# block 1

Block 1, logic cells by family:
(2 px per um)
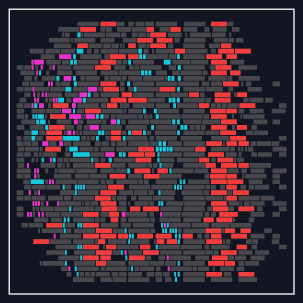

==> src/rtl/operand_sequencer_if.sv <==
// Instruction handshake, ALU operand/result buses, status pulses and debug port
// shared between the operand sequencer and its environment.
interface operand_sequencer_if;
  logic        instr_valid;
  logic        instr_ready;
  logic [15:0] instr;
  logic [15:0] a_bus;
  logic [15:0] b_bus;
  logic [2:0]  alu_opcode;
  logic [15:0] accumulator;
  logic        zero_flag;
  logic        z_flag;
  logic        done;
  logic        illegal;
  logic [2:0]  dbg_addr;
  logic [15:0] dbg_data;

  modport master (
    output instr_valid, instr, accumulator, zero_flag, dbg_addr,
    input  instr_ready, a_bus, b_bus, alu_opcode, z_flag, done, illegal, dbg_data
  );

  modport slave (
    input  instr_valid, instr, accumulator, zero_flag, dbg_addr,
    output instr_ready, a_bus, b_bus, alu_opcode, z_flag, done, illegal, dbg_data
  );
endinterface

==> src/rtl/operand_sequencer.sv <==
// Operand fetch / writeback stage around a combinational ALU: owns the 8x16
// register file and runs one instruction at a time through IDLE-READ-EXEC-WRITE.
//
// state   | meaning
// IDLE    | ready for a new instruction, latches it on instr_valid
// READ    | drives ALU operands/opcode, or routes LDI / rejects illegal ops
// EXEC    | settling cycle for the ALU result
// WRITE   | commits result to rd and updates z_flag, pulses done
module operand_sequencer (
  input  logic                 clk,
  input  logic                 reset,
  operand_sequencer_if.slave   bus
);

  localparam logic [1:0] S_IDLE  = 2'd0;
  localparam logic [1:0] S_READ  = 2'd1;
  localparam logic [1:0] S_EXEC  = 2'd2;
  localparam logic [1:0] S_WRITE = 2'd3;

  localparam logic [2:0] OP_LDI = 3'b011;

  logic [1:0]  state_q, state_d;
  logic [15:0] instr_q, instr_d;
  logic [15:0] rf_q [8];
  logic [15:0] a_q, a_d;
  logic [15:0] b_q, b_d;
  logic [2:0]  op_q, op_d;
  logic        z_q, z_d;
  logic        done_q, done_d;
  logic        ill_q, ill_d;
  logic        wr_en;
  logic [15:0] wr_data;

  logic [2:0]  f_op, f_rd, f_rs1, f_rs2;
  logic [7:0]  f_imm;

  assign f_op  = instr_q[15:13];
  assign f_rd  = instr_q[12:10];
  assign f_rs1 = instr_q[9:7];
  assign f_rs2 = instr_q[6:4];
  assign f_imm = instr_q[7:0];

  function automatic logic [15:0] rf_read(input logic [2:0] addr);
    return (addr == 3'd0) ? 16'h0000 : rf_q[addr];
  endfunction

  always_comb begin
    state_d = state_q;
    instr_d = instr_q;
    a_d     = a_q;
    b_d     = b_q;
    op_d    = op_q;
    z_d     = z_q;
    done_d  = 1'b0;
    ill_d   = 1'b0;
    wr_en   = 1'b0;
    wr_data = 16'h0000;
    case (state_q)
      S_IDLE: begin
        if (bus.instr_valid) begin
          instr_d = bus.instr;
          state_d = S_READ;
        end
      end
      S_READ: begin
        if (f_op == OP_LDI) begin
          state_d = S_WRITE;
        end else if (f_op[2]) begin
          ill_d   = 1'b1;
          state_d = S_IDLE;
        end else begin
          a_d     = rf_read(f_rs1);
          b_d     = rf_read(f_rs2);
          op_d    = f_op;
          state_d = S_EXEC;
        end
      end
      S_EXEC: begin
        state_d = S_WRITE;
      end
      default: begin
        // LDI bypasses the ALU, so its zero status is derived locally
        wr_en   = 1'b1;
        wr_data = (f_op == OP_LDI) ? {8'h00, f_imm} : bus.accumulator;
        z_d     = (f_op == OP_LDI) ? (f_imm == 8'h00) : bus.zero_flag;
        done_d  = 1'b1;
        state_d = S_IDLE;
      end
    endcase
  end

  always_ff @(posedge clk) begin
    if (reset) begin
      state_q <= S_IDLE;
      instr_q <= 16'h0000;
      a_q     <= 16'h0000;
      b_q     <= 16'h0000;
      op_q    <= 3'b000;
      z_q     <= 1'b0;
      done_q  <= 1'b0;
      ill_q   <= 1'b0;
      for (int i = 0; i < 8; i++) rf_q[i] <= 16'h0000;
    end else begin
      state_q <= state_d;
      instr_q <= instr_d;
      a_q     <= a_d;
      b_q     <= b_d;
      op_q    <= op_d;
      z_q     <= z_d;
      done_q  <= done_d;
      ill_q   <= ill_d;
      if (wr_en && (f_rd != 3'd0)) rf_q[f_rd] <= wr_data;
    end
  end

  assign bus.instr_ready = (state_q == S_IDLE);
  assign bus.a_bus       = a_q;
  assign bus.b_bus       = b_q;
  assign bus.alu_opcode  = op_q;
  assign bus.z_flag      = z_q;
  assign bus.done        = done_q;
  assign bus.illegal     = ill_q;
  assign bus.dbg_data    = rf_read(bus.dbg_addr);

endmodule

==> src/flat_wrapper.sv <==
// flat-port wrapper written by rule: the top's interface ports become plain ports
module operand_sequencer_flat 
  (clk, reset, bus_instr_valid, bus_instr, bus_accumulator, bus_zero_flag, bus_dbg_addr, bus_instr_ready, bus_a_bus, bus_b_bus, bus_alu_opcode, bus_z_flag, bus_done, bus_illegal, bus_dbg_data);
  operand_sequencer_if bus_i ();
  input  logic clk;
  input  logic reset;
  input wire logic [$bits(bus_i.instr_valid)-1:0] bus_instr_valid;
  input wire logic [$bits(bus_i.instr)-1:0] bus_instr;
  input wire logic [$bits(bus_i.accumulator)-1:0] bus_accumulator;
  input wire logic [$bits(bus_i.zero_flag)-1:0] bus_zero_flag;
  input wire logic [$bits(bus_i.dbg_addr)-1:0] bus_dbg_addr;
  output wire logic [$bits(bus_i.instr_ready)-1:0] bus_instr_ready;
  output wire logic [$bits(bus_i.a_bus)-1:0] bus_a_bus;
  output wire logic [$bits(bus_i.b_bus)-1:0] bus_b_bus;
  output wire logic [$bits(bus_i.alu_opcode)-1:0] bus_alu_opcode;
  output wire logic [$bits(bus_i.z_flag)-1:0] bus_z_flag;
  output wire logic [$bits(bus_i.done)-1:0] bus_done;
  output wire logic [$bits(bus_i.illegal)-1:0] bus_illegal;
  output wire logic [$bits(bus_i.dbg_data)-1:0] bus_dbg_data;
  assign bus_i.instr_valid = bus_instr_valid;
  assign bus_i.instr = bus_instr;
  assign bus_i.accumulator = bus_accumulator;
  assign bus_i.zero_flag = bus_zero_flag;
  assign bus_i.dbg_addr = bus_dbg_addr;
  assign bus_instr_ready = bus_i.instr_ready;
  assign bus_a_bus = bus_i.a_bus;
  assign bus_b_bus = bus_i.b_bus;
  assign bus_alu_opcode = bus_i.alu_opcode;
  assign bus_z_flag = bus_i.z_flag;
  assign bus_done = bus_i.done;
  assign bus_illegal = bus_i.illegal;
  assign bus_dbg_data = bus_i.dbg_data;
  operand_sequencer u_core (.clk(clk), .reset(reset), .bus(bus_i));
endmodule
==> config.mk <==
export PLATFORM = sky130hd
export DESIGN_NAME = operand_sequencer_flat
export DESIGN_NICKNAME = d
export VERILOG_FILES = /design/src/rtl/operand_sequencer_if.sv /design/src/rtl/operand_sequencer.sv /design/src/flat_wrapper.sv
export SDC_FILE = /design/constraint.sdc
export NUM_CORES = 1
export LEC_CHECK = 0
export CORE_MARGIN = 3
export CORE_UTILIZATION = 52
export CTS_CLUSTER_DIAMETER = 40
export DETAILED_ROUTE_END_ITERATION = 10
export GPL_TIMING_DRIVEN = 0
export PLACE_DENSITY = 0.77
export SLEW_MARGIN = 30
export SYNTH_ARGS = -nofsm -noshare
export SYNTH_HDL_FRONTEND = slang
export SYNTH_SLANG_ARGS = --single-unit
==> constraint.sdc <==
create_clock -name clk -period 1.7 [get_ports clk]
set_input_delay 0.17 -clock clk [delete_from_list [all_inputs] [get_ports clk]]
set_output_delay 0.17 -clock clk [all_outputs]
set_load 0.1 [all_outputs]
# block 2

File: config.mk
export PLATFORM = sky130hd
export DESIGN_NAME = eth_pcs_rx_block_lock_multi_flat
export DESIGN_NICKNAME = d
export VERILOG_FILES = /design/src/rtl/eth_pcs_rx_block_lock_multi_pkg.sv /design/src/rtl/eth_pcs_rx_block_lock_multi_if.sv /design/src/rtl/eth_pcs_rx_block_lock_lane.sv /design/src/rtl/eth_pcs_rx_block_lock_multi.sv /design/src/flat_wrapper.sv
export SDC_FILE = /design/constraint.sdc
export NUM_CORES = 1
export LEC_CHECK = 0
export ABC_AREA = 0
export CAP_MARGIN = 30
export CORE_MARGIN = 4
export CORE_UTILIZATION = 62
export DETAILED_ROUTE_END_ITERATION = 10
export GPL_TIMING_DRIVEN = 0
export PLACE_DENSITY = 0.85
export SLEW_MARGIN = 20
export SYNTH_ARGS = -nofsm -noshare
export SYNTH_HDL_FRONTEND = slang
export SYNTH_SLANG_ARGS = --single-unit
File: constraint.sdc
create_clock -name i_clk -period 12.5 [get_ports i_clk]
set_input_delay 3.75 -clock i_clk [delete_from_list [all_inputs] [get_ports i_clk]]
set_output_delay 3.75 -clock i_clk [all_outputs]
set_load 0.01 [all_outputs]
File: src/rtl/eth_pcs_rx_block_lock_multi_pkg.sv
// Shared RX PCS definitions: sync-header encoding and the block-lock FSM state type.
package eth_pcs_params;

  localparam int W_SYNC = 2;
  localparam logic [W_SYNC-1:0] SYNC_CTRL = 2'b10;
  localparam logic [W_SYNC-1:0] SYNC_DATA = 2'b01;

  typedef enum logic [1:0] {
    S_INIT = 2'd0,
    S_TEST = 2'd1,
    S_WAIT = 2'd2
  } blk_lock_state_t;

  function automatic logic sh_is_good(input logic [W_SYNC-1:0] hdr);
    return (hdr == SYNC_CTRL) || (hdr == SYNC_DATA);
  endfunction

endpackage

File: src/rtl/eth_pcs_rx_block_lock_multi_if.sv
// Gearbox <-> block-lock lane bundle: per-lane header strobes in, slip/lock back.
interface eth_pcs_rx_block_lock_multi_if #(
  parameter int N_LANES = 4
);
  import eth_pcs_params::*;

  logic [N_LANES-1:0]        i_valid;
  logic [N_LANES*W_SYNC-1:0] i_sync_hdr;
  logic [N_LANES-1:0]        o_slip;
  logic [N_LANES-1:0]        o_rx_lock;

  modport master (output i_valid, output i_sync_hdr, input o_slip, input o_rx_lock);
  modport slave  (input i_valid, input i_sync_hdr, output o_slip, output o_rx_lock);

endinterface

File: src/rtl/eth_pcs_rx_block_lock_lane.sv
// Single-lane 64b/66b block-lock FSM with post-slip hold-off and registered slip/lock.
module eth_pcs_rx_block_lock_lane
  import eth_pcs_params::*;
#(
  parameter int SH_CNT_MAX   = 64,
  parameter int SH_INVAL_MAX = 16,
  parameter int SLIP_WAIT    = 2
) (
  input  logic              clk,
  input  logic              reset,
  input  logic              valid,
  input  logic [W_SYNC-1:0] sync_hdr,
  input  logic              relock,
  output logic              slip,
  output logic              lock,
  output logic              lock_fall
);

  localparam int W_SH   = $clog2(SH_CNT_MAX);
  localparam int W_INV  = $clog2(SH_INVAL_MAX + 1);
  localparam int W_WAIT = (SLIP_WAIT > 0) ? $clog2(SLIP_WAIT + 1) : 1;

  localparam logic [W_SH-1:0]   SH_LAST   = W_SH'(SH_CNT_MAX - 1);
  localparam logic [W_INV-1:0]  INV_LAST  = W_INV'(SH_INVAL_MAX - 1);
  localparam logic [W_WAIT-1:0] WAIT_LAST = W_WAIT'((SLIP_WAIT > 0) ? SLIP_WAIT - 1 : 0);

  blk_lock_state_t   state_r, state_s;
  logic [W_SH-1:0]   sh_cnt_r, sh_cnt_s;
  logic [W_INV-1:0]  inv_cnt_r, inv_cnt_s;
  logic [W_WAIT-1:0] wait_cnt_r, wait_cnt_s;
  logic              lock_r, lock_s;
  logic              slip_r, slip_s;

  // Next-state logic; relock overrides everything, including a same-cycle slip.
  always_comb begin
    state_s    = state_r;
    sh_cnt_s   = sh_cnt_r;
    inv_cnt_s  = inv_cnt_r;
    wait_cnt_s = wait_cnt_r;
    lock_s     = lock_r;
    slip_s     = 1'b0;
    if (relock) begin
      state_s    = S_INIT;
      sh_cnt_s   = '0;
      inv_cnt_s  = '0;
      wait_cnt_s = '0;
      lock_s     = 1'b0;
    end else begin
      case (state_r)
        S_INIT: begin
          sh_cnt_s   = '0;
          inv_cnt_s  = '0;
          wait_cnt_s = '0;
          lock_s     = 1'b0;
          state_s    = S_TEST;
        end
        S_TEST: begin
          if (!valid) begin
            state_s = S_TEST;
          end else if (sh_is_good(sync_hdr)) begin
            if (sh_cnt_r == SH_LAST) begin
              sh_cnt_s  = '0;
              inv_cnt_s = '0;
              if (inv_cnt_r == '0) lock_s = 1'b1;
              else                 lock_s = lock_r;
            end else begin
              sh_cnt_s = sh_cnt_r + W_SH'(1);
            end
          end else if (!lock_r || (inv_cnt_r == INV_LAST)) begin
            sh_cnt_s   = '0;
            inv_cnt_s  = '0;
            wait_cnt_s = '0;
            lock_s     = 1'b0;
            slip_s     = 1'b1;
            state_s    = (SLIP_WAIT == 0) ? S_TEST : S_WAIT;
          end else if (sh_cnt_r == SH_LAST) begin
            // Window closes on a tolerated bad header: lock is kept.
            sh_cnt_s  = '0;
            inv_cnt_s = '0;
          end else begin
            sh_cnt_s  = sh_cnt_r + W_SH'(1);
            inv_cnt_s = inv_cnt_r + W_INV'(1);
          end
        end
        S_WAIT: begin
          if (!valid) begin
            state_s = S_WAIT;
          end else if (wait_cnt_r == WAIT_LAST) begin
            wait_cnt_s = '0;
            state_s    = S_TEST;
          end else begin
            wait_cnt_s = wait_cnt_r + W_WAIT'(1);
          end
        end
        default: begin
          state_s = S_INIT;
        end
      endcase
    end
  end

  // State, counters and registered outputs.
  always_ff @(posedge clk) begin
    if (reset) begin
      state_r    <= S_INIT;
      sh_cnt_r   <= '0;
      inv_cnt_r  <= '0;
      wait_cnt_r <= '0;
      lock_r     <= 1'b0;
      slip_r     <= 1'b0;
    end else begin
      state_r    <= state_s;
      sh_cnt_r   <= sh_cnt_s;
      inv_cnt_r  <= inv_cnt_s;
      wait_cnt_r <= wait_cnt_s;
      lock_r     <= lock_s;
      slip_r     <= slip_s;
    end
  end

  assign slip      = slip_r;
  assign lock      = lock_r;
  assign lock_fall = lock_r & ~lock_s;

endmodule

File: src/rtl/eth_pcs_rx_block_lock_multi.sv
// Multi-lane RX block lock: independent per-lane FSMs plus a saturating lock-loss counter.
module eth_pcs_rx_block_lock_multi
  import eth_pcs_params::*;
#(
  parameter int N_LANES      = 4,
  parameter int SH_CNT_MAX   = 64,
  parameter int SH_INVAL_MAX = 16,
  parameter int SLIP_WAIT    = 2,
  parameter int W_LOSS_CNT   = 16
) (
  input  logic                          i_clk,
  input  logic                          i_reset,
  eth_pcs_rx_block_lock_multi_if.slave  lanes,
  input  logic                          i_relock,
  input  logic                          i_cnt_clr,
  output logic                          o_all_lock,
  output logic [W_LOSS_CNT-1:0]         o_loss_cnt
);

  localparam int W_POP = $clog2(N_LANES + 1);
  localparam int W_SUM = ((W_LOSS_CNT > W_POP) ? W_LOSS_CNT : W_POP) + 1;
  localparam logic [W_SUM-1:0] LOSS_MAX = {{(W_SUM - W_LOSS_CNT){1'b0}}, {W_LOSS_CNT{1'b1}}};

  logic [N_LANES-1:0]    slip_s, lock_s, fall_s;
  logic [W_POP-1:0]      pop_s;
  logic [W_SUM-1:0]      sum_s;
  logic [W_LOSS_CNT-1:0] loss_cnt_r;

  for (genvar g = 0; g < N_LANES; g++) begin : g_lane
    eth_pcs_rx_block_lock_lane #(
      .SH_CNT_MAX  (SH_CNT_MAX),
      .SH_INVAL_MAX(SH_INVAL_MAX),
      .SLIP_WAIT   (SLIP_WAIT)
    ) u_lane (
      .clk      (i_clk),
      .reset    (i_reset),
      .valid    (lanes.i_valid[g]),
      .sync_hdr (lanes.i_sync_hdr[g*W_SYNC +: W_SYNC]),
      .relock   (i_relock),
      .slip     (slip_s[g]),
      .lock     (lock_s[g]),
      .lock_fall(fall_s[g])
    );
  end

  // Number of lanes losing lock this cycle, added onto the running count.
  always_comb begin
    pop_s = '0;
    for (int i = 0; i < N_LANES; i++) begin
      pop_s = pop_s + W_POP'(fall_s[i]);
    end
    sum_s = W_SUM'(loss_cnt_r) + W_SUM'(pop_s);
  end

  // Saturating loss counter; a clear request discards same-cycle events.
  always_ff @(posedge i_clk) begin
    if (i_reset || i_cnt_clr) begin
      loss_cnt_r <= '0;
    end else if (sum_s > LOSS_MAX) begin
      loss_cnt_r <= '1;
    end else begin
      loss_cnt_r <= sum_s[W_LOSS_CNT-1:0];
    end
  end

  assign lanes.o_slip    = slip_s;
  assign lanes.o_rx_lock = lock_s;
  assign o_all_lock      = &lock_s;
  assign o_loss_cnt      = loss_cnt_r;

endmodule
File: src/flat_wrapper.sv
// flat-port wrapper written by rule: the top's interface ports become plain ports
module eth_pcs_rx_block_lock_multi_flat import eth_pcs_params::*;
#(
  parameter int N_LANES      = 4,
  parameter int SH_CNT_MAX   = 64,
  parameter int SH_INVAL_MAX = 16,
  parameter int SLIP_WAIT    = 2,
  parameter int W_LOSS_CNT   = 16
)
  (i_clk, i_reset, i_relock, i_cnt_clr, o_all_lock, o_loss_cnt, lanes_i_valid, lanes_i_sync_hdr, lanes_o_slip, lanes_o_rx_lock);
  eth_pcs_rx_block_lock_multi_if #(.N_LANES(N_LANES)) lanes_i ();
  input  logic i_clk;
  input  logic i_reset;
  input  logic i_relock;
  input  logic i_cnt_clr;
  output logic o_all_lock;
  output logic [W_LOSS_CNT-1:0] o_loss_cnt;
  input wire logic [$bits(lanes_i.i_valid)-1:0] lanes_i_valid;
  input wire logic [$bits(lanes_i.i_sync_hdr)-1:0] lanes_i_sync_hdr;
  output wire logic [$bits(lanes_i.o_slip)-1:0] lanes_o_slip;
  output wire logic [$bits(lanes_i.o_rx_lock)-1:0] lanes_o_rx_lock;
  assign lanes_i.i_valid = lanes_i_valid;
  assign lanes_i.i_sync_hdr = lanes_i_sync_hdr;
  assign lanes_o_slip = lanes_i.o_slip;
  assign lanes_o_rx_lock = lanes_i.o_rx_lock;
  eth_pcs_rx_block_lock_multi #(.N_LANES(N_LANES), .SH_CNT_MAX(SH_CNT_MAX), .SH_INVAL_MAX(SH_INVAL_MAX), .SLIP_WAIT(SLIP_WAIT), .W_LOSS_CNT(W_LOSS_CNT)) u_core (.i_clk(i_clk), .i_reset(i_reset), .lanes(lanes_i), .i_relock(i_relock), .i_cnt_clr(i_cnt_clr), .o_all_lock(o_all_lock), .o_loss_cnt(o_loss_cnt));
endmodule
# block 3

<file path="src/rtl/data_mem_ctrl.sv">
`default_nettype none
// ============================================================================
// Module   : data_mem_ctrl
// Purpose  : Multi-cycle load/store sequencer between the execute stage and a
//            single-port, word-addressed 32-bit data memory (req/ack). Checks
//            alignment/legality, performs read-modify-write for SB/SH (the
//            memory has no byte enables), extends load data, and stalls the
//            pipeline while busy.
// Ports    : clk_i/rst_i        clock, async active-high reset
//            start_i            command valid (sampled in IDLE only)
//            load_i/store_i     command kind
//            funct3_i           RV32I load/store funct3
//            addr_i/wdata_i     byte address, store data
//            busy_o/done_o      stall, one-cycle completion pulse
//            err_o/rdata_o      error flag and load result (valid with done_o)
//            mem_*              memory request interface
// Revision : 1.0 - initial release
// ============================================================================
module data_mem_ctrl #(
  parameter int TIMEOUT = 16,
  parameter int ADDR_W  = 32
) (
  input  logic              clk_i,
  input  logic              rst_i,
  input  logic              start_i,
  input  logic              load_i,
  input  logic              store_i,
  input  logic [2:0]        funct3_i,
  input  logic [ADDR_W-1:0] addr_i,
  input  logic [31:0]       wdata_i,
  output logic              busy_o,
  output logic              done_o,
  output logic              err_o,
  output logic [31:0]       rdata_o,
  output logic              mem_req_o,
  output logic              mem_we_o,
  output logic [ADDR_W-3:0] mem_addr_o,
  output logic [31:0]       mem_wdata_o,
  input  logic [31:0]       mem_rdata_i,
  input  logic              mem_ack_i
);

  localparam int CNT_W = (TIMEOUT > 1) ? $clog2(TIMEOUT) : 1;
  localparam logic [CNT_W-1:0] c_TO_LAST = CNT_W'(TIMEOUT - 1);

  localparam logic [1:0] c_IDLE  = 2'd0;
  localparam logic [1:0] c_READ  = 2'd1;
  localparam logic [1:0] c_WRITE = 2'd2;
  localparam logic [1:0] c_RESP  = 2'd3;

  logic [1:0]        r_state;
  logic [ADDR_W-1:0] r_addr;
  logic [31:0]       r_wdata;
  logic [31:0]       r_data;
  logic [2:0]        r_funct3;
  logic              r_load;
  logic [CNT_W-1:0]  r_cnt;
  logic              r_err;

  logic              w_illegal;
  logic              w_misalign;
  logic              w_timeout;
  logic [7:0]        w_byte;
  logic [15:0]       w_half;
  logic [31:0]       w_load_ext;
  logic [31:0]       w_merge;

  // Command decode, only meaningful in IDLE with start_i high.
  assign w_illegal = (load_i == store_i)
                   | (load_i  & ((funct3_i == 3'b011) | (funct3_i[2:1] == 2'b11)))
                   | (store_i & (funct3_i[2] | (funct3_i[1:0] == 2'b11)));

  assign w_misalign = ((funct3_i[1:0] == 2'b01) & addr_i[0])
                    | ((funct3_i[1:0] == 2'b10) & (addr_i[1:0] != 2'b00));

  // Last permitted wait cycle; an ack in this same cycle still wins.
  assign w_timeout = (r_cnt == c_TO_LAST);

  // Lane selection from the captured word.
  always_comb begin
    w_byte = r_data[7:0];
    case (r_addr[1:0])
      2'd0:    w_byte = r_data[7:0];
      2'd1:    w_byte = r_data[15:8];
      2'd2:    w_byte = r_data[23:16];
      default: w_byte = r_data[31:24];
    endcase
  end

  assign w_half = r_addr[1] ? r_data[31:16] : r_data[15:0];

  always_comb begin
    w_load_ext = r_data;
    case (r_funct3)
      3'b000:  w_load_ext = {{24{w_byte[7]}}, w_byte};
      3'b100:  w_load_ext = {24'd0, w_byte};
      3'b001:  w_load_ext = {{16{w_half[15]}}, w_half};
      3'b101:  w_load_ext = {16'd0, w_half};
      default: w_load_ext = r_data;
    endcase
  end

  // Store word: sub-word stores patch the lane into the word read back first.
  always_comb begin
    w_merge = r_wdata;
    case (r_funct3[1:0])
      2'b00: begin
        w_merge = r_data;
        case (r_addr[1:0])
          2'd0:    w_merge[7:0]   = r_wdata[7:0];
          2'd1:    w_merge[15:8]  = r_wdata[7:0];
          2'd2:    w_merge[23:16] = r_wdata[7:0];
          default: w_merge[31:24] = r_wdata[7:0];
        endcase
      end
      2'b01: begin
        w_merge = r_data;
        if (r_addr[1]) begin
          w_merge[31:16] = r_wdata[15:0];
        end else begin
          w_merge[15:0]  = r_wdata[15:0];
        end
      end
      default: w_merge = r_wdata;
    endcase
  end

  always_ff @(posedge clk_i or posedge rst_i) begin
    if (rst_i) begin
      r_state  <= c_IDLE;
      r_addr   <= '0;
      r_wdata  <= '0;
      r_data   <= '0;
      r_funct3 <= '0;
      r_load   <= 1'b0;
      r_cnt    <= '0;
      r_err    <= 1'b0;
    end else begin
      case (r_state)
        c_IDLE: begin
          if (start_i) begin
            r_addr   <= addr_i;
            r_wdata  <= wdata_i;
            r_funct3 <= funct3_i;
            r_load   <= load_i;
            r_cnt    <= '0;
            r_err    <= 1'b0;
            if (w_illegal || w_misalign) begin
              r_err   <= 1'b1;
              r_state <= c_RESP;
            end else if (load_i || (funct3_i[1:0] != 2'b10)) begin
              // Loads and SB/SH both start by reading the word.
              r_state <= c_READ;
            end else begin
              r_state <= c_WRITE;
            end
          end
        end
        c_READ: begin
          if (mem_ack_i) begin
            r_data  <= mem_rdata_i;
            r_cnt   <= '0;
            r_state <= r_load ? c_RESP : c_WRITE;
          end else if (w_timeout) begin
            r_err   <= 1'b1;
            r_state <= c_RESP;
          end else begin
            r_cnt <= r_cnt + 1'b1;
          end
        end
        c_WRITE: begin
          if (mem_ack_i) begin
            r_state <= c_RESP;
          end else if (w_timeout) begin
            r_err   <= 1'b1;
            r_state <= c_RESP;
          end else begin
            r_cnt <= r_cnt + 1'b1;
          end
        end
        default: begin
          r_state <= c_IDLE;
        end
      endcase
    end
  end

  // All outputs decode directly from state so reset clears them immediately.
  assign busy_o      = (r_state != c_IDLE);
  assign done_o      = (r_state == c_RESP);
  assign err_o       = done_o & r_err;
  assign rdata_o     = (done_o && !r_err && r_load) ? w_load_ext : 32'd0;
  assign mem_req_o   = (r_state == c_READ) || (r_state == c_WRITE);
  assign mem_we_o    = (r_state == c_WRITE);
  assign mem_addr_o  = mem_req_o ? r_addr[ADDR_W-1:2] : '0;
  assign mem_wdata_o = mem_we_o ? w_merge : 32'd0;

endmodule
`default_nettype wire

</file>
<file path="config.mk">
export PLATFORM = sky130hd
export DESIGN_NAME = data_mem_ctrl
export DESIGN_NICKNAME = d
export VERILOG_FILES = /design/src/rtl/data_mem_ctrl.sv
export SDC_FILE = /design/constraint.sdc
export NUM_CORES = 1
export LEC_CHECK = 0
export CORE_MARGIN = 3
export CORE_UTILIZATION = 50
export CTS_CLUSTER_DIAMETER = 40
export DETAILED_ROUTE_END_ITERATION = 8
export GPL_ROUTABILITY_DRIVEN = 0
export PLACE_DENSITY_LB_ADDON = 0.05
export SLEW_MARGIN = 20
export SYNTH_ARGS = -nofsm -noshare
export SYNTH_HDL_FRONTEND = slang
export SYNTH_SLANG_ARGS = --single-unit
</file>
<file path="constraint.sdc">
create_clock -name clk_i -period 8.6 [get_ports clk_i]
set_input_delay 2.15 -clock clk_i [delete_from_list [all_inputs] [get_ports clk_i]]
set_output_delay 2.15 -clock clk_i [all_outputs]
set_load 0.03 [all_outputs]
</file>
# block 4

==> config.mk <==
export PLATFORM = sky130hd
export DESIGN_NAME = alu_op_sequencer_flat
export DESIGN_NICKNAME = d
export VERILOG_FILES = /design/src/rtl/alu_op_sequencer_if.sv /design/src/rtl/alu_op_sequencer.sv /design/src/flat_wrapper.sv
export SDC_FILE = /design/constraint.sdc
export NUM_CORES = 1
export LEC_CHECK = 0
export ABC_AREA = 0
export CORE_ASPECT_RATIO = 0.9
export CORE_MARGIN = 3
export CORE_UTILIZATION = 41
export DETAILED_ROUTE_END_ITERATION = 6
export HOLD_SLACK_MARGIN = 0.08
export PLACE_DENSITY = 0.74
export SLEW_MARGIN = 10
export SYNTH_ARGS = -nofsm -noshare
export SYNTH_HDL_FRONTEND = slang
export SYNTH_SLANG_ARGS = --single-unit
==> constraint.sdc <==
create_clock -name clk -period 1.4 [get_ports clk]
set_clock_uncertainty 0.1 [all_clocks]
set_input_delay 0.42 -clock clk [delete_from_list [all_inputs] [get_ports clk]]
set_output_delay 0.42 -clock clk [all_outputs]
set_load 0.01 [all_outputs]
==> src/rtl/alu_op_sequencer_if.sv <==
// Command, result and ALU-drive signals between the sequencer and its surroundings.
// Both streams use plain valid/ready: a transfer happens on the rising edge where valid && ready; valid holds with stable data until then.
interface alu_op_sequencer_if #(
    parameter int WIDTH = 16
);
    logic             cmd_valid;
    logic             cmd_ready;
    logic [1:0]       cmd_op;
    logic [WIDTH-1:0] cmd_a;
    logic [WIDTH-1:0] cmd_b;

    logic [WIDTH-1:0] alu_ain;
    logic [WIDTH-1:0] alu_bin;
    logic [1:0]       alu_op;
    logic [WIDTH-1:0] alu_out;
    logic             alu_z;

    logic             res_valid;
    logic             res_ready;
    logic [WIDTH-1:0] res_data;
    logic             res_z;

    modport master (
        input  cmd_valid, cmd_op, cmd_a, cmd_b, alu_out, alu_z, res_ready,
        output cmd_ready, alu_ain, alu_bin, alu_op, res_valid, res_data, res_z
    );

    modport slave (
        output cmd_valid, cmd_op, cmd_a, cmd_b, alu_out, alu_z, res_ready,
        input  cmd_ready, alu_ain, alu_bin, alu_op, res_valid, res_data, res_z
    );
endinterface

==> src/rtl/alu_op_sequencer.sv <==
// Sequences one ALU command at a time: buffer, load A, load B, capture C/Z, hand back the result.
// Op 11 (NOT B) skips the A load, so A keeps whatever the previous command left there.
module alu_op_sequencer #(
    parameter int WIDTH = 16,
    parameter int CNT_W = 8
) (
    input  logic                clk,
    input  logic                reset_n,
    alu_op_sequencer_if.master  bus,
    output logic [CNT_W-1:0]    done_count,
    output logic [2:0]          dbg_state
);
    typedef enum logic [2:0] {
        IDLE  = 3'd0,
        LOADA = 3'd1,
        LOADB = 3'd2,
        EXEC  = 3'd3,
        DONE  = 3'd4
    } state_t;

    localparam logic [CNT_W-1:0] CNT_ONE = {{(CNT_W-1){1'b0}}, 1'b1};

    state_t           state_q, state_d;
    logic [WIDTH-1:0] a_q, b_q, c_q, buf_a, buf_b;
    logic [1:0]       op_q;
    logic             z_q;
    logic [CNT_W-1:0] cnt_q;
    logic             accept, finish;

    always_comb begin
        state_d       = state_q;
        bus.cmd_ready = 1'b0;
        bus.res_valid = 1'b0;
        case (state_q)
            IDLE: begin
                bus.cmd_ready = 1'b1;
                if (bus.cmd_valid) state_d = (bus.cmd_op == 2'b11) ? LOADB : LOADA;
            end
            LOADA: state_d = LOADB;
            LOADB: state_d = EXEC;
            EXEC:  state_d = DONE;
            DONE: begin
                bus.res_valid = 1'b1;
                if (bus.res_ready) state_d = IDLE;
            end
            default: state_d = IDLE;
        endcase
    end

    assign accept = bus.cmd_valid && (state_q == IDLE);
    assign finish = bus.res_ready && (state_q == DONE);

    always_ff @(posedge clk) begin
        if (!reset_n) begin
            state_q <= IDLE;
            a_q     <= '0;
            b_q     <= '0;
            c_q     <= '0;
            z_q     <= 1'b0;
            op_q    <= 2'b00;
            buf_a   <= '0;
            buf_b   <= '0;
            cnt_q   <= '0;
        end else begin
            state_q <= state_d;
            if (accept) begin
                op_q  <= bus.cmd_op;
                buf_a <= bus.cmd_a;
                buf_b <= bus.cmd_b;
            end
            if (state_q == LOADA) a_q <= buf_a;
            if (state_q == LOADB) b_q <= buf_b;
            // C/Z move only here, so res_data/res_z stay put through DONE and IDLE.
            if (state_q == EXEC) begin
                c_q <= bus.alu_out;
                z_q <= bus.alu_z;
            end
            if (finish) cnt_q <= cnt_q + CNT_ONE;
        end
    end

    assign bus.alu_ain  = a_q;
    assign bus.alu_bin  = b_q;
    assign bus.alu_op   = op_q;
    assign bus.res_data = c_q;
    assign bus.res_z    = z_q;
    assign done_count   = cnt_q;
    assign dbg_state    = state_q;
endmodule

==> src/flat_wrapper.sv <==
// flat-port wrapper written by rule: the top's interface ports become plain ports
module alu_op_sequencer_flat 
#(
    parameter int WIDTH = 16,
    parameter int CNT_W = 8
)
  (clk, reset_n, done_count, dbg_state, bus_cmd_valid, bus_cmd_op, bus_cmd_a, bus_cmd_b, bus_alu_out, bus_alu_z, bus_res_ready, bus_cmd_ready, bus_alu_ain, bus_alu_bin, bus_alu_op, bus_res_valid, bus_res_data, bus_res_z);
  alu_op_sequencer_if #(.WIDTH(WIDTH)) bus_i ();
  input  logic clk;
  input  logic reset_n;
  output logic [CNT_W-1:0] done_count;
  output logic [2:0] dbg_state;
  input wire logic [$bits(bus_i.cmd_valid)-1:0] bus_cmd_valid;
  input wire logic [$bits(bus_i.cmd_op)-1:0] bus_cmd_op;
  input wire logic [$bits(bus_i.cmd_a)-1:0] bus_cmd_a;
  input wire logic [$bits(bus_i.cmd_b)-1:0] bus_cmd_b;
  input wire logic [$bits(bus_i.alu_out)-1:0] bus_alu_out;
  input wire logic [$bits(bus_i.alu_z)-1:0] bus_alu_z;
  input wire logic [$bits(bus_i.res_ready)-1:0] bus_res_ready;
  output wire logic [$bits(bus_i.cmd_ready)-1:0] bus_cmd_ready;
  output wire logic [$bits(bus_i.alu_ain)-1:0] bus_alu_ain;
  output wire logic [$bits(bus_i.alu_bin)-1:0] bus_alu_bin;
  output wire logic [$bits(bus_i.alu_op)-1:0] bus_alu_op;
  output wire logic [$bits(bus_i.res_valid)-1:0] bus_res_valid;
  output wire logic [$bits(bus_i.res_data)-1:0] bus_res_data;
  output wire logic [$bits(bus_i.res_z)-1:0] bus_res_z;
  assign bus_i.cmd_valid = bus_cmd_valid;
  assign bus_i.cmd_op = bus_cmd_op;
  assign bus_i.cmd_a = bus_cmd_a;
  assign bus_i.cmd_b = bus_cmd_b;
  assign bus_i.alu_out = bus_alu_out;
  assign bus_i.alu_z = bus_alu_z;
  assign bus_i.res_ready = bus_res_ready;
  assign bus_cmd_ready = bus_i.cmd_ready;
  assign bus_alu_ain = bus_i.alu_ain;
  assign bus_alu_bin = bus_i.alu_bin;
  assign bus_alu_op = bus_i.alu_op;
  assign bus_res_valid = bus_i.res_valid;
  assign bus_res_data = bus_i.res_data;
  assign bus_res_z = bus_i.res_z;
  alu_op_sequencer #(.WIDTH(WIDTH), .CNT_W(CNT_W)) u_core (.clk(clk), .reset_n(reset_n), .bus(bus_i), .done_count(done_count), .dbg_state(dbg_state));
endmodule

==> layout pictures side by side <==
Logic cells by family.
panel A
(3 px per um)
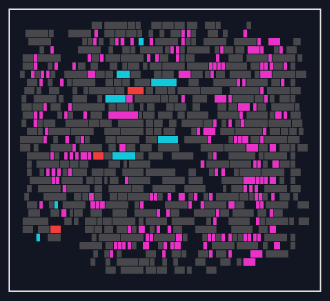
panel B
(2 px per um)
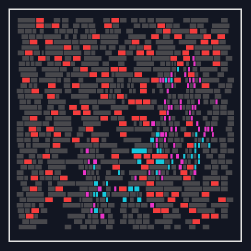
panel C
(3 px per um)
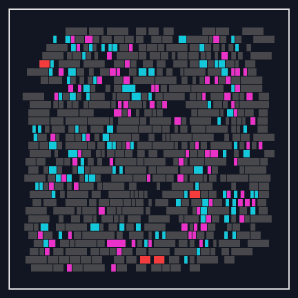
panel C: block 2
panel A: block 4
panel B: block 3
The one with the most cells is panel B.

Block 2, congestion heat map:
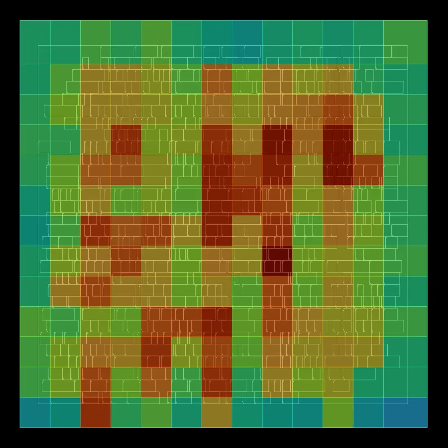
met2 GRT Util: 0.403
final core utilization: 0.756

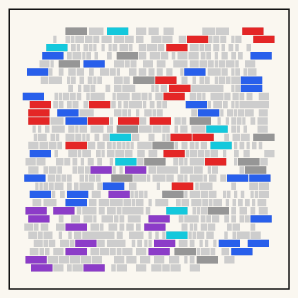
Block 2: where the registers sit
(3 px per um) Other sequential cells in the stronger grey, the rest of the logic in the fainter grey.
u_core.g_lane.u_lane.sh_cnt_r: shown in blue, placed flops 24, where spread over the die. u_core.o_loss_cnt: shown in purple, placed flops 16. u_core.g_lane.u_lane.inv_cnt_r: shown in red, placed flops 20. u_core.g_lane.u_lane.state_r: shown in cyan, placed flops 8.

==> CHANGELOG.md, block 2 <==
### Physical design

* # clock sinks at 84
* Buffering overhead at 0.0998
* Top-area cell share at 0.378
* Status: complete, no violations
* Seq pwr share at 0.515
* Complex Gates by Area at 0.211
* Latency at later pin at 0.36 ns
* Hold_ws at 0.448 ns
* R2R Setup Slk at 7.70 ns
* Relative slew slack at 0.307
* Reg2reg start: u_core.g_lane[0].u_lane.inv_cnt_r[0]
* Yosys top cell by instances: dfxtp_1
* Clk power at 213 uW
* Hold_buf cts at 0
* Met1 usage at 0.306
* Post-synth EDFFs at 0
* Xor/xnor share at 0.0433
* Fin crit share at 0.637
* Maximum vdd drop at 0.0686 mV
* Combinational Area at 0.00254 mm^2
* Die height at 92.8 um
* FP Rows at 30
* PwrDens at 101 mW/mm^2
* Worst Hold Depth at 2
* First-pass GRT wire length at 16900 um
* Total wire length at 10000 um
* Vias per std cell at 5.87
* Inverters at 30
* FF/Latch Area at 0.00168 mm^2
* Final Max Tran Viols at 0
* R2R cell count at 17
* Clock buf/inv share at 0.0417
* Die Size at 0.00860 mm^2
* RSZ-0062 raised after global routing: false
* Largest net degree at the start of global routing at 14
* Seq_cells at 84
* Share of cells above drive strength 1 at 0.0645
* Number of logic gates at 398
* I/O Buffers at 40
* Seq group at 271 uW
[block 2: critical path, cell delays in order]
cell and delay [ns]:
clkdlybuf4s50_1 0.41, xnor2_1 0.55, nand3_1 0.29, a21oi_1 0.28, o21a_1 0.15, ha_1 0.24
fa_1 0.40, ha_1 0.31, inv_1 0.06, fa_1 0.42, nand2b_1 0.22, a21oi_2 0.30
or4b_4 0.55, buf_6 0.17, a21oi_1 0.13
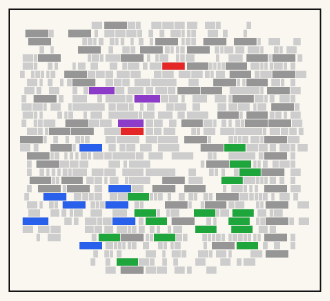
Block 4: where the registers sit
(3 px per um) Other sequential cells in the stronger grey, the rest of the logic in the fainter grey.
u_core.dbg_state: shown in purple, placed flops 3. u_core.buf_b: shown in green, placed flops 16. u_core.bus.alu_op: shown in red, placed flops 2. u_core.done_count: shown in blue, placed flops 8.

==> CHANGELOG.md, block 4 <==
### Physical design

* Status: complete, but fails checks
* Failing checks: setup timing
* Crit. path cell count at 6
* PwrDens at 1090 mW/mm^2
* Number of logic gates at 299
* Root buf cell: clkbuf_8
* Kind of critical path: reg2reg
* Synthesized registers at 94
* Most frequent cells after synthesis: 168 x nand2_1, 94 x dfxtp_1, 90 x a21oi_1
* I/O Buffers at 118
* I/O pin count at 119
* Yosys stat area at 0.00349 mm^2
* PnR worst setup slack at -0.318 ns
* Main logic family: simple AND/OR/NAND/NOR gates
* Hold EP: u_core.bus.alu_bin[11]
* Final Max Tran Viols at 0
* Hpwl dp at 6320 um
* Tapcells inserted at 99
* Finish-stage setup viols at 79
* Final core utilization at 0.684
* Seq group at 2920 uW
* Crit path capture: u_core.buf_b[0]
-- block 4: layer usage --
layer	vias up	part of all wire	GRT usage
li1	1715	-	-
met1	1643	0.41	0.250
met2	140	0.48	0.315
met3	18	0.087	0.0649
met4	0	0.015	0.0518
met5	-	0	0
-- block 4: sequential cells by signal, indices dropped and copies added, names as in the netlist --
name / count
u_core.buf_a: 16
u_core.buf_b: 16
u_core.bus.alu_ain: 16
u_core.bus.alu_bin: 16
u_core.bus.alu_op: 2
u_core.bus.res_data: 16
u_core.bus.res_z: 1
u_core.dbg_state: 3
u_core.done_count: 8
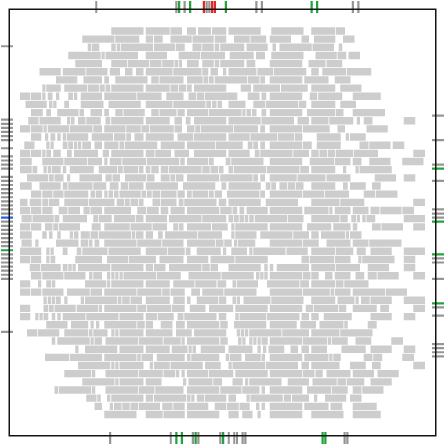
Block 1: pin map
(3 px per um) Pins as bars across the die edge, other pins in grey.
bus_dbg_data: shown in green, pins 16, direction output, edge 6 bottom, 5 top, 4 right, 1 left. bus_dbg_addr: shown in red, pins 3, direction input, edge top. bus_zero_flag: shown in blue, pins 1, direction input, edge left.

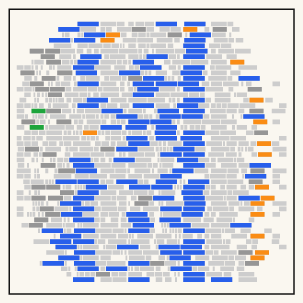
Block 1: where the registers sit
(2 px per um) Other sequential cells in the stronger grey, the rest of the logic in the fainter grey.
u_core.rf_q: shown in blue, placed flops 128. u_core.bus.a_bus: shown in orange, placed flops 16. u_core.bus.alu_opcode: shown in green, placed flops 2.
Another 43 sequential cells are not coloured.

About 'logic cells by family' of block 1:
mux cells: shown in red, cells 136, most used mux4_2. nand cells: shown in magenta, cells 61, most used nand2_1. nor cells: shown in cyan, cells 133, most used nor2_1.

==> CHANGELOG.md, block 1 <==
### Physical design

* Area grow syn2layout at 41.2%
* Critical Path Sink Type: output port
* Clk pwr share at 0.339
* Fin crit share at 1.15
* PnR worst setup slack at -0.249 ns
* Tot GR Track Use at 0.344
* Relative slew slack at 0.521
* Comb area share at 0.365
* Leak at 0.00496 uW
* Clk power at 4150 uW
* Switching portion of total power at 0.307
* Largest cells by area: edfxtp_1 40%, dfxtp_1 13%, mux4_2 12%, mux4_1 8.2%, mux2_2 5.7%
* Hpwl dp at 18600 um
* P_sw at 3760 uW
* Kind of critical path: reg2out
* CTS tree: yes
* Yosys stat area at 0.00957 mm^2
* Worst-path fanout max at 3
* Warnings from Yosys at 0
* Tapcells inserted at 225
* Status: complete, but fails checks
* GR Layer Usage met3 at 0.107
* Flop share of the area at 0.376
* Worst Path Buf+Inv at 1
* I/O Buffers at 89
* R2R Path End: u_core.bus.a_bus[8]
* H-tree levels at 4
* Finish-stage setup viols at 49
* Failing checks: setup timing
* Basic Gates by Area at 0.100
* Total global routing overflow at 0
* PwrDens at 906 mW/mm^2
* GP Congestion at 0.915
* Post-route DRC violation count at 0
* Worst setup path startpoint: u_core.rf_q[3][6]
* Inverters at 15
* FF/Latch Area at 0.00508 mm^2
* MaxCap Viol Count at 0
* Non-CTS buffers at 240
* Final Critical Period at 1.95 ns
* Post-synth EDFFs at 128
[block 1: per-stage QoR]
| step | worst slack (ns) | power (uW) |
|---|---|---|
| 6_report | -0.249 | 12200 |
| 5_1_grt | -0.271 | 12400 |
| 4_1_cts | -0.185 | 12000 |
| 3_5_place_dp | -1.38 | 7420 |
| 3_3_place_gp | -1.67 | 7380 |
| 2_1_floorplan | -0.00782 | 6820 |
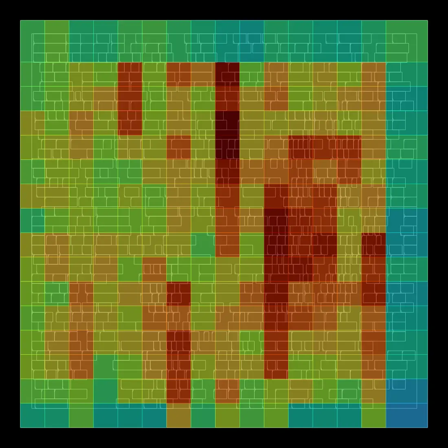
Block 3: congestion heat map
Tot GR Track Use: 0.282
busiest grt layer: met2
post-DR wirelength/cell: 21.0 um
final core utilization: 0.719

==> CHANGELOG.md, block 3 <==
### Physical design

* Status: complete, no violations
* Hold_buf cts at 0
* Worst Hold Depth at 1
* Latency at later pin at 0.35 ns
* Critical Path Sink Type: output port
* I/O pin count at 204
* Dominant flop cell: dfrtp_1
* Warnings from Yosys at 0
* Final ANT Viol Nets at 0
* Largest cells by area: dfrtp_1 45%, mux2_2 11%, mux2_1 8.1%, mux2i_1 3.5%, and2_1 3.4%
* Fin area at 0.00832 mm^2
* Xor/xnor share at 0
* Synth Area per Inst at 10.5 um^2
* Total wire length at 18800 um
* Total global routing overflow at 0
* Pre-CTS setup slack at 3.52 ns
* Core footprint at 0.0116 mm^2
* Biggest consumer: combinational logic
* Total power at 3400 uW
* Post-Syn Instances at 571
* Vias per std cell at 5.98
* Root buf cell: clkbuf_16
* R2R Path End: r_wdata[3]
* Final Critical Period at 5.55 ns
* Yosys stat area at 0.00597 mm^2
* Post-synth EDFFs at 0
* Adder Area Share at 0.0126
* Post-DP Area at 0.00804 mm^2
* Switching portion of total power at 0.469
* R2R Setup Slk at 6.17 ns
* Dominant logic cell type in the layout: clkdlybuf4s50_1
* Seq pwr share at 0.321
* Initial antenna violation count at 0
* Vias in the first global route at 5310
* Layout fillers at 873
* Kind of critical path: reg2out
* Finish-stage setup viols at 0
* Largest registers: r_addr (32), r_data (32), r_wdata (32)
* Fin nets at 859
* Yosys Instances at 571
* Vias at 5354
* Clk power at 391 uW
* Mapped Nets at 682
[block 3: per-layer routing]
metal  vias to the layer above  track usage  share of wire
met1                      2596        0.357           0.39
met3                        46       0.0937           0.10
met5                         -            0              0
met2                       310        0.456           0.47
li1                       2402            -              -
met4                         0       0.0962          0.029
[block 3: layout make-up]
class,count,area share
multi-input cells,413,0.371
flip-flops and latches,107,0.322
repair buffers,206,0.247
clock buffers,10,0.0275
well taps,143,0.0215
clock inverters,5,0.00557
inverters,11,0.00526

# block 5

Block 5, pin map:
(1.5 px per um) Pins as bars across the die edge, other pins in grey.
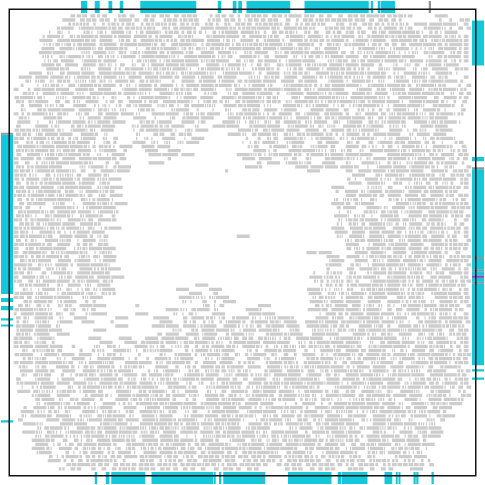

<file path="src/rtl/trng_vn_if.sv">
// Raw-sample input, word handshake and fault flag of the TRNG core.
// master is the core side, slave is the sensor/consumer side.
interface trng_vn_if #(
    parameter int WIDTH = 512
);
    logic             EN;
    logic             RAW_BIT;
    logic             RAW_VALID;
    logic             READY;
    logic [WIDTH-1:0] RANDOM_NUMBER;
    logic             VALID;
    logic             FAULT;

    modport master (
        input  EN,
        input  RAW_BIT,
        input  RAW_VALID,
        input  READY,
        output RANDOM_NUMBER,
        output VALID,
        output FAULT
    );

    modport slave (
        output EN,
        output RAW_BIT,
        output RAW_VALID,
        output READY,
        input  RANDOM_NUMBER,
        input  VALID,
        input  FAULT
    );
endinterface

</file>
<file path="src/rtl/trng_vn.sv">
// Von Neumann debiased TRNG core with repetition-count health test
// and a one-deep ready/valid output slot.
module trng_vn #(
    parameter int WIDTH     = 512,
    parameter int REP_LIMIT = 32
) (
    input logic       SCLK,
    input logic       RST,
    trng_vn_if.master bus
);

    localparam int CW = $clog2(WIDTH + 1);
    localparam int RW = $clog2(REP_LIMIT + 1);
    localparam logic [CW-1:0] LAST    = CW'(WIDTH - 1);
    localparam logic [RW-1:0] REP_MAX = RW'(REP_LIMIT);

    typedef enum logic [1:0] {
        COLLECT,
        FULL,
        FAULTED
    } state_t;

    state_t           state_q, state_d;
    logic             phase_q, phase_d;
    logic             first_q, first_d;
    logic             prev_q, prev_d;
    logic [RW-1:0]    rep_q, rep_d;
    logic [CW-1:0]    cnt_q, cnt_d;
    logic [WIDTH-1:0] sreg_q, sreg_d;
    logic [WIDTH-1:0] out_q, out_d;
    logic             valid_q, valid_d;
    logic             fault_q, fault_d;

    logic             sample;
    logic             xfer;
    logic             emit;
    logic             trip;
    logic [WIDTH-1:0] shifted;

    always_ff @(posedge SCLK or posedge RST) begin
        if (RST) begin
            state_q <= COLLECT;
            phase_q <= 1'b0;
            first_q <= 1'b0;
            prev_q  <= 1'b0;
            rep_q   <= '0;
            cnt_q   <= '0;
            sreg_q  <= '0;
            out_q   <= '0;
            valid_q <= 1'b0;
            fault_q <= 1'b0;
        end else begin
            state_q <= state_d;
            phase_q <= phase_d;
            first_q <= first_d;
            prev_q  <= prev_d;
            rep_q   <= rep_d;
            cnt_q   <= cnt_d;
            sreg_q  <= sreg_d;
            out_q   <= out_d;
            valid_q <= valid_d;
            fault_q <= fault_d;
        end
    end

    always_comb begin
        state_d = state_q;
        phase_d = phase_q;
        first_d = first_q;
        prev_d  = prev_q;
        rep_d   = rep_q;
        cnt_d   = cnt_q;
        sreg_d  = sreg_q;
        out_d   = out_q;
        valid_d = valid_q;
        fault_d = fault_q;

        sample  = bus.EN & bus.RAW_VALID & (state_q != FAULTED);
        xfer    = valid_q & bus.READY;
        // A pair emits its first bit when the two samples differ.
        emit    = sample & phase_q & (first_q != bus.RAW_BIT);
        shifted = {sreg_q[WIDTH-2:0], first_q};
        trip    = 1'b0;

        if (xfer)
            valid_d = 1'b0;

        if (sample) begin
            phase_d = ~phase_q;
            prev_d  = bus.RAW_BIT;
            if (!phase_q)
                first_d = bus.RAW_BIT;
            if (rep_q == '0 || bus.RAW_BIT != prev_q)
                rep_d = RW'(1);
            else if (rep_q != REP_MAX)
                rep_d = rep_q + 1'b1;
            trip = (rep_d == REP_MAX);
        end

        if (!bus.EN)
            phase_d = 1'b0;

        unique case (state_q)
            COLLECT: begin
                if (emit) begin
                    sreg_d = shifted;
                    if (cnt_q != LAST) begin
                        cnt_d = cnt_q + 1'b1;
                    end else if (!valid_q || bus.READY) begin
                        out_d   = shifted;
                        valid_d = 1'b1;
                        cnt_d   = '0;
                    end else begin
                        cnt_d   = cnt_q + 1'b1;
                        state_d = FULL;
                    end
                end
            end
            FULL: begin
                if (xfer) begin
                    out_d   = sreg_q;
                    valid_d = 1'b1;
                    cnt_d   = '0;
                    state_d = COLLECT;
                end
            end
            FAULTED: begin
            end
            default: state_d = COLLECT;
        endcase

        // Health-test failure overrides any word completing on this edge.
        if (trip) begin
            state_d = FAULTED;
            fault_d = 1'b1;
            valid_d = 1'b0;
            rep_d   = '0;
            phase_d = 1'b0;
            first_d = 1'b0;
            cnt_d   = '0;
            sreg_d  = '0;
            out_d   = '0;
        end
    end

    assign bus.RANDOM_NUMBER = valid_q ? out_q : '0;
    assign bus.VALID         = valid_q;
    assign bus.FAULT         = fault_q;

endmodule

</file>
<file path="src/flat_wrapper.sv">
// flat-port wrapper written by rule: the top's interface ports become plain ports
module trng_vn_flat 
#(
    parameter int WIDTH     = 512,
    parameter int REP_LIMIT = 32
)
  (SCLK, RST, bus_EN, bus_RAW_BIT, bus_RAW_VALID, bus_READY, bus_RANDOM_NUMBER, bus_VALID, bus_FAULT);
  trng_vn_if #(.WIDTH(WIDTH)) bus_i ();
  input logic SCLK;
  input logic RST;
  input wire logic [$bits(bus_i.EN)-1:0] bus_EN;
  input wire logic [$bits(bus_i.RAW_BIT)-1:0] bus_RAW_BIT;
  input wire logic [$bits(bus_i.RAW_VALID)-1:0] bus_RAW_VALID;
  input wire logic [$bits(bus_i.READY)-1:0] bus_READY;
  output wire logic [$bits(bus_i.RANDOM_NUMBER)-1:0] bus_RANDOM_NUMBER;
  output wire logic [$bits(bus_i.VALID)-1:0] bus_VALID;
  output wire logic [$bits(bus_i.FAULT)-1:0] bus_FAULT;
  assign bus_i.EN = bus_EN;
  assign bus_i.RAW_BIT = bus_RAW_BIT;
  assign bus_i.RAW_VALID = bus_RAW_VALID;
  assign bus_i.READY = bus_READY;
  assign bus_RANDOM_NUMBER = bus_i.RANDOM_NUMBER;
  assign bus_VALID = bus_i.VALID;
  assign bus_FAULT = bus_i.FAULT;
  trng_vn #(.WIDTH(WIDTH), .REP_LIMIT(REP_LIMIT)) u_core (.SCLK(SCLK), .RST(RST), .bus(bus_i));
endmodule
</file>
<file path="config.mk">
export PLATFORM = sky130hd
export DESIGN_NAME = trng_vn_flat
export DESIGN_NICKNAME = d
export VERILOG_FILES = /design/src/rtl/trng_vn_if.sv /design/src/rtl/trng_vn.sv /design/src/flat_wrapper.sv
export SDC_FILE = /design/constraint.sdc
export NUM_CORES = 2
export LEC_CHECK = 0
export CORE_MARGIN = 2
export CORE_UTILIZATION = 53
export DETAILED_ROUTE_END_ITERATION = 10
export PLACE_DENSITY = 0.82
export SYNTH_ARGS = -nofsm -noshare
export SYNTH_HDL_FRONTEND = slang
export SYNTH_SLANG_ARGS = --single-unit
</file>
<file path="constraint.sdc">
create_clock -name SCLK -period 48.8 [get_ports SCLK]
set_input_delay 9.76 -clock SCLK [delete_from_list [all_inputs] [get_ports SCLK]]
set_output_delay 9.76 -clock SCLK [all_outputs]
set_load 0.01 [all_outputs]
</file>
# block 6

[config.mk]
export PLATFORM = sky130hd
export DESIGN_NAME = am_lane_tx
export DESIGN_NICKNAME = d
export VERILOG_FILES = /design/src/rtl/am_lane_tx.sv
export SDC_FILE = /design/constraint.sdc
export NUM_CORES = 1
export LEC_CHECK = 0
export ABC_AREA = 1
export CORE_MARGIN = 2
export CORE_UTILIZATION = 65
export CTS_CLUSTER_DIAMETER = 50
export DETAILED_ROUTE_END_ITERATION = 16
export DONT_BUFFER_PORTS = 1
export GPL_TIMING_DRIVEN = 0
export MAX_ROUTING_LAYER = met4
export PLACE_DENSITY = 0.81
export SLEW_MARGIN = 20
export SYNTH_ARGS = -nofsm -noshare
export SYNTH_HDL_FRONTEND = slang
export SYNTH_SLANG_ARGS = --single-unit
export TNS_END_PERCENT = 10
[constraint.sdc]
create_clock -name clk -period 3.2 [get_ports clk]
set_input_delay 0.64 -clock clk [delete_from_list [all_inputs] [get_ports clk]]
set_output_delay 0.64 -clock clk [all_outputs]
set_load 0.01 [all_outputs]
[src/rtl/am_lane_tx.sv]
// am_lane_tx: per-lane TX alignment marker insertion for a multi-lane 64b/66b PCS.
// Every AM_GAP data blocks the upstream is stalled for one slot and the lane marker is sent,
// carrying the running BIP3/BIP7 parity over everything sent since the previous marker.
// Optional feature: define AM_TX_BIP_ERR_INJ_EN to add bip_err_i, which corrupts BIP3 bit 0
// of the marker sent on that cycle (the parity accumulator keeps the true value).
module am_lane_tx #(
    parameter int unsigned BLOCK_W = 66,
    parameter int unsigned AM_GAP  = 16383,
    parameter logic [23:0] AM_M    = 24'h4776_90,
    parameter int unsigned CNT_W   = $clog2(AM_GAP)
) (
    input  logic               clk,
    input  logic               nreset,
    input  logic               ready_i,
`ifdef AM_TX_BIP_ERR_INJ_EN
    input  logic               bip_err_i,
`endif
    input  logic [BLOCK_W-1:0] data_i,
    output logic               ready_o,
    output logic [BLOCK_W-1:0] data_o,
    output logic               am_v_o
);

    logic               am_slot_q, am_slot_d;
    logic [CNT_W-1:0]   cnt_q, cnt_d;
    logic [7:0]         bip_q, bip_d;
    logic [BLOCK_W-1:0] data_q, data_d;
    logic               am_v_q, am_v_d;

    logic [7:0]         bip3_tx;
    logic [BLOCK_W-1:0] am_clean;
    logic [BLOCK_W-1:0] am_tx;

    // Bit-interleaved parity of one block: payload bits fold onto 8 lanes, sync header
    // bits land on parity bits 3 and 4.
    function automatic logic [7:0] fold(input logic [BLOCK_W-1:0] b);
        logic [7:0] f;
        f = 8'h00;
        for (int k = 0; k < 8; k++) begin
            f = f ^ b[2 + 8*k +: 8];
        end
        f[3] = f[3] ^ b[0];
        f[4] = f[4] ^ b[1];
        return f;
    endfunction

    // Marker contents; the clean copy feeds the parity accumulator.
    always_comb begin
        bip3_tx = bip_q;
`ifdef AM_TX_BIP_ERR_INJ_EN
        bip3_tx[0] = bip_q[0] ^ bip_err_i;
`endif
        am_clean = {~bip_q, ~AM_M, bip_q, AM_M, 2'b01};
        am_tx    = {~bip_q, ~AM_M, bip3_tx, AM_M, 2'b01};
    end

    // Next-state: hold unless the gearbox takes a block; choose marker or data slot.
    always_comb begin
        am_slot_d = am_slot_q;
        cnt_d     = cnt_q;
        bip_d     = bip_q;
        data_d    = data_q;
        am_v_d    = am_v_q;
        if (ready_i) begin
            if (am_slot_q) begin
                data_d    = am_tx;
                am_v_d    = 1'b1;
                bip_d     = fold(am_clean);
                cnt_d     = '0;
                am_slot_d = 1'b0;
            end else begin
                data_d = data_i;
                am_v_d = 1'b0;
                bip_d  = bip_q ^ fold(data_i);
                if (cnt_q == CNT_W'(AM_GAP - 1)) begin
                    am_slot_d = 1'b1;
                    cnt_d     = '0;
                end else begin
                    cnt_d = cnt_q + CNT_W'(1);
                end
            end
        end
    end

    // State register with synchronous active-low reset; first slot after reset is a marker.
    always_ff @(posedge clk) begin
        if (!nreset) begin
            am_slot_q <= 1'b1;
            cnt_q     <= '0;
            bip_q     <= 8'h00;
            data_q    <= '0;
            am_v_q    <= 1'b0;
        end else begin
            am_slot_q <= am_slot_d;
            cnt_q     <= cnt_d;
            bip_q     <= bip_d;
            data_q    <= data_d;
            am_v_q    <= am_v_d;
        end
    end

    // Gate with nreset so nothing is consumed on the cycle reset is first asserted.
    always_comb begin
        ready_o = ready_i & ~am_slot_q & nreset;
        data_o  = data_q;
        am_v_o  = am_v_q;
    end

endmodule
Block 6, logic cells by family:
(3 px per um)
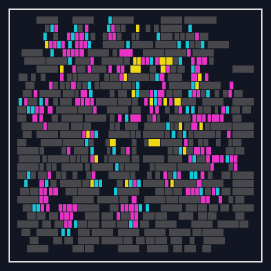
nor cells: shown in yellow, cells 26, most used nor2_1. inv cells: shown in cyan, cells 71, most used inv_1, where spread over the die. nand cells: shown in magenta, cells 142, most used nand2_1, where spread over the die.

==> CHANGELOG.md, block 6 <==
### Physical design

* Setup crit start kind: flip-flop
* Hold Path Class: in2reg
* Share of cells above drive strength 1 at 0.0912
* Diodes inserted at 0
* Num CTS Buffers at 9
* Clk pwr share at 0.359
* Status: complete, no violations
* Fin nets at 603
* Worst Hold Depth at 2
* Vias at 3690
* Clock Skew at 0.00906 ns
* Worst-path fanout max at 10
* Metal-1 WL at 4390 um
* Final ANT Viol Nets at 0
* I/O pin count at 137
* Final Hold Vio Count at 0
block 6: worst max-delay path: cells and delay by family, from the launching register on:
kind | cells | cell delay, ns
flip-flops | 1 | 0.30
AND/OR/NAND/NOR | 2 | 0.38
buffers and inverters | 3 | 0.67
block 6: layer usage:
layer	global-route usage	vias to the layer above
met3	0.0900	35
met1	0.398	1707
met2	0.519	192
met5	-	-
li1	-	1756
met4	0.150	0
block 6: flip-flops by register name, summed over array words and instances, names as in the netlist:
register / flops
data_o: 66
cnt_q: 14
am_v_o: 1
bip3_tx: 8
am_slot_q: 1
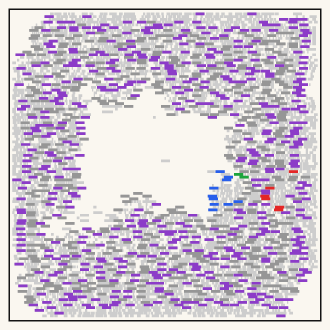
Block 5: where the registers sit
(1 px per um) Other sequential cells in the stronger grey, the rest of the logic in the fainter grey.
u_core.state_q: shown in green, placed flops 2. u_core.cnt_q: shown in blue, placed flops 10. u_core.rep_q: shown in red, placed flops 6, where middle right. u_core.out_q: shown in purple, placed flops 512, where spread over the die.
Another 517 sequential cells are not coloured.

About 'pin map' of block 5:
bus_RANDOM_NUMBER: shown in cyan, pins 512, direction output, edge 163 bottom, 146 top, 118 right, 85 left. bus_READY: shown in purple, pins 1, direction input, edge right.
All pins by edge: 164 bottom, 147 top, 123 right, 86 left.

==> CHANGELOG.md, block 5 <==
### Physical design

* Combinational Area at 0.0213 mm^2
* Synth Area per Inst at 9.48 um^2
* CP most frequent cell: buf_4
* Most frequent cells after synthesis: 1047 x dfrtp_1, 1042 x nand2_1, 529 x nor2_1
* DIE WIDTH at 310 um
* Final ANT Viol Nets at 0
* Status: complete, no violations
* Seq pwr share at 0.497
* Setup TNS at 0 ns
* DR top layer: met5
* Sequential fraction of the synthesis area at 0.528
* Vias per std cell at 5.64
* P_sw at 403 uW
* CP max-delay cell: and4_4
* Vias in the first global route at 36300
* Yosys top cell by instances: dfrtp_1
* R2R Path End: u_core.out_q[190]
* Metal-1 WL at 50700 um
* Yosys cell types at 51
* Post-DP Area at 0.0548 mm^2
* Relative slew slack at 0.0432
block 5: kinds of logic after synthesis:
group	after synthesis	synth area share
buffers and inverters	468	0.0423
XOR/XNOR	4	0.000706
AND/OR/NAND/NOR	2124	0.189
adder cells (fa/ha/maj)	3	0.000757
multiplexers	513	0.104
flip-flops	1047	0.528
AND-OR/OR-AND	1074	0.136
block 5: sequential cells by signal, indices dropped and copies added, names as in the netlist:
name              cells
u_core.bus.FAULT      1
u_core.bus.VALID      1
u_core.cnt_q         10
u_core.first_q        1
u_core.out_q        512
u_core.phase_q        1
u_core.prev_q         1
u_core.rep_q          6
u_core.sreg_q       512
u_core.state_q        2

# block 7

Block 7, pin map:
(2 px per um) Pins as bars across the die edge, other pins in grey.
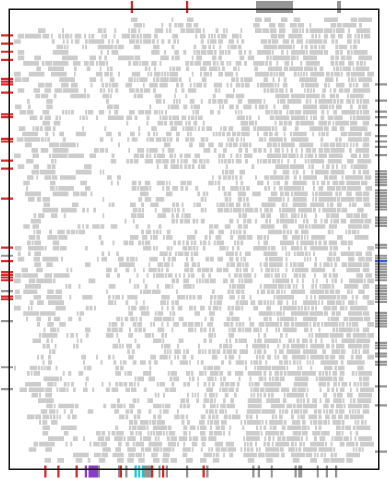

File: src/rtl/alu_exec_unit.sv
// ALU execution stage: decode, single-cycle ops, iterative MULTU (and DIVU).
// Build option: define ALU_DIVIDER_EN to add the DIVU restoring divider.
module alu_exec_unit #(
  parameter int DATA_WIDTH = 32,
  localparam int SHAMT_W = $clog2(DATA_WIDTH)
) (
  input  logic                  clk,
  input  logic                  reset,
  input  logic                  in_valid,
  output logic                  in_ready,
  input  logic [2:0]            alu_op,
  input  logic [5:0]            alu_funct,
  input  logic [SHAMT_W-1:0]    shamt,
  input  logic [DATA_WIDTH-1:0] operand_a,
  input  logic [DATA_WIDTH-1:0] operand_b,
  output logic                  out_valid,
  output logic [DATA_WIDTH-1:0] result,
  output logic [DATA_WIDTH-1:0] result_hi,
  output logic                  zero,
  output logic                  illegal_op,
  output logic                  busy
);

  localparam int W = DATA_WIDTH;
  localparam logic [SHAMT_W-1:0] CNT_INIT = SHAMT_W'(W - 1);

`ifdef ALU_DIVIDER_EN
  typedef enum logic [1:0] {
    S_IDLE,
    S_MUL,
    S_DIV
  } state_t;
`else
  typedef enum logic [0:0] {
    S_IDLE,
    S_MUL
  } state_t;
`endif

  state_t               state_q, state_d;
  logic [SHAMT_W-1:0]   cnt_q, cnt_d;
  logic [W-1:0]         mcand_q, mcand_d;
  logic [2*W-1:0]       prod_q, prod_d;
  logic [W-1:0]         result_q, result_d;
  logic [W-1:0]         hi_q, hi_d;
  logic                 zero_q, zero_d;
  logic                 ill_q, ill_d;
  logic                 valid_q, valid_d;

  logic [W-1:0]         dec_res;
  logic                 dec_ill;
  logic                 dec_mul;
  logic                 dec_div;

  logic [W:0]           mul_sum;
  logic [2*W-1:0]       mul_next;
`ifdef ALU_DIVIDER_EN
  logic [W:0]           div_sh;
  logic [W:0]           div_try;
  logic [2*W-1:0]       div_next;
`endif

  // Decode {alu_op, alu_funct} and compute every single-cycle result.
  always_comb begin
    dec_res = '0;
    dec_ill = 1'b0;
    dec_mul = 1'b0;
    dec_div = 1'b0;
    unique case (alu_op)
      3'b111: begin
        unique case (alu_funct)
          6'b100100: dec_res = operand_a & operand_b;
          6'b100101: dec_res = operand_a | operand_b;
          6'b100111: dec_res = ~(operand_a | operand_b);
          6'b100000: dec_res = operand_a + operand_b;
          6'b100010: dec_res = operand_a - operand_b;
          6'b000000: dec_res = operand_b << shamt;
          6'b000010: dec_res = operand_b >> shamt;
          6'b011001: dec_mul = 1'b1;
`ifdef ALU_DIVIDER_EN
          6'b011011: dec_div = 1'b1;
`endif
          default:   dec_ill = 1'b1;
        endcase
      end
      3'b100:  dec_res = operand_a + operand_b;
      3'b101:  dec_res = operand_a | operand_b;
      3'b110:  dec_res = operand_a & operand_b;
      3'b010:  dec_res = {operand_b[W-17:0], 16'h0};
      default: dec_ill = 1'b1;
    endcase
  end

  // One shift-add multiply step: {hi,lo} holds partial product and multiplier.
  always_comb begin
    mul_sum  = {1'b0, prod_q[2*W-1:W]}
             + ({1'b0, mcand_q} & {(W+1){prod_q[0]}});
    mul_next = {mul_sum, prod_q[W-1:1]};
  end

`ifdef ALU_DIVIDER_EN
  // One restoring divide step: {hi,lo} holds remainder and dividend/quotient.
  always_comb begin
    div_sh  = {prod_q[2*W-1:W], prod_q[W-1]};
    div_try = div_sh - {1'b0, mcand_q};
    if (!div_try[W])
      div_next = {div_try[W-1:0], prod_q[W-2:0], 1'b1};
    else
      div_next = {div_sh[W-1:0], prod_q[W-2:0], 1'b0};
  end
`endif

  // Next-state and output register update for the execution FSM.
  always_comb begin
    state_d  = state_q;
    cnt_d    = cnt_q;
    mcand_d  = mcand_q;
    prod_d   = prod_q;
    result_d = result_q;
    hi_d     = hi_q;
    zero_d   = zero_q;
    ill_d    = ill_q;
    valid_d  = 1'b0;
    unique case (state_q)
      S_IDLE: begin
        if (in_valid) begin
          if (dec_mul) begin
            state_d = S_MUL;
            cnt_d   = CNT_INIT;
            mcand_d = operand_a;
            prod_d  = {{W{1'b0}}, operand_b};
          end
`ifdef ALU_DIVIDER_EN
          else if (dec_div) begin
            if (operand_b == '0) begin
              valid_d  = 1'b1;
              result_d = '1;
              hi_d     = operand_a;
              zero_d   = 1'b0;
              ill_d    = 1'b0;
            end else begin
              state_d = S_DIV;
              cnt_d   = CNT_INIT;
              mcand_d = operand_b;
              prod_d  = {{W{1'b0}}, operand_a};
            end
          end
`endif
          else begin
            valid_d  = 1'b1;
            result_d = dec_res;
            hi_d     = '0;
            zero_d   = (dec_res == '0);
            ill_d    = dec_ill;
          end
        end
      end
      S_MUL: begin
        prod_d = mul_next;
        cnt_d  = cnt_q - 1'b1;
        if (cnt_q == '0) begin
          state_d  = S_IDLE;
          valid_d  = 1'b1;
          result_d = mul_next[W-1:0];
          hi_d     = mul_next[2*W-1:W];
          zero_d   = (mul_next[W-1:0] == '0);
          ill_d    = 1'b0;
        end
      end
`ifdef ALU_DIVIDER_EN
      S_DIV: begin
        prod_d = div_next;
        cnt_d  = cnt_q - 1'b1;
        if (cnt_q == '0) begin
          state_d  = S_IDLE;
          valid_d  = 1'b1;
          result_d = div_next[W-1:0];
          hi_d     = div_next[2*W-1:W];
          zero_d   = (div_next[W-1:0] == '0);
          ill_d    = 1'b0;
        end
      end
`endif
      default: state_d = S_IDLE;
    endcase
  end

  // State and output registers; reset aborts any in-flight operation.
  always_ff @(posedge clk) begin
    if (reset) begin
      state_q  <= S_IDLE;
      cnt_q    <= '0;
      mcand_q  <= '0;
      prod_q   <= '0;
      result_q <= '0;
      hi_q     <= '0;
      zero_q   <= 1'b1;
      ill_q    <= 1'b0;
      valid_q  <= 1'b0;
    end else begin
      state_q  <= state_d;
      cnt_q    <= cnt_d;
      mcand_q  <= mcand_d;
      prod_q   <= prod_d;
      result_q <= result_d;
      hi_q     <= hi_d;
      zero_q   <= zero_d;
      ill_q    <= ill_d;
      valid_q  <= valid_d;
    end
  end

  assign in_ready   = (state_q == S_IDLE);
  assign busy       = (state_q != S_IDLE);
  assign out_valid  = valid_q;
  assign result     = result_q;
  assign result_hi  = hi_q;
  assign zero       = zero_q;
  assign illegal_op = ill_q;

endmodule

File: config.mk
export PLATFORM = sky130hd
export DESIGN_NAME = alu_exec_unit
export DESIGN_NICKNAME = d
export VERILOG_FILES = /design/src/rtl/alu_exec_unit.sv
export SDC_FILE = /design/constraint.sdc
export NUM_CORES = 1
export LEC_CHECK = 0
export CORE_ASPECT_RATIO = 1.25
export CORE_MARGIN = 1.5
export CORE_UTILIZATION = 45
export CTS_BUF_LIST = sky130_fd_sc_hd__clkbuf_8 sky130_fd_sc_hd__clkbuf_16
export DETAILED_ROUTE_END_ITERATION = 10
export GPL_TIMING_DRIVEN = 0
export HOLD_SLACK_MARGIN = 0.05
export SLEW_MARGIN = 20
export SYNTH_ARGS = -nofsm -noshare
export SYNTH_HDL_FRONTEND = slang
export SYNTH_SLANG_ARGS = --single-unit
File: constraint.sdc
create_clock -name clk -period 7.8 [get_ports clk]
set_clock_uncertainty 0.05 [all_clocks]
set_input_delay 0.78 -clock clk [delete_from_list [all_inputs] [get_ports clk]]
set_output_delay 0.78 -clock clk [all_outputs]
set_load 0.005 [all_outputs]
# block 8

<file path="src/rtl/checksum_frame_sched_pkg.sv">
// rtl/checksum_frame_sched_pkg.sv - shared widths, state encoding and beat-count helpers
package checksum_frame_sched_pkg;

    localparam int REQ_ID_W = 1;
    localparam int DATA_W   = 8;
    localparam int POLY_W   = 4;
    localparam int RES_W    = 12;

    localparam logic [2:0] ST_IDLE   = 3'd0;
    localparam logic [2:0] ST_ACCEPT = 3'd1;
    localparam logic [2:0] ST_ISSUE  = 3'd2;
    localparam logic [2:0] ST_WAIT   = 3'd3;
    localparam logic [2:0] ST_DONE   = 3'd4;
    localparam logic [2:0] ST_DRAIN  = 3'd5;

    typedef enum logic [2:0] {
        S_IDLE   = ST_IDLE,
        S_ACCEPT = ST_ACCEPT,
        S_ISSUE  = ST_ISSUE,
        S_WAIT   = ST_WAIT,
        S_DONE   = ST_DONE,
        S_DRAIN  = ST_DRAIN
    } state_t;

    function automatic logic [2:0] popcount4(input logic [POLY_W-1:0] v);
        return 3'(v[0]) + 3'(v[1]) + 3'(v[2]) + 3'(v[3]);
    endfunction

    // The core still answers an all-zero polynomial with a single zero beat.
    function automatic logic [2:0] beats_for_poly(input logic [POLY_W-1:0] p);
        logic [2:0] pc;
        pc = popcount4(p);
        return (pc == 3'd0) ? 3'd1 : pc;
    endfunction

endpackage

</file>
<file path="src/rtl/checksum_frame_sched_rr_arb2.sv">
// rtl/checksum_frame_sched_rr_arb2.sv - two-way round-robin arbiter, pointer advances on frame done
module checksum_frame_sched_rr_arb2
    import checksum_frame_sched_pkg::*;
(
    input  logic                clk,
    input  logic                reset,
    input  logic [1:0]          req,
    input  logic                update,
    input  logic [REQ_ID_W-1:0] owner,
    output logic [REQ_ID_W-1:0] grant_id
);

    logic [REQ_ID_W-1:0] ptr;

    // On a tie the pointer side wins; a lone requester always wins.
    always_comb begin
        grant_id = ptr;
        if (req[0] && !req[1]) begin
            grant_id = 1'b0;
        end else if (req[1] && !req[0]) begin
            grant_id = 1'b1;
        end
    end

    always_ff @(posedge clk) begin
        if (reset) begin
            ptr <= 1'b0;
        end else if (update) begin
            ptr <= ~owner;
        end
    end

endmodule

</file>
<file path="src/rtl/checksum_frame_sched.sv">
// rtl/checksum_frame_sched.sv - frame-level round-robin scheduler sharing one checksum core
module checksum_frame_sched
    import checksum_frame_sched_pkg::*;
#(
    parameter int TIMEOUT_CYCLES = 16
)
(
    input  logic                clk,
    input  logic                reset,
    input  logic                req0_vld,
    input  logic [DATA_W-1:0]   req0_data,
    input  logic                req0_last,
    input  logic [POLY_W-1:0]   req0_poly,
    output logic                req0_rdy,
    input  logic                req1_vld,
    input  logic [DATA_W-1:0]   req1_data,
    input  logic                req1_last,
    input  logic [POLY_W-1:0]   req1_poly,
    output logic                req1_rdy,
    output logic                cs_in_data_vld,
    output logic [DATA_W-1:0]   cs_in_data,
    output logic [POLY_W-1:0]   cs_polynomial,
    input  logic [RES_W-1:0]    cs_out_data,
    input  logic                cs_out_data_vld,
    output logic                res_vld,
    output logic [RES_W-1:0]    res_data,
    output logic [REQ_ID_W-1:0] res_id,
    output logic                res_err
);

    localparam int TW = $clog2(TIMEOUT_CYCLES);

    state_t              state;
    logic [REQ_ID_W-1:0] owner;
    logic [REQ_ID_W-1:0] grant_id;
    logic                last_q;
    logic                err;
    logic [2:0]          cnt;
    logic [TW-1:0]       timer;
    logic [RES_W-1:0]    acc;

    logic                own_vld;
    logic                own_rdy;
    logic                own_last;
    logic [DATA_W-1:0]   own_data;
    logic                hs;

    always_comb begin
        own_vld  = owner ? req1_vld  : req0_vld;
        own_rdy  = owner ? req1_rdy  : req0_rdy;
        own_last = owner ? req1_last : req0_last;
        own_data = owner ? req1_data : req0_data;
        hs       = own_vld && own_rdy;
    end

    checksum_frame_sched_rr_arb2 u_arb (
        .clk      (clk),
        .reset    (reset),
        .req      ({req1_vld, req0_vld}),
        .update   (state == S_DONE),
        .owner    (owner),
        .grant_id (grant_id)
    );

    always_ff @(posedge clk) begin
        if (reset) begin
            state          <= S_IDLE;
            owner          <= 1'b0;
            last_q         <= 1'b0;
            err            <= 1'b0;
            cnt            <= 3'd0;
            timer          <= '0;
            acc            <= '0;
            req0_rdy       <= 1'b0;
            req1_rdy       <= 1'b0;
            cs_in_data_vld <= 1'b0;
            cs_in_data     <= '0;
            cs_polynomial  <= '0;
            res_vld        <= 1'b0;
            res_data       <= '0;
            res_id         <= 1'b0;
            res_err        <= 1'b0;
        end else begin
            cs_in_data_vld <= 1'b0;
            res_vld        <= 1'b0;
            case (state)
                S_IDLE: begin
                    if (req0_vld || req1_vld) begin
                        owner         <= grant_id;
                        cs_polynomial <= grant_id ? req1_poly : req0_poly;
                        acc           <= '0;
                        err           <= 1'b0;
                        req0_rdy      <= ~grant_id;
                        req1_rdy      <= grant_id;
                        state         <= S_ACCEPT;
                    end
                end
                S_ACCEPT: begin
                    if (hs) begin
                        cs_in_data     <= own_data;
                        last_q         <= own_last;
                        req0_rdy       <= 1'b0;
                        req1_rdy       <= 1'b0;
                        cs_in_data_vld <= 1'b1;
                        state          <= S_ISSUE;
                    end
                end
                S_ISSUE: begin
                    cnt   <= beats_for_poly(cs_polynomial);
                    timer <= '0;
                    state <= S_WAIT;
                end
                S_WAIT: begin
                    if (cs_out_data_vld) begin
                        acc   <= acc ^ cs_out_data;
                        timer <= '0;
                        cnt   <= cnt - 3'd1;
                        if (cnt == 3'd1) begin
                            if (last_q) begin
                                res_vld  <= 1'b1;
                                res_data <= acc ^ cs_out_data;
                                res_id   <= owner;
                                res_err  <= err;
                                state    <= S_DONE;
                            end else begin
                                req0_rdy <= ~owner;
                                req1_rdy <= owner;
                                state    <= S_ACCEPT;
                            end
                        end
                    end else if (timer == TW'(TIMEOUT_CYCLES - 1)) begin
                        err <= 1'b1;
                        if (last_q) begin
                            res_vld  <= 1'b1;
                            res_data <= acc;
                            res_id   <= owner;
                            res_err  <= 1'b1;
                            state    <= S_DONE;
                        end else begin
                            // Keep the owner locked and swallow the rest of its frame.
                            req0_rdy <= ~owner;
                            req1_rdy <= owner;
                            state    <= S_DRAIN;
                        end
                    end else begin
                        timer <= timer + TW'(1);
                    end
                end
                S_DRAIN: begin
                    if (hs && own_last) begin
                        req0_rdy <= 1'b0;
                        req1_rdy <= 1'b0;
                        res_vld  <= 1'b1;
                        res_data <= acc;
                        res_id   <= owner;
                        res_err  <= err;
                        state    <= S_DONE;
                    end
                end
                S_DONE: begin
                    err   <= 1'b0;
                    state <= S_IDLE;
                end
                default: state <= S_IDLE;
            endcase
        end
    end

endmodule
</file>
<file path="config.mk">
export PLATFORM = sky130hd
export DESIGN_NAME = checksum_frame_sched
export DESIGN_NICKNAME = d
export VERILOG_FILES = /design/src/rtl/checksum_frame_sched_pkg.sv /design/src/rtl/checksum_frame_sched_rr_arb2.sv /design/src/rtl/checksum_frame_sched.sv
export SDC_FILE = /design/constraint.sdc
export NUM_CORES = 1
export LEC_CHECK = 0
export ABC_AREA = 1
export CAP_MARGIN = 15
export CELL_PAD_IN_SITES_DETAIL_PLACEMENT = 1
export CELL_PAD_IN_SITES_GLOBAL_PLACEMENT = 1
export CORE_UTILIZATION = 35
export DETAILED_ROUTE_END_ITERATION = 8
export PLACE_DENSITY = 0.87
export SLEW_MARGIN = 0
export SYNTH_ARGS = -nofsm -noshare
export SYNTH_HDL_FRONTEND = slang
export SYNTH_HIERARCHICAL = 1
export SYNTH_SLANG_ARGS = --single-unit
export TNS_END_PERCENT = 5
</file>
<file path="constraint.sdc">
create_clock -name clk -period 5.1 [get_ports clk]
set_input_delay 1.02 -clock clk [delete_from_list [all_inputs] [get_ports clk]]
set_output_delay 1.02 -clock clk [all_outputs]
set_load 0.01 [all_outputs]
</file>
# block 9

## src/rtl/fb_pkg.sv

```systemverilog
// Shared types for the framebuffer scan-out slice.
//
// pixel_t      : 9-bit RGB333 pixel, packed as {r, g, b}.
// scan_state_t : scan-out sequencer states (IDLE, FETCH, DRAIN).
// test_pattern : builds the debug pattern pixel {x[2:0], y[2:0], x[5:3]}
//                from raster coordinates.
package fb_pkg;

  typedef struct packed {
    logic [2:0] r;
    logic [2:0] g;
    logic [2:0] b;
  } pixel_t;

  typedef enum logic [1:0] {
    IDLE,
    FETCH,
    DRAIN
  } scan_state_t;

  function automatic pixel_t test_pattern(input logic [5:0] x, input logic [2:0] y);
    return pixel_t'({x[2:0], y, x[5:3]});
  endfunction

endpackage

```

## src/rtl/fb_fifo.sv

```systemverilog
// Synchronous pixel FIFO with a show-ahead head.
//
// Ports:
//   clock      : clock
//   reset      : synchronous active-high reset, empties the FIFO
//   flush      : synchronous empty request, has priority over push/pop
//   push       : write push_data this cycle (caller guarantees space)
//   push_data  : element to write
//   pop        : retire the head element (ignored when empty)
//   head       : oldest element, read straight from storage
//   count      : number of stored elements, 0..DEPTH
//   empty/full : count == 0 / count == DEPTH
//
// DEPTH must be a power of two so the pointers wrap naturally. A pushed
// element is visible at head one cycle later; there is no bypass path.
module fb_fifo
  import fb_pkg::*;
#(
  parameter int  DEPTH  = 8,
  parameter type elem_t = pixel_t,
  localparam int CNT_W  = $clog2(DEPTH) + 1
) (
  input  logic             clock,
  input  logic             reset,
  input  logic             flush,
  input  logic             push,
  input  elem_t            push_data,
  input  logic             pop,
  output elem_t            head,
  output logic [CNT_W-1:0] count,
  output logic             empty,
  output logic             full
);

  localparam int PTR_W = (DEPTH > 1) ? $clog2(DEPTH) : 1;

  elem_t            mem [DEPTH];
  logic [PTR_W-1:0] wr_ptr;
  logic [PTR_W-1:0] rd_ptr;
  logic             do_pop;

  assign do_pop = pop && !empty;
  assign empty  = (count == '0);
  assign full   = (count == CNT_W'(DEPTH));
  assign head   = mem[rd_ptr];

  // NOTE: storage is reset on purpose; head is read directly from it, so
  // this is what makes the pixel output read zero coming out of reset.
  always_ff @(posedge clock) begin
    if (reset) begin
      for (int i = 0; i < DEPTH; i++) mem[i] <= '0;
    end else if (push && !flush) begin
      mem[wr_ptr] <= push_data;
    end
  end

  // NOTE: state registers use non-blocking assignments so every flop in
  // the design samples pre-edge values regardless of block ordering.
  always_ff @(posedge clock) begin
    if (reset || flush) begin
      wr_ptr <= '0;
      rd_ptr <= '0;
      count  <= '0;
    end else begin
      if (push)   wr_ptr <= wr_ptr + PTR_W'(1);
      if (do_pop) rd_ptr <= rd_ptr + PTR_W'(1);
      unique case ({push, do_pop})
        2'b10:   count <= count + CNT_W'(1);
        2'b01:   count <= count - CNT_W'(1);
        default: count <= count;
      endcase
    end
  end

endmodule

```

## src/rtl/fb_scanout.sv

```systemverilog
// Framebuffer scan-out: walks the frame in raster order on RAM port B,
// absorbs the RAM read latency and streams pixels to the VGA block.
//
// Ports:
//   clock       : VGA pixel clock
//   reset       : synchronous active-high reset
//   frame_start : 1-cycle pulse at vertical sync; starts (or restarts) a frame
//   address     : RAM port B word address
//   q           : RAM port B read data, valid RAM_LATENCY cycles after address
//   pix_valid   : pix_data holds a pixel
//   pix_data    : pixel to VGA, {R[2:0],G[2:0],B[2:0]}
//   pix_ready   : VGA consumes pix_data this cycle
//   frame_done  : 1-cycle pulse after the last pixel of the frame is popped
//   underflow   : sticky; VGA asked for a pixel that was not there
//   test_mode   : selects the test pattern (only with FB_SCANOUT_TESTPAT_EN)
//
// Build option: define FB_SCANOUT_TESTPAT_EN to enable the coordinate test
// pattern; without it test_mode is ignored and push data is always q.
module fb_scanout
  import fb_pkg::*;
#(
  parameter int                WIDTH       = 128,
  parameter int                HEIGHT      = 3,
  parameter int                ADDR_W      = 16,
  parameter int                DATA_W      = 9,
  parameter logic [ADDR_W-1:0] BASE_ADDR   = '0,
  parameter int                RAM_LATENCY = 2,
  parameter int                FIFO_DEPTH  = 8
) (
  input  logic              clock,
  input  logic              reset,
  input  logic              frame_start,
  output logic [ADDR_W-1:0] address,
  input  logic [DATA_W-1:0] q,
  output logic              pix_valid,
  output logic [DATA_W-1:0] pix_data,
  input  logic              pix_ready,
  output logic              frame_done,
  output logic              underflow,
  input  logic              test_mode
);

  localparam int FRAME_PIXELS = WIDTH * HEIGHT;
  localparam int IDX_W        = (FRAME_PIXELS > 1) ? $clog2(FRAME_PIXELS) : 1;
  localparam int CNT_W        = $clog2(FIFO_DEPTH) + 1;

  scan_state_t            state;
  logic [IDX_W-1:0]       pix_idx;
  logic [RAM_LATENCY-1:0] pipe_vld;    // one bit per read in flight
  logic [CNT_W-1:0]       inflight;
  logic [CNT_W-1:0]       fifo_count;
  logic                   fifo_empty;
  logic                   unused_fifo_full;
  logic                   issue;
  logic                   push;
  logic                   pop;
  logic                   last_pop;
  pixel_t                 push_data;
  pixel_t                 fifo_head;

  // NOTE: combinational blocks assign a default first so no path can leave
  // a variable unassigned and infer a latch.
  always_comb begin
    inflight = '0;
    for (int i = 0; i < RAM_LATENCY; i++) inflight = inflight + CNT_W'(pipe_vld[i]);
  end

  // Credit check: every issued read already owns a FIFO slot, so pushes can
  // never exceed the free space and no overflow handling is needed.
  assign issue = (state == FETCH) &&
                 ((CNT_W+1)'(fifo_count) + (CNT_W+1)'(inflight) < (CNT_W+1)'(FIFO_DEPTH));

  assign push      = pipe_vld[RAM_LATENCY-1];
  assign pix_valid = !fifo_empty;
  assign pop       = pix_valid && pix_ready;
  assign pix_data  = fifo_head;

  // In DRAIN every read has been issued, so the frame ends when the only
  // stored pixel leaves and nothing is left in the latency pipe.
  assign last_pop = (state == DRAIN) && pop &&
                    (fifo_count == CNT_W'(1)) && (inflight == '0);

`ifdef FB_SCANOUT_TESTPAT_EN
  localparam int XW = ($clog2(WIDTH)  > 6) ? $clog2(WIDTH)  : 6;
  localparam int YW = ($clog2(HEIGHT) > 3) ? $clog2(HEIGHT) : 3;

  logic [XW-1:0] x_cnt;
  logic [YW-1:0] y_cnt;
  pixel_t        pat_pipe [RAM_LATENCY];

  // The pattern travels alongside the read so it lands with the right pixel.
  always_ff @(posedge clock) begin
    pat_pipe[0] <= test_pattern(x_cnt[5:0], y_cnt[2:0]);
    for (int i = 1; i < RAM_LATENCY; i++) pat_pipe[i] <= pat_pipe[i-1];
  end

  always_ff @(posedge clock) begin
    if (reset || frame_start) begin
      x_cnt <= '0;
      y_cnt <= '0;
    end else if (issue) begin
      if (x_cnt == XW'(WIDTH - 1)) begin
        x_cnt <= '0;
        y_cnt <= y_cnt + YW'(1);
      end else begin
        x_cnt <= x_cnt + XW'(1);
      end
    end
  end

  assign push_data = test_mode ? pat_pipe[RAM_LATENCY-1] : pixel_t'(q);
`else
  logic unused_test_mode;
  assign unused_test_mode = test_mode;
  assign push_data        = pixel_t'(q);
`endif

  fb_fifo #(
    .DEPTH  (FIFO_DEPTH),
    .elem_t (pixel_t)
  ) u_fifo (
    .clock     (clock),
    .reset     (reset),
    .flush     (frame_start),
    .push      (push),
    .push_data (push_data),
    .pop       (pop),
    .head      (fifo_head),
    .count     (fifo_count),
    .empty     (fifo_empty),
    .full      (unused_fifo_full)
  );

  // Sequencer. frame_start outranks everything: it aborts any frame in
  // progress, drops reads in flight and suppresses frame_done.
  always_ff @(posedge clock) begin
    if (reset) begin
      state      <= IDLE;
      address    <= BASE_ADDR;
      pix_idx    <= '0;
      pipe_vld   <= '0;
      frame_done <= 1'b0;
      underflow  <= 1'b0;
    end else if (frame_start) begin
      state      <= FETCH;
      address    <= BASE_ADDR;
      pix_idx    <= '0;
      pipe_vld   <= '0;
      frame_done <= 1'b0;
      underflow  <= 1'b0;
    end else begin
      frame_done <= 1'b0;
      pipe_vld   <= (pipe_vld << 1) | RAM_LATENCY'(issue);
      if (pix_ready && !pix_valid && state != IDLE) underflow <= 1'b1;
      case (state)
        IDLE: begin
        end
        FETCH: begin
          if (issue) begin
            if (pix_idx == IDX_W'(FRAME_PIXELS - 1)) begin
              state <= DRAIN;
            end else begin
              pix_idx <= pix_idx + IDX_W'(1);
              address <= address + ADDR_W'(1);   // wraps modulo 2^ADDR_W
            end
          end
        end
        DRAIN: begin
          if (last_pop) begin
            state      <= IDLE;
            frame_done <= 1'b1;
            address    <= BASE_ADDR;
          end
        end
        default: state <= IDLE;
      endcase
    end
  end

endmodule

```

## config.mk

```make
export PLATFORM = sky130hd
export DESIGN_NAME = fb_scanout
export DESIGN_NICKNAME = d
export VERILOG_FILES = /design/src/rtl/fb_pkg.sv /design/src/rtl/fb_fifo.sv /design/src/rtl/fb_scanout.sv
export SDC_FILE = /design/constraint.sdc
export NUM_CORES = 1
export LEC_CHECK = 0
export CAP_MARGIN = 0
export CORE_MARGIN = 5
export CORE_UTILIZATION = 45
export CTS_CLUSTER_DIAMETER = 50
export CTS_CLUSTER_SIZE = 20
export DETAILED_ROUTE_END_ITERATION = 8
export HOLD_SLACK_MARGIN = 0.12
export PLACE_DENSITY = 0.66
export SLEW_MARGIN = 20
export SYNTH_ARGS = -nofsm -noshare
export SYNTH_HDL_FRONTEND = slang
export SYNTH_SLANG_ARGS = --single-unit
```

## constraint.sdc

```tcl
create_clock -name clock -period 3.55 [get_ports clock]
set_input_delay 0.71 -clock clock [delete_from_list [all_inputs] [get_ports clock]]
set_output_delay 0.71 -clock clock [all_outputs]
set_load 0.01 [all_outputs]
```

Block 7, congestion heat map:
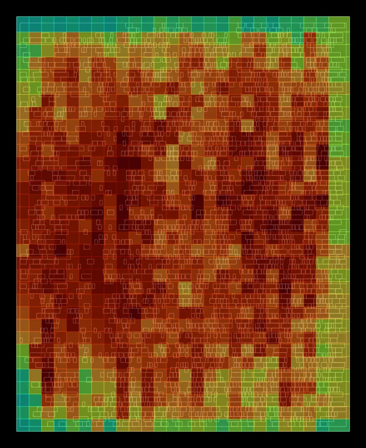
met1 usage: 0.494
post-DR wirelength/cell: 30.2 um
GR Layer Usage met3: 0.0922
met2 GRT Util: 0.743

Notes on 'pin map' of block 7 above:
alu_funct: shown in purple, pins 6, direction input, edge bottom. illegal_op: shown in blue, pins 1, direction output, edge right. alu_op: shown in cyan, pins 3, direction input, edge bottom. operand_b: shown in red, pins 32, direction input, edge 23 left, 7 bottom, 2 top.
All pins by edge: 62 right, 36 bottom, 28 left, 24 top.

==> CHANGELOG.md, block 7 <==
### Physical design

* Hold EP: mcand_q[22]
* Post-DP Area at 0.0206 mm^2
* Status: complete, no violations
* Worst-path fanout max at 10
* Mapped Nets at 2731
* Setup crit start kind: input port
* Maximum vdd drop at 0.163 mV
* R2R Path End: zero
* Hold Path Class: reg2reg
* Worst EP arrival at 7.55 ns
* Starting Density at 0.458
* Largest cells by area: dfxtp_1 18%, ha_1 8.8%, nor2_1 6.2%, mux4_2 6.0%, a21oi_1 5.9%
* Hold_ws at 0.397 ns
* Busiest grt layer: met2
* Die Size at 0.0422 mm^2
* Total power at 2710 uW
* Setup TNS at 0 ns
* Fmax achieved at 138 MHz
* Worst setup path startpoint: operand_b[11]
* Basic Gates by Area at 0.227
* Crit-path cells: clkdlybuf4s50_1 > clkbuf_1 > inv_1 > ha_1 > clkbuf_1 > nor4_1 > nand4b_1 > a21oi_1 > o21ai_0 > o21ai_0 > a21oi_1 > o31ai_1 > o221ai_1 > a211oi_1 > a21oi_1 > a22o_1
* Finish-stage setup viols at 0
* MaxCap Viol Count at 0
* Post-CTS sizing at 0
* Final Hold Vio Count at 0
-- block 7: final cells by class --
type,instances,area (um^2),area share
antenna,1,2.50,0.000118
buffer,196,853,0.0403
clock buffer,18,439,0.0207
clock inverter,14,129,0.00608
inverter,110,413,0.0195
multi-input combinational,2043,13800,0.653
sequential,169,3380,0.160
tap,546,683,0.0322
timing repair buffer,145,1440,0.0680
-- block 7: power groups by stage --
stage | registers, uW | clock network [uW] | logic [uW]
floorplan | 900 | 0 | 564
global placement | 902 | 0 | 936
detailed placement | 902 | 0 | 940
CTS | 882 | 823 | 946
global route | 883 | 862 | 1030
finish | 882 | 833 | 997
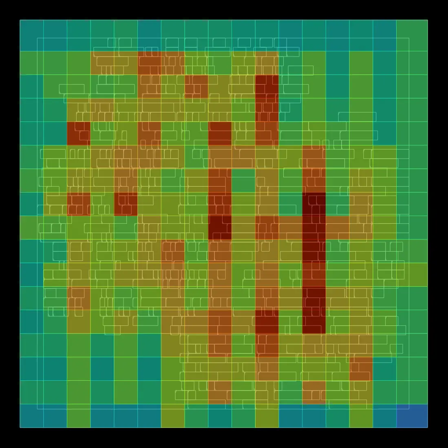
Block 9: congestion heat map
met1 usage: 0.208
final core utilization: 0.553
busiest grt layer: met2

==> CHANGELOG.md, block 9 <==
### Physical design

* WP data required at 2.84 ns
* Xor/xnor share at 0.0114
* PnR worst setup slack at 0.442 ns
* Postcts setup bufs at 0
* Final Critical Period at 3.11 ns
* Tapcells inserted at 147
* H-tree levels at 4
* Core footprint at 0.0119 mm^2
* Initial antenna violation count at 0
* Largest cells by area: edfxtp_1 40%, dfxtp_1 16%, and2_1 8.6%, mux4_2 7.5%, a21oi_1 2.6%
* Post-synth EDFFs at 72
* Seq group at 1470 uW
* Setup crit start kind: flip-flop
* CTS clk-pin slew, worst paths at 0.05 ns
* Initial drt markers at 290
* P_sw at 649 uW
* I/O Buffers at 40
* Warnings from Yosys at 0
* Slew @ Worst Pin at 0.560 ns
* Yosys stat area at 0.00540 mm^2
* RSZ-0062 raised after global routing: false
* Die Size at 0.0143 mm^2
* Layout fillers at 973
* First-pass GRT wire length at 18300 um
* Dominant flop cell: edfxtp_1
* Post-DR wirelength/cell at 17.1 um
* Largest net degree at the start of global routing at 46
* Buffering overhead at 0.0759
* Top cells excl fill/tap: 74 x and2_1, 72 x edfxtp_1, 44 x dfxtp_1, 40 x clkdlybuf4s50_1, 28 x a21oi_1
* Status: complete, no violations
* Fmax achieved at 322 MHz
* Post-route DRC violation count at 0
* Finish-stage setup viols at 0
* Pre-CTS setup slack at 0.638 ns
[block 9: flip-flops by register name (all words and copies together), names as in the netlist, named ones only]
register       flops
u_fifo.count       4
u_fifo.rd_ptr      3
u_fifo.mem        72
frame_done         1
state              2
address           16
pipe_vld           2
u_fifo.wr_ptr      3
underflow          1
pix_idx            9
[block 9: path summary, 6_finish.rpt]
path | startpoint | to | slack [ns] | cells after the start
min reg2reg | underflow | underflow | 0.47 | 1
min | underflow | underflow | 0.47 | 1
max | flip-flop | pix_data[7] | 0.44 | 4
max reg2reg | pipe_vld[1] | address[12] | 1.14 | 6
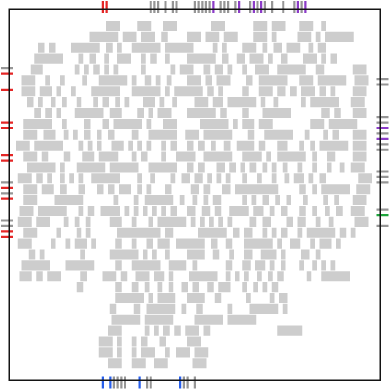
Block 8: pin map
(4 px per um) Pins as bars across the die edge, other pins in grey.
cs_out_data: shown in red, pins 12, direction input, edge 10 left, 2 top. req0_data: shown in purple, pins 8, direction input, edge 6 top, 2 right. req0_vld: shown in green, pins 1, direction input, edge right. req0_poly: shown in blue, pins 4, direction input, edge bottom.
All pins by edge: 30 top, 15 left, 15 right, 13 bottom.

==> CHANGELOG.md, block 8 <==
### Physical design

* Status: complete, no violations
* Vias per std cell at 5.07
* MaxCap Viol Count at 0
* CP max-delay cell: clkdlybuf4s50_1
* Total power at 1250 uW
* Clk pwr share at 0.272
* Post-synth EDFFs at 0
* Number of logic gates at 305
* Top cells excl fill/tap: 99 x nand2_1, 72 x clkdlybuf4s50_1, 56 x nor2_1, 56 x dfxtp_1, 47 x o21ai_0
* Switching portion of total power at 0.330
* # clock sinks at 56
* Met2 wire length at 4420 um
* Critical Path Sink Type: flip-flop
* Largest registers: acc (12), res_data (12), cs_in_data (8)
* RSZ-0062 raised after global routing: false
* Final Max Tran Viols at 0
## block 8: worst min path at each step
stage / start / endpoint / slack (ns) / cells past startpoint
2_1_floorplan: err / err / 0.44 / 2
3_3_place_gp: err / err / 0.45 / 2
6_report: cnt[0] / cnt[0] / 0.51 / 2
5_1_grt: req1_rdy / req1_rdy / 0.53 / 2
3_5_place_dp: cnt[0] / cnt[0] / 0.50 / 2
4_1_cts: cnt[0] / cnt[0] / 0.51 / 2
## block 8: kinds of logic after synthesis
kind of cell / after synthesis
flops: 56
xor+xnor: 14
mux: 1
buf+inv: 47
compound gates: 97
fa+ha+maj: 6
simple gates: 187

# block 10

Block 10, close-up of the layout:
Region (27, 11) to (52, 36) um. Cells in grey, sequential cells in the stronger grey; small squares are vias.
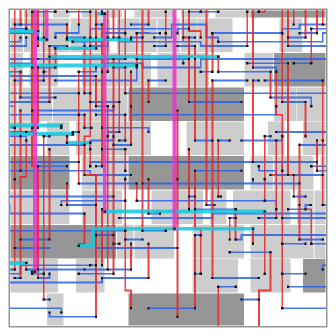

--- src/rtl/dk_video_source.sv ---
// Raster source: CRT-order RGB332 pixel stream with a level pixel clock, fed from a framebuffer or colour bars.
// Outputs are registered; the position advances on the falling pix_clk edge and data is stable while pix_clk is high.
module dk_video_source #(
    parameter int CLK_DIV  = 4,
    parameter int H_ACTIVE = 256,
    parameter int H_TOTAL  = 384,
    parameter int V_ACTIVE = 224,
    parameter int V_TOTAL  = 264,
    parameter int ADDR_W   = 16
) (
    input  logic              masterclk,
    input  logic              rst,
    input  logic              pattern_sel,
    output logic              fb_rd,
    output logic [ADDR_W-1:0] fb_addr,
    input  logic [7:0]        fb_data,
    output logic              pix_clk,
    output logic              pix_valid,
    output logic [2:0]        pix_r,
    output logic [2:0]        pix_g,
    output logic [1:0]        pix_b,
    output logic              hblank,
    output logic              vblank,
    output logic              frame_start
);

    localparam int HALF = CLK_DIV / 2;
    localparam int PH_W = $clog2(CLK_DIV);
    localparam int H_W  = $clog2(H_TOTAL);
    localparam int V_W  = $clog2(V_TOTAL);

    localparam logic [PH_W-1:0] PH_LAST  = PH_W'(CLK_DIV - 1);
    localparam logic [PH_W-1:0] PH_HALF  = PH_W'(HALF);
    localparam logic [PH_W-1:0] PH_FETCH = PH_W'(HALF - 2);
    localparam logic [H_W-1:0]  H_LAST   = H_W'(H_TOTAL - 1);
    localparam logic [H_W-1:0]  H_ACT    = H_W'(H_ACTIVE);
    localparam logic [V_W-1:0]  V_LAST   = V_W'(V_TOTAL - 1);
    localparam logic [V_W-1:0]  V_ACT    = V_W'(V_ACTIVE);

    logic [PH_W-1:0]   ph_q, ph_d;
    logic [H_W-1:0]    h_q, h_d, h_n;
    logic [V_W-1:0]    v_q, v_d, v_n;
    logic              pat_q, pat_d;
    logic              fb_rd_q, fb_rd_d;
    logic [ADDR_W-1:0] fb_addr_q, fb_addr_d;
    logic              pix_clk_q, pix_clk_d;
    logic              pix_valid_q, pix_valid_d;
    logic [2:0]        pix_r_q, pix_r_d, pix_g_q, pix_g_d;
    logic [1:0]        pix_b_q, pix_b_d;
    logic              hblank_q, hblank_d, vblank_q, vblank_d;
    logic              frame_start_q, frame_start_d;
    logic              boundary, n_active;
    logic [2:0]        bar;

    always_comb begin
        ph_d     = (ph_q == PH_LAST) ? '0 : ph_q + PH_W'(1);
        boundary = (ph_d == PH_HALF);

        // Position that becomes current at the next boundary.
        if (h_q == H_LAST) begin
            h_n = '0;
            v_n = (v_q == V_LAST) ? '0 : v_q + V_W'(1);
        end else begin
            h_n = h_q + H_W'(1);
            v_n = v_q;
        end
        n_active = (h_n < H_ACT) && (v_n < V_ACT);
        bar      = h_n[7:5];

        h_d           = h_q;
        v_d           = v_q;
        pat_d         = pat_q;
        fb_rd_d       = 1'b0;
        fb_addr_d     = fb_addr_q;
        pix_clk_d     = pix_clk_q;
        pix_valid_d   = pix_valid_q;
        pix_r_d       = pix_r_q;
        pix_g_d       = pix_g_q;
        pix_b_d       = pix_b_q;
        hblank_d      = hblank_q;
        vblank_d      = vblank_q;
        frame_start_d = 1'b0;

        if (ph_d == '0) pix_clk_d = 1'b1;

        // Fetch lands on fb_data one cycle before the boundary that consumes it.
        if (ph_d == PH_FETCH && n_active && !pat_q) begin
            fb_rd_d   = 1'b1;
            fb_addr_d = ADDR_W'(v_n) * ADDR_W'(H_ACTIVE) + ADDR_W'(h_n);
        end

        if (boundary) begin
            pix_clk_d   = 1'b0;
            h_d         = h_n;
            v_d         = v_n;
            hblank_d    = (h_n >= H_ACT);
            vblank_d    = (v_n >= V_ACT);
            pix_valid_d = n_active;
            if (h_n == '0 && v_n == '0) begin
                pat_d         = pattern_sel;
                frame_start_d = 1'b1;
            end
            if (!n_active) begin
                pix_r_d = '0;
                pix_g_d = '0;
                pix_b_d = '0;
            end else if (pat_d) begin
                pix_r_d = {3{bar[0]}};
                pix_g_d = {3{bar[1]}};
                pix_b_d = {2{bar[2]}};
            end else begin
                pix_r_d = fb_data[2:0];
                pix_g_d = fb_data[5:3];
                pix_b_d = fb_data[7:6];
            end
        end
    end

    always_ff @(posedge masterclk or posedge rst) begin
        if (rst) begin
            ph_q          <= '0;
            h_q           <= '0;
            v_q           <= V_ACT;
            pat_q         <= 1'b0;
            fb_rd_q       <= 1'b0;
            fb_addr_q     <= '0;
            pix_clk_q     <= 1'b0;
            pix_valid_q   <= 1'b0;
            pix_r_q       <= '0;
            pix_g_q       <= '0;
            pix_b_q       <= '0;
            hblank_q      <= 1'b1;
            vblank_q      <= 1'b1;
            frame_start_q <= 1'b0;
        end else begin
            ph_q          <= ph_d;
            h_q           <= h_d;
            v_q           <= v_d;
            pat_q         <= pat_d;
            fb_rd_q       <= fb_rd_d;
            fb_addr_q     <= fb_addr_d;
            pix_clk_q     <= pix_clk_d;
            pix_valid_q   <= pix_valid_d;
            pix_r_q       <= pix_r_d;
            pix_g_q       <= pix_g_d;
            pix_b_q       <= pix_b_d;
            hblank_q      <= hblank_d;
            vblank_q      <= vblank_d;
            frame_start_q <= frame_start_d;
        end
    end

    assign fb_rd       = fb_rd_q;
    assign fb_addr     = fb_addr_q;
    assign pix_clk     = pix_clk_q;
    assign pix_valid   = pix_valid_q;
    assign pix_r       = pix_r_q;
    assign pix_g       = pix_g_q;
    assign pix_b       = pix_b_q;
    assign hblank      = hblank_q;
    assign vblank      = vblank_q;
    assign frame_start = frame_start_q;

endmodule
--- config.mk ---
export PLATFORM = sky130hd
export DESIGN_NAME = dk_video_source
export DESIGN_NICKNAME = d
export VERILOG_FILES = /design/src/rtl/dk_video_source.sv
export SDC_FILE = /design/constraint.sdc
export NUM_CORES = 1
export LEC_CHECK = 0
export CORE_MARGIN = 4
export CORE_UTILIZATION = 56
export CTS_BUF_LIST = sky130_fd_sc_hd__clkbuf_8
export CTS_CLUSTER_SIZE = 10
export DETAILED_ROUTE_END_ITERATION = 10
export PLACE_DENSITY = 0.93
export SLEW_MARGIN = 0
export SYNTH_ARGS = -nofsm -noshare
export SYNTH_HDL_FRONTEND = slang
export SYNTH_SLANG_ARGS = --single-unit
export TNS_END_PERCENT = 20
--- constraint.sdc ---
create_clock -name masterclk -period 3.93 [get_ports masterclk]
set_input_delay 0.393 -clock masterclk [delete_from_list [all_inputs] [get_ports masterclk]]
set_output_delay 0.393 -clock masterclk [all_outputs]
set_load 0.01 [all_outputs]
# block 11

## config.mk

```make
export PLATFORM = sky130hd
export DESIGN_NAME = uart_rx_cfg_flat
export DESIGN_NICKNAME = d
export VERILOG_FILES = /design/src/rtl/uart_rx_cfg_if.sv /design/src/rtl/uart_rx_cfg.sv /design/src/flat_wrapper.sv
export SDC_FILE = /design/constraint.sdc
export NUM_CORES = 1
export LEC_CHECK = 0
export CAP_MARGIN = 0
export CORE_MARGIN = 2
export CORE_UTILIZATION = 57
export DETAILED_ROUTE_END_ITERATION = 7
export GPL_TIMING_DRIVEN = 0
export PLACE_DENSITY = 0.75
export SLEW_MARGIN = 30
export SYNTH_ARGS = -nofsm -noshare
export SYNTH_HDL_FRONTEND = slang
export SYNTH_SLANG_ARGS = --single-unit
```

## constraint.sdc

```tcl
create_clock -name i_SysClock -period 2.35 [get_ports i_SysClock]
set_clock_uncertainty 0.15 [all_clocks]
set_input_delay 0.705 -clock i_SysClock [delete_from_list [all_inputs] [get_ports i_SysClock]]
set_output_delay 0.705 -clock i_SysClock [all_outputs]
set_load 0.05 [all_outputs]
```

## src/rtl/uart_rx_cfg_if.sv

```systemverilog
// Receive-side stream interface of the configurable UART receiver:
// word, status flags and a valid/ready handshake towards the consumer.
interface uart_rx_cfg_if #(
    parameter int DATA_BITS = 8
) ();
    logic [DATA_BITS-1:0] o_RxData;
    logic                 o_RxValid;
    logic                 i_RxReady;
    logic                 o_ParityErr;
    logic                 o_FrameErr;
    logic                 o_Overrun;
    logic                 o_Busy;

    modport master (
        output o_RxData, o_RxValid, o_ParityErr, o_FrameErr, o_Overrun, o_Busy,
        input  i_RxReady
    );

    modport slave (
        input  o_RxData, o_RxValid, o_ParityErr, o_FrameErr, o_Overrun, o_Busy,
        output i_RxReady
    );
endinterface

```

## src/rtl/uart_rx_cfg.sv

```systemverilog
// Configurable UART receiver: 5..9 data bits, none/even/odd parity, 1 or 2 stop bits,
// start-glitch rejection, parity/framing/overrun reporting and a valid/ready output.
module uart_rx_cfg #(
    parameter int SYS_CLOCK     = 50000000,
    parameter int UART_BAUDRATE = 115200,
    parameter int DATA_BITS     = 8,
    parameter int PARITY        = 0,
    parameter int STOP_BITS     = 1
) (
    input  logic          i_SysClock,
    input  logic          i_ResetN,
    input  logic          i_RxSerial,
    uart_rx_cfg_if.master rx
);
    localparam int BIT_CYC  = int'((longint'(SYS_CLOCK) * 10 / UART_BAUDRATE + 5) / 10);
    localparam int HALF_CYC = (BIT_CYC + 1) / 2;
    localparam int CNT_W    = $clog2(BIT_CYC) + 1;
    localparam int IDX_W    = 4;

    localparam logic [CNT_W-1:0] BIT_LAST  = CNT_W'(BIT_CYC - 1);
    localparam logic [CNT_W-1:0] HALF_LAST = CNT_W'(HALF_CYC - 1);
    localparam logic [IDX_W-1:0] IDX_LAST  = IDX_W'(DATA_BITS - 1);
    localparam logic             STOP_LAST = (STOP_BITS == 2);
    localparam logic             ODD_PAR   = (PARITY == 2);

    typedef enum logic [2:0] {
        S_IDLE,
        S_START,
        S_DATA,
        S_PAR,
        S_STOP,
        S_WAIT_IDLE
    } state_t;

    state_t               state_reg;
    logic                 sync1_reg;
    logic                 sync2_reg;
    logic [CNT_W-1:0]     cnt_reg;
    logic [IDX_W-1:0]     bit_idx_reg;
    logic                 stop_idx_reg;
    logic [DATA_BITS-1:0] shift_reg;
    logic                 perr_reg;
    logic                 ferr_reg;
    logic                 done_reg;
    logic [DATA_BITS-1:0] data_reg;
    logic                 valid_reg;
    logic                 perr_out_reg;
    logic                 ferr_out_reg;
    logic                 overrun_reg;
    logic                 busy_reg;
    logic                 line;

    assign line = sync2_reg;

    always_ff @(posedge i_SysClock or negedge i_ResetN) begin
        if (!i_ResetN) begin
            state_reg    <= S_IDLE;
            sync1_reg    <= 1'b1;
            sync2_reg    <= 1'b1;
            cnt_reg      <= '0;
            bit_idx_reg  <= '0;
            stop_idx_reg <= 1'b0;
            shift_reg    <= '0;
            perr_reg     <= 1'b0;
            ferr_reg     <= 1'b0;
            done_reg     <= 1'b0;
            data_reg     <= '0;
            valid_reg    <= 1'b0;
            perr_out_reg <= 1'b0;
            ferr_out_reg <= 1'b0;
            overrun_reg  <= 1'b0;
            busy_reg     <= 1'b0;
        end else begin
            sync1_reg   <= i_RxSerial;
            sync2_reg   <= sync1_reg;
            done_reg    <= 1'b0;
            overrun_reg <= 1'b0;

            if (valid_reg && rx.i_RxReady)
                valid_reg <= 1'b0;

            // A finished frame loads only if the held word is gone or leaving this cycle.
            if (done_reg) begin
                if (!valid_reg || rx.i_RxReady) begin
                    data_reg     <= shift_reg;
                    perr_out_reg <= perr_reg;
                    ferr_out_reg <= ferr_reg;
                    valid_reg    <= 1'b1;
                end else begin
                    overrun_reg <= 1'b1;
                end
            end

            case (state_reg)
                S_IDLE: begin
                    if (!line) begin
                        state_reg <= S_START;
                        cnt_reg   <= '0;
                        busy_reg  <= 1'b1;
                        perr_reg  <= 1'b0;
                        ferr_reg  <= 1'b0;
                    end
                end
                S_START: begin
                    if (cnt_reg == HALF_LAST) begin
                        cnt_reg <= '0;
                        if (line) begin
                            state_reg <= S_IDLE;
                            busy_reg  <= 1'b0;
                        end else begin
                            state_reg   <= S_DATA;
                            bit_idx_reg <= '0;
                        end
                    end else begin
                        cnt_reg <= cnt_reg + CNT_W'(1);
                    end
                end
                S_DATA: begin
                    if (cnt_reg == BIT_LAST) begin
                        cnt_reg   <= '0;
                        shift_reg <= {line, shift_reg[DATA_BITS-1:1]};
                        if (bit_idx_reg == IDX_LAST) begin
                            state_reg    <= (PARITY != 0) ? S_PAR : S_STOP;
                            stop_idx_reg <= 1'b0;
                        end else begin
                            bit_idx_reg <= bit_idx_reg + IDX_W'(1);
                        end
                    end else begin
                        cnt_reg <= cnt_reg + CNT_W'(1);
                    end
                end
                S_PAR: begin
                    if (cnt_reg == BIT_LAST) begin
                        cnt_reg      <= '0;
                        perr_reg     <= ((^shift_reg) ^ line) != ODD_PAR;
                        state_reg    <= S_STOP;
                        stop_idx_reg <= 1'b0;
                    end else begin
                        cnt_reg <= cnt_reg + CNT_W'(1);
                    end
                end
                S_STOP: begin
                    if (cnt_reg == BIT_LAST) begin
                        cnt_reg  <= '0;
                        ferr_reg <= ferr_reg | ~line;
                        if (stop_idx_reg == STOP_LAST) begin
                            done_reg <= 1'b1;
                            // A bad stop bit may be a break; hold off until the line idles.
                            if (ferr_reg || !line) begin
                                state_reg <= S_WAIT_IDLE;
                            end else begin
                                state_reg <= S_IDLE;
                                busy_reg  <= 1'b0;
                            end
                        end else begin
                            stop_idx_reg <= 1'b1;
                        end
                    end else begin
                        cnt_reg <= cnt_reg + CNT_W'(1);
                    end
                end
                S_WAIT_IDLE: begin
                    if (line) begin
                        state_reg <= S_IDLE;
                        busy_reg  <= 1'b0;
                    end
                end
                default: begin
                    state_reg <= S_IDLE;
                    busy_reg  <= 1'b0;
                end
            endcase
        end
    end

    assign rx.o_RxData    = data_reg;
    assign rx.o_RxValid   = valid_reg;
    assign rx.o_ParityErr = perr_out_reg;
    assign rx.o_FrameErr  = ferr_out_reg;
    assign rx.o_Overrun   = overrun_reg;
    assign rx.o_Busy      = busy_reg;
endmodule

```

## src/flat_wrapper.sv

```systemverilog
// flat-port wrapper written by rule: the top's interface ports become plain ports
module uart_rx_cfg_flat 
#(
    parameter int SYS_CLOCK     = 50000000,
    parameter int UART_BAUDRATE = 115200,
    parameter int DATA_BITS     = 8,
    parameter int PARITY        = 0,
    parameter int STOP_BITS     = 1
)
  (i_SysClock, i_ResetN, i_RxSerial, rx_o_RxData, rx_o_RxValid, rx_o_ParityErr, rx_o_FrameErr, rx_o_Overrun, rx_o_Busy, rx_i_RxReady);
  uart_rx_cfg_if #(.DATA_BITS(DATA_BITS)) rx_i ();
  input  logic i_SysClock;
  input  logic i_ResetN;
  input  logic i_RxSerial;
  output wire logic [$bits(rx_i.o_RxData)-1:0] rx_o_RxData;
  output wire logic [$bits(rx_i.o_RxValid)-1:0] rx_o_RxValid;
  output wire logic [$bits(rx_i.o_ParityErr)-1:0] rx_o_ParityErr;
  output wire logic [$bits(rx_i.o_FrameErr)-1:0] rx_o_FrameErr;
  output wire logic [$bits(rx_i.o_Overrun)-1:0] rx_o_Overrun;
  output wire logic [$bits(rx_i.o_Busy)-1:0] rx_o_Busy;
  input wire logic [$bits(rx_i.i_RxReady)-1:0] rx_i_RxReady;
  assign rx_o_RxData = rx_i.o_RxData;
  assign rx_o_RxValid = rx_i.o_RxValid;
  assign rx_o_ParityErr = rx_i.o_ParityErr;
  assign rx_o_FrameErr = rx_i.o_FrameErr;
  assign rx_o_Overrun = rx_i.o_Overrun;
  assign rx_o_Busy = rx_i.o_Busy;
  assign rx_i.i_RxReady = rx_i_RxReady;
  uart_rx_cfg #(.SYS_CLOCK(SYS_CLOCK), .UART_BAUDRATE(UART_BAUDRATE), .DATA_BITS(DATA_BITS), .PARITY(PARITY), .STOP_BITS(STOP_BITS)) u_core (.i_SysClock(i_SysClock), .i_ResetN(i_ResetN), .i_RxSerial(i_RxSerial), .rx(rx_i));
endmodule
```

Block 10, congestion heat map:
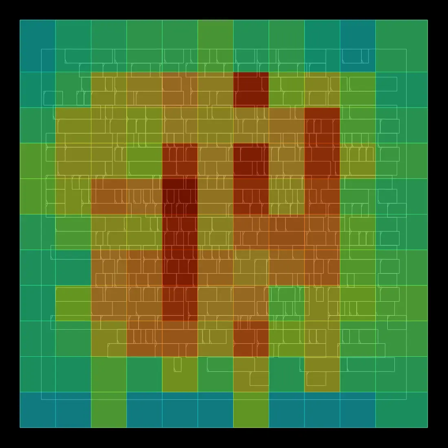
GR Layer Usage met3: 0.0351
busiest grt layer: met2
met2 GRT Util: 0.335
final core utilization: 0.691
Tot GR Track Use: 0.210

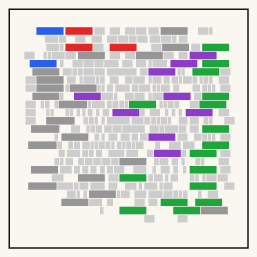
Block 10: where the registers sit
(3 px per um) Other sequential cells in the stronger grey, the rest of the logic in the fainter grey.
fb_addr: shown in green, placed flops 16. ph_q: shown in blue, placed flops 2. pix_r: shown in red, placed flops 3. h_q: shown in purple, placed flops 9.
Another 21 sequential cells are not coloured.

Notes on 'close-up of the layout' of block 10 above:
metal 4: shown in magenta. metal 3: shown in cyan. metal 1: shown in blue. metal 2: shown in red.
51 logic cells have their middle in the window. Netlist names of flops here include v_q (3), fb_addr (2). Most frequent: nand2_1 (7), dfrtp_1 (5). Sequential cells in the window: 5.

==> CHANGELOG.md, block 10 <==
### Physical design

* Fin area at 0.00333 mm^2
* DIE WIDTH at 79.1 um
* Relative slew slack at 0.319
* Worst setup path startpoint: h_q[0]
* Sequential fraction of the synthesis area at 0.453
* Post-synth EDFFs at 0
* CP max-delay cell: a2111oi_2
* Maximum vdd drop at 0.182 mV
* Routed met3 length at 310 um
* Setup crit start kind: flip-flop
* Area grow syn2layout at 17.7%
* Status: complete, no violations
* Slew @ Worst Pin at 1.02 ns
* Initial drt markers at 218
* First-pass GRT wire length at 10500 um
* Complex Gates by Area at 0.145
* Top cells excl fill/tap: 46 x dfrtp_1, 40 x clkdlybuf4s50_1, 30 x nand2_1, 26 x nor2_1, 14 x o21ai_0
* Number of logic gates at 201
* Basic Gates by Area at 0.199
* Die height at 79.1 um
* Yosys Instances at 283
* CTS tree: yes
## block 10: state kept, by name, summed over array words and instances, names as in the netlist, 2 cells and up
signal / cells
fb_addr: 16
v_q: 9
pix_b: 2
h_q: 9
pix_r: 3
ph_q: 2
pix_g: 3
## block 10: power by group through the flow
| stage | Sequential (uW) | Combinational [uW] | Clock (uW) |
|---|---|---|---|
| after global routing | 532 | 39.3 | 327 |
| after global placement | 541 | 36.2 | 0 |
| after floorplan | 543 | 12.2 | 0 |
| after detailed placement | 541 | 36.6 | 0 |
| after CTS | 531 | 36.8 | 301 |
| final | 531 | 35.7 | 296 |
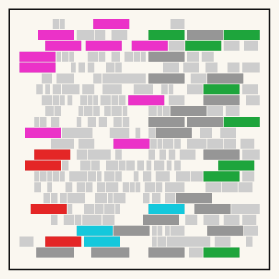
Block 11: where the registers sit
(4 px per um) Other sequential cells in the stronger grey, the rest of the logic in the fainter grey.
u_core.state_reg: shown in cyan, placed flops 3. u_core.rx.o_RxData: shown in green, placed flops 8. u_core.bit_idx_reg: shown in red, placed flops 4. u_core.cnt_reg: shown in magenta, placed flops 10.
Another 18 sequential cells are not coloured.

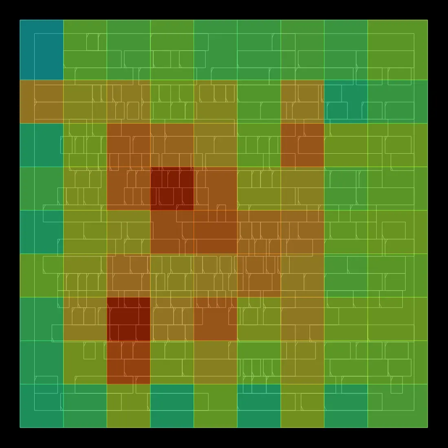
Block 11: congestion heat map
final core utilization: 0.701
busiest grt layer: met2

==> CHANGELOG.md, block 11 <==
### Physical design

* Metal-1 WL at 1790 um
* Worst Path Buf+Inv at 1
* Status: complete, no violations
* Root buf cell: clkbuf_8
* Worst-path fanout max at 2
* Complex Gates by Area at 0.138
* Number of logic gates at 139
* Warnings from Yosys at 0
* Non-CTS buffers at 24
* Leading cell kind: flip-flops and latches
* Mapped Nets at 206
* Setup crit start kind: flip-flop
* Hpwl dp at 2890 um
* Reg2reg start: u_core.cnt_reg[2]
* Worst-case clock buffer depth at 2
* I/O Buffers at 16
* Flop share of the area at 0.427
* CP top delay family: buffers and inverters
* P_sw at 272 uW
* Kind of critical path: reg2out
* RSZ-0062 raised after global routing: true
* Synth Area per Inst at 10.6 um^2
* Adder Area Share at 0.0238
* Main logic family: simple AND/OR/NAND/NOR gates
* H-tree levels at 2
* Crit. path cell count at 1
* Final Critical Period at 2.31 ns
* Fmax achieved at 432 MHz
* Tot GR Track Use at 0.213
* Comb pwr share at 0.021
* Die height at 64.7 um
* GP Congestion at 0.881
* Hold_ws at 0.182 ns
* Yosys Instances at 198
* Post-synth EDFFs at 0
* Met2 GRT Util at 0.380
* Synth area leader: dfrtp_1
* DIE WIDTH at 64.7 um
* Finished Layout Cells at 274
block 11: power groups by stage:
stage                     Combinational [uW]  Sequential (uW)  Clock [uW]
after floorplan                         6.34              758           0
after global placement                  26.3              758           0
after global routing                    34.8              743         722
after detailed placement                30.5              758           0
final                                   30.0              743         675
after CTS                               30.9              743         688
block 11: timing repair:
| item | in CTS | in global routing |
|---|---|---|
| buffers inserted | 0 | 3 |
| resized | 2 | 6 |
| setup endpoints to repair | 2 | 11 |
| pin swaps | 0 | 1 |


==> layout pictures side by side <==
Close-up of the layout.
(a)
Region (58, 30) to (83, 55) um. Cells in grey, sequential cells in the stronger grey; small squares are vias.
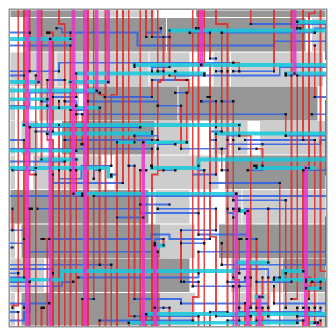
(b)
Region (47, 23) to (72, 48) um. Cells in grey, sequential cells in the stronger grey; small squares are vias.
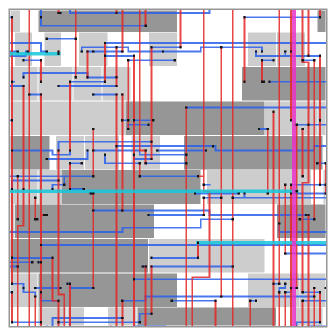
(c)
Region (45, 22) to (70, 47) um. Cells in grey, sequential cells in the stronger grey; small squares are vias.
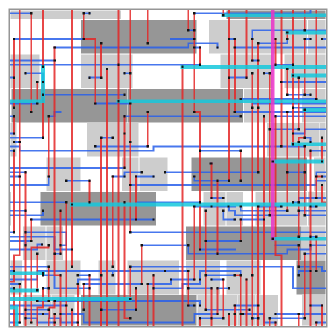
(d)
Region (20, 7) to (45, 32) um. Cells in grey, sequential cells in the stronger grey; small squares are vias.
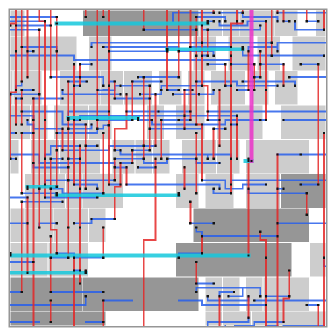
(e)
Region (142, 80) to (167, 105) um. Cells in grey, sequential cells in the stronger grey; small squares are vias.
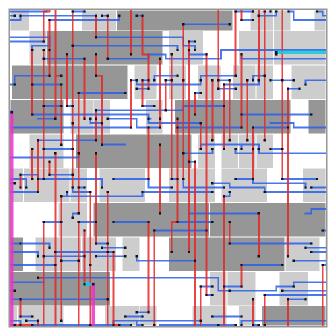
(f)
Region (39, 16) to (64, 41) um. Cells in grey, sequential cells in the stronger grey; small squares are vias.
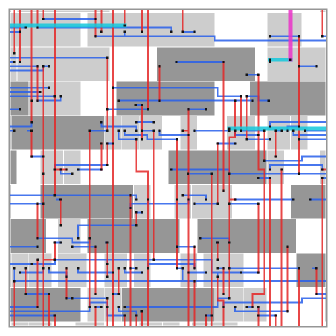
block 9 -> (b)
block 3 -> (c)
block 5 -> (e)
block 1 -> (a)
block 4 -> (f)
block 11 -> (d)

Key to (c):
metal 4: shown in magenta. metal 3: shown in cyan. metal 2: shown in red. metal 1: shown in blue.
35 logic cells have their middle in the window. Netlist names of flops here include r_data (2). Sequential cells in the window: 7. Most frequent: dfrtp_1 (7), mux2_2 (5), nand2_1 (3).


## Gallery

Logic cells by family.
Plate I
(4 px per um)
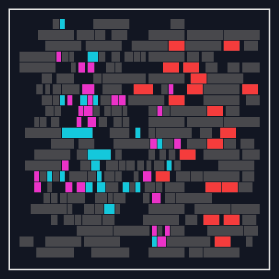
Plate II
(2 px per um)
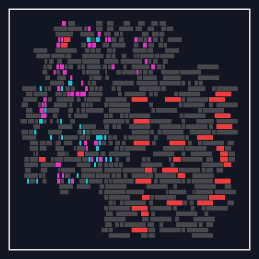
Plate III
(3 px per um)
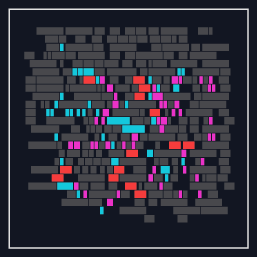
Plate IV
(3 px per um)
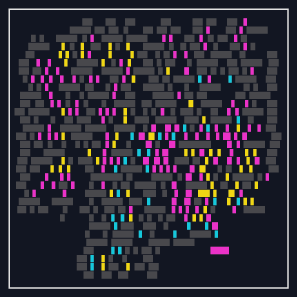
block 8: Plate IV
block 10: Plate III
block 11: Plate I
block 9: Plate II
The one with the largest die is Plate II.

Key to Plate IV:
inv cells: shown in cyan, cells 29, most used inv_1. nand cells: shown in magenta, cells 126, most used nand2_1. nor cells: shown in yellow, cells 61, most used nor2_1.

Power is estimated from default activity; no workload was simulated.
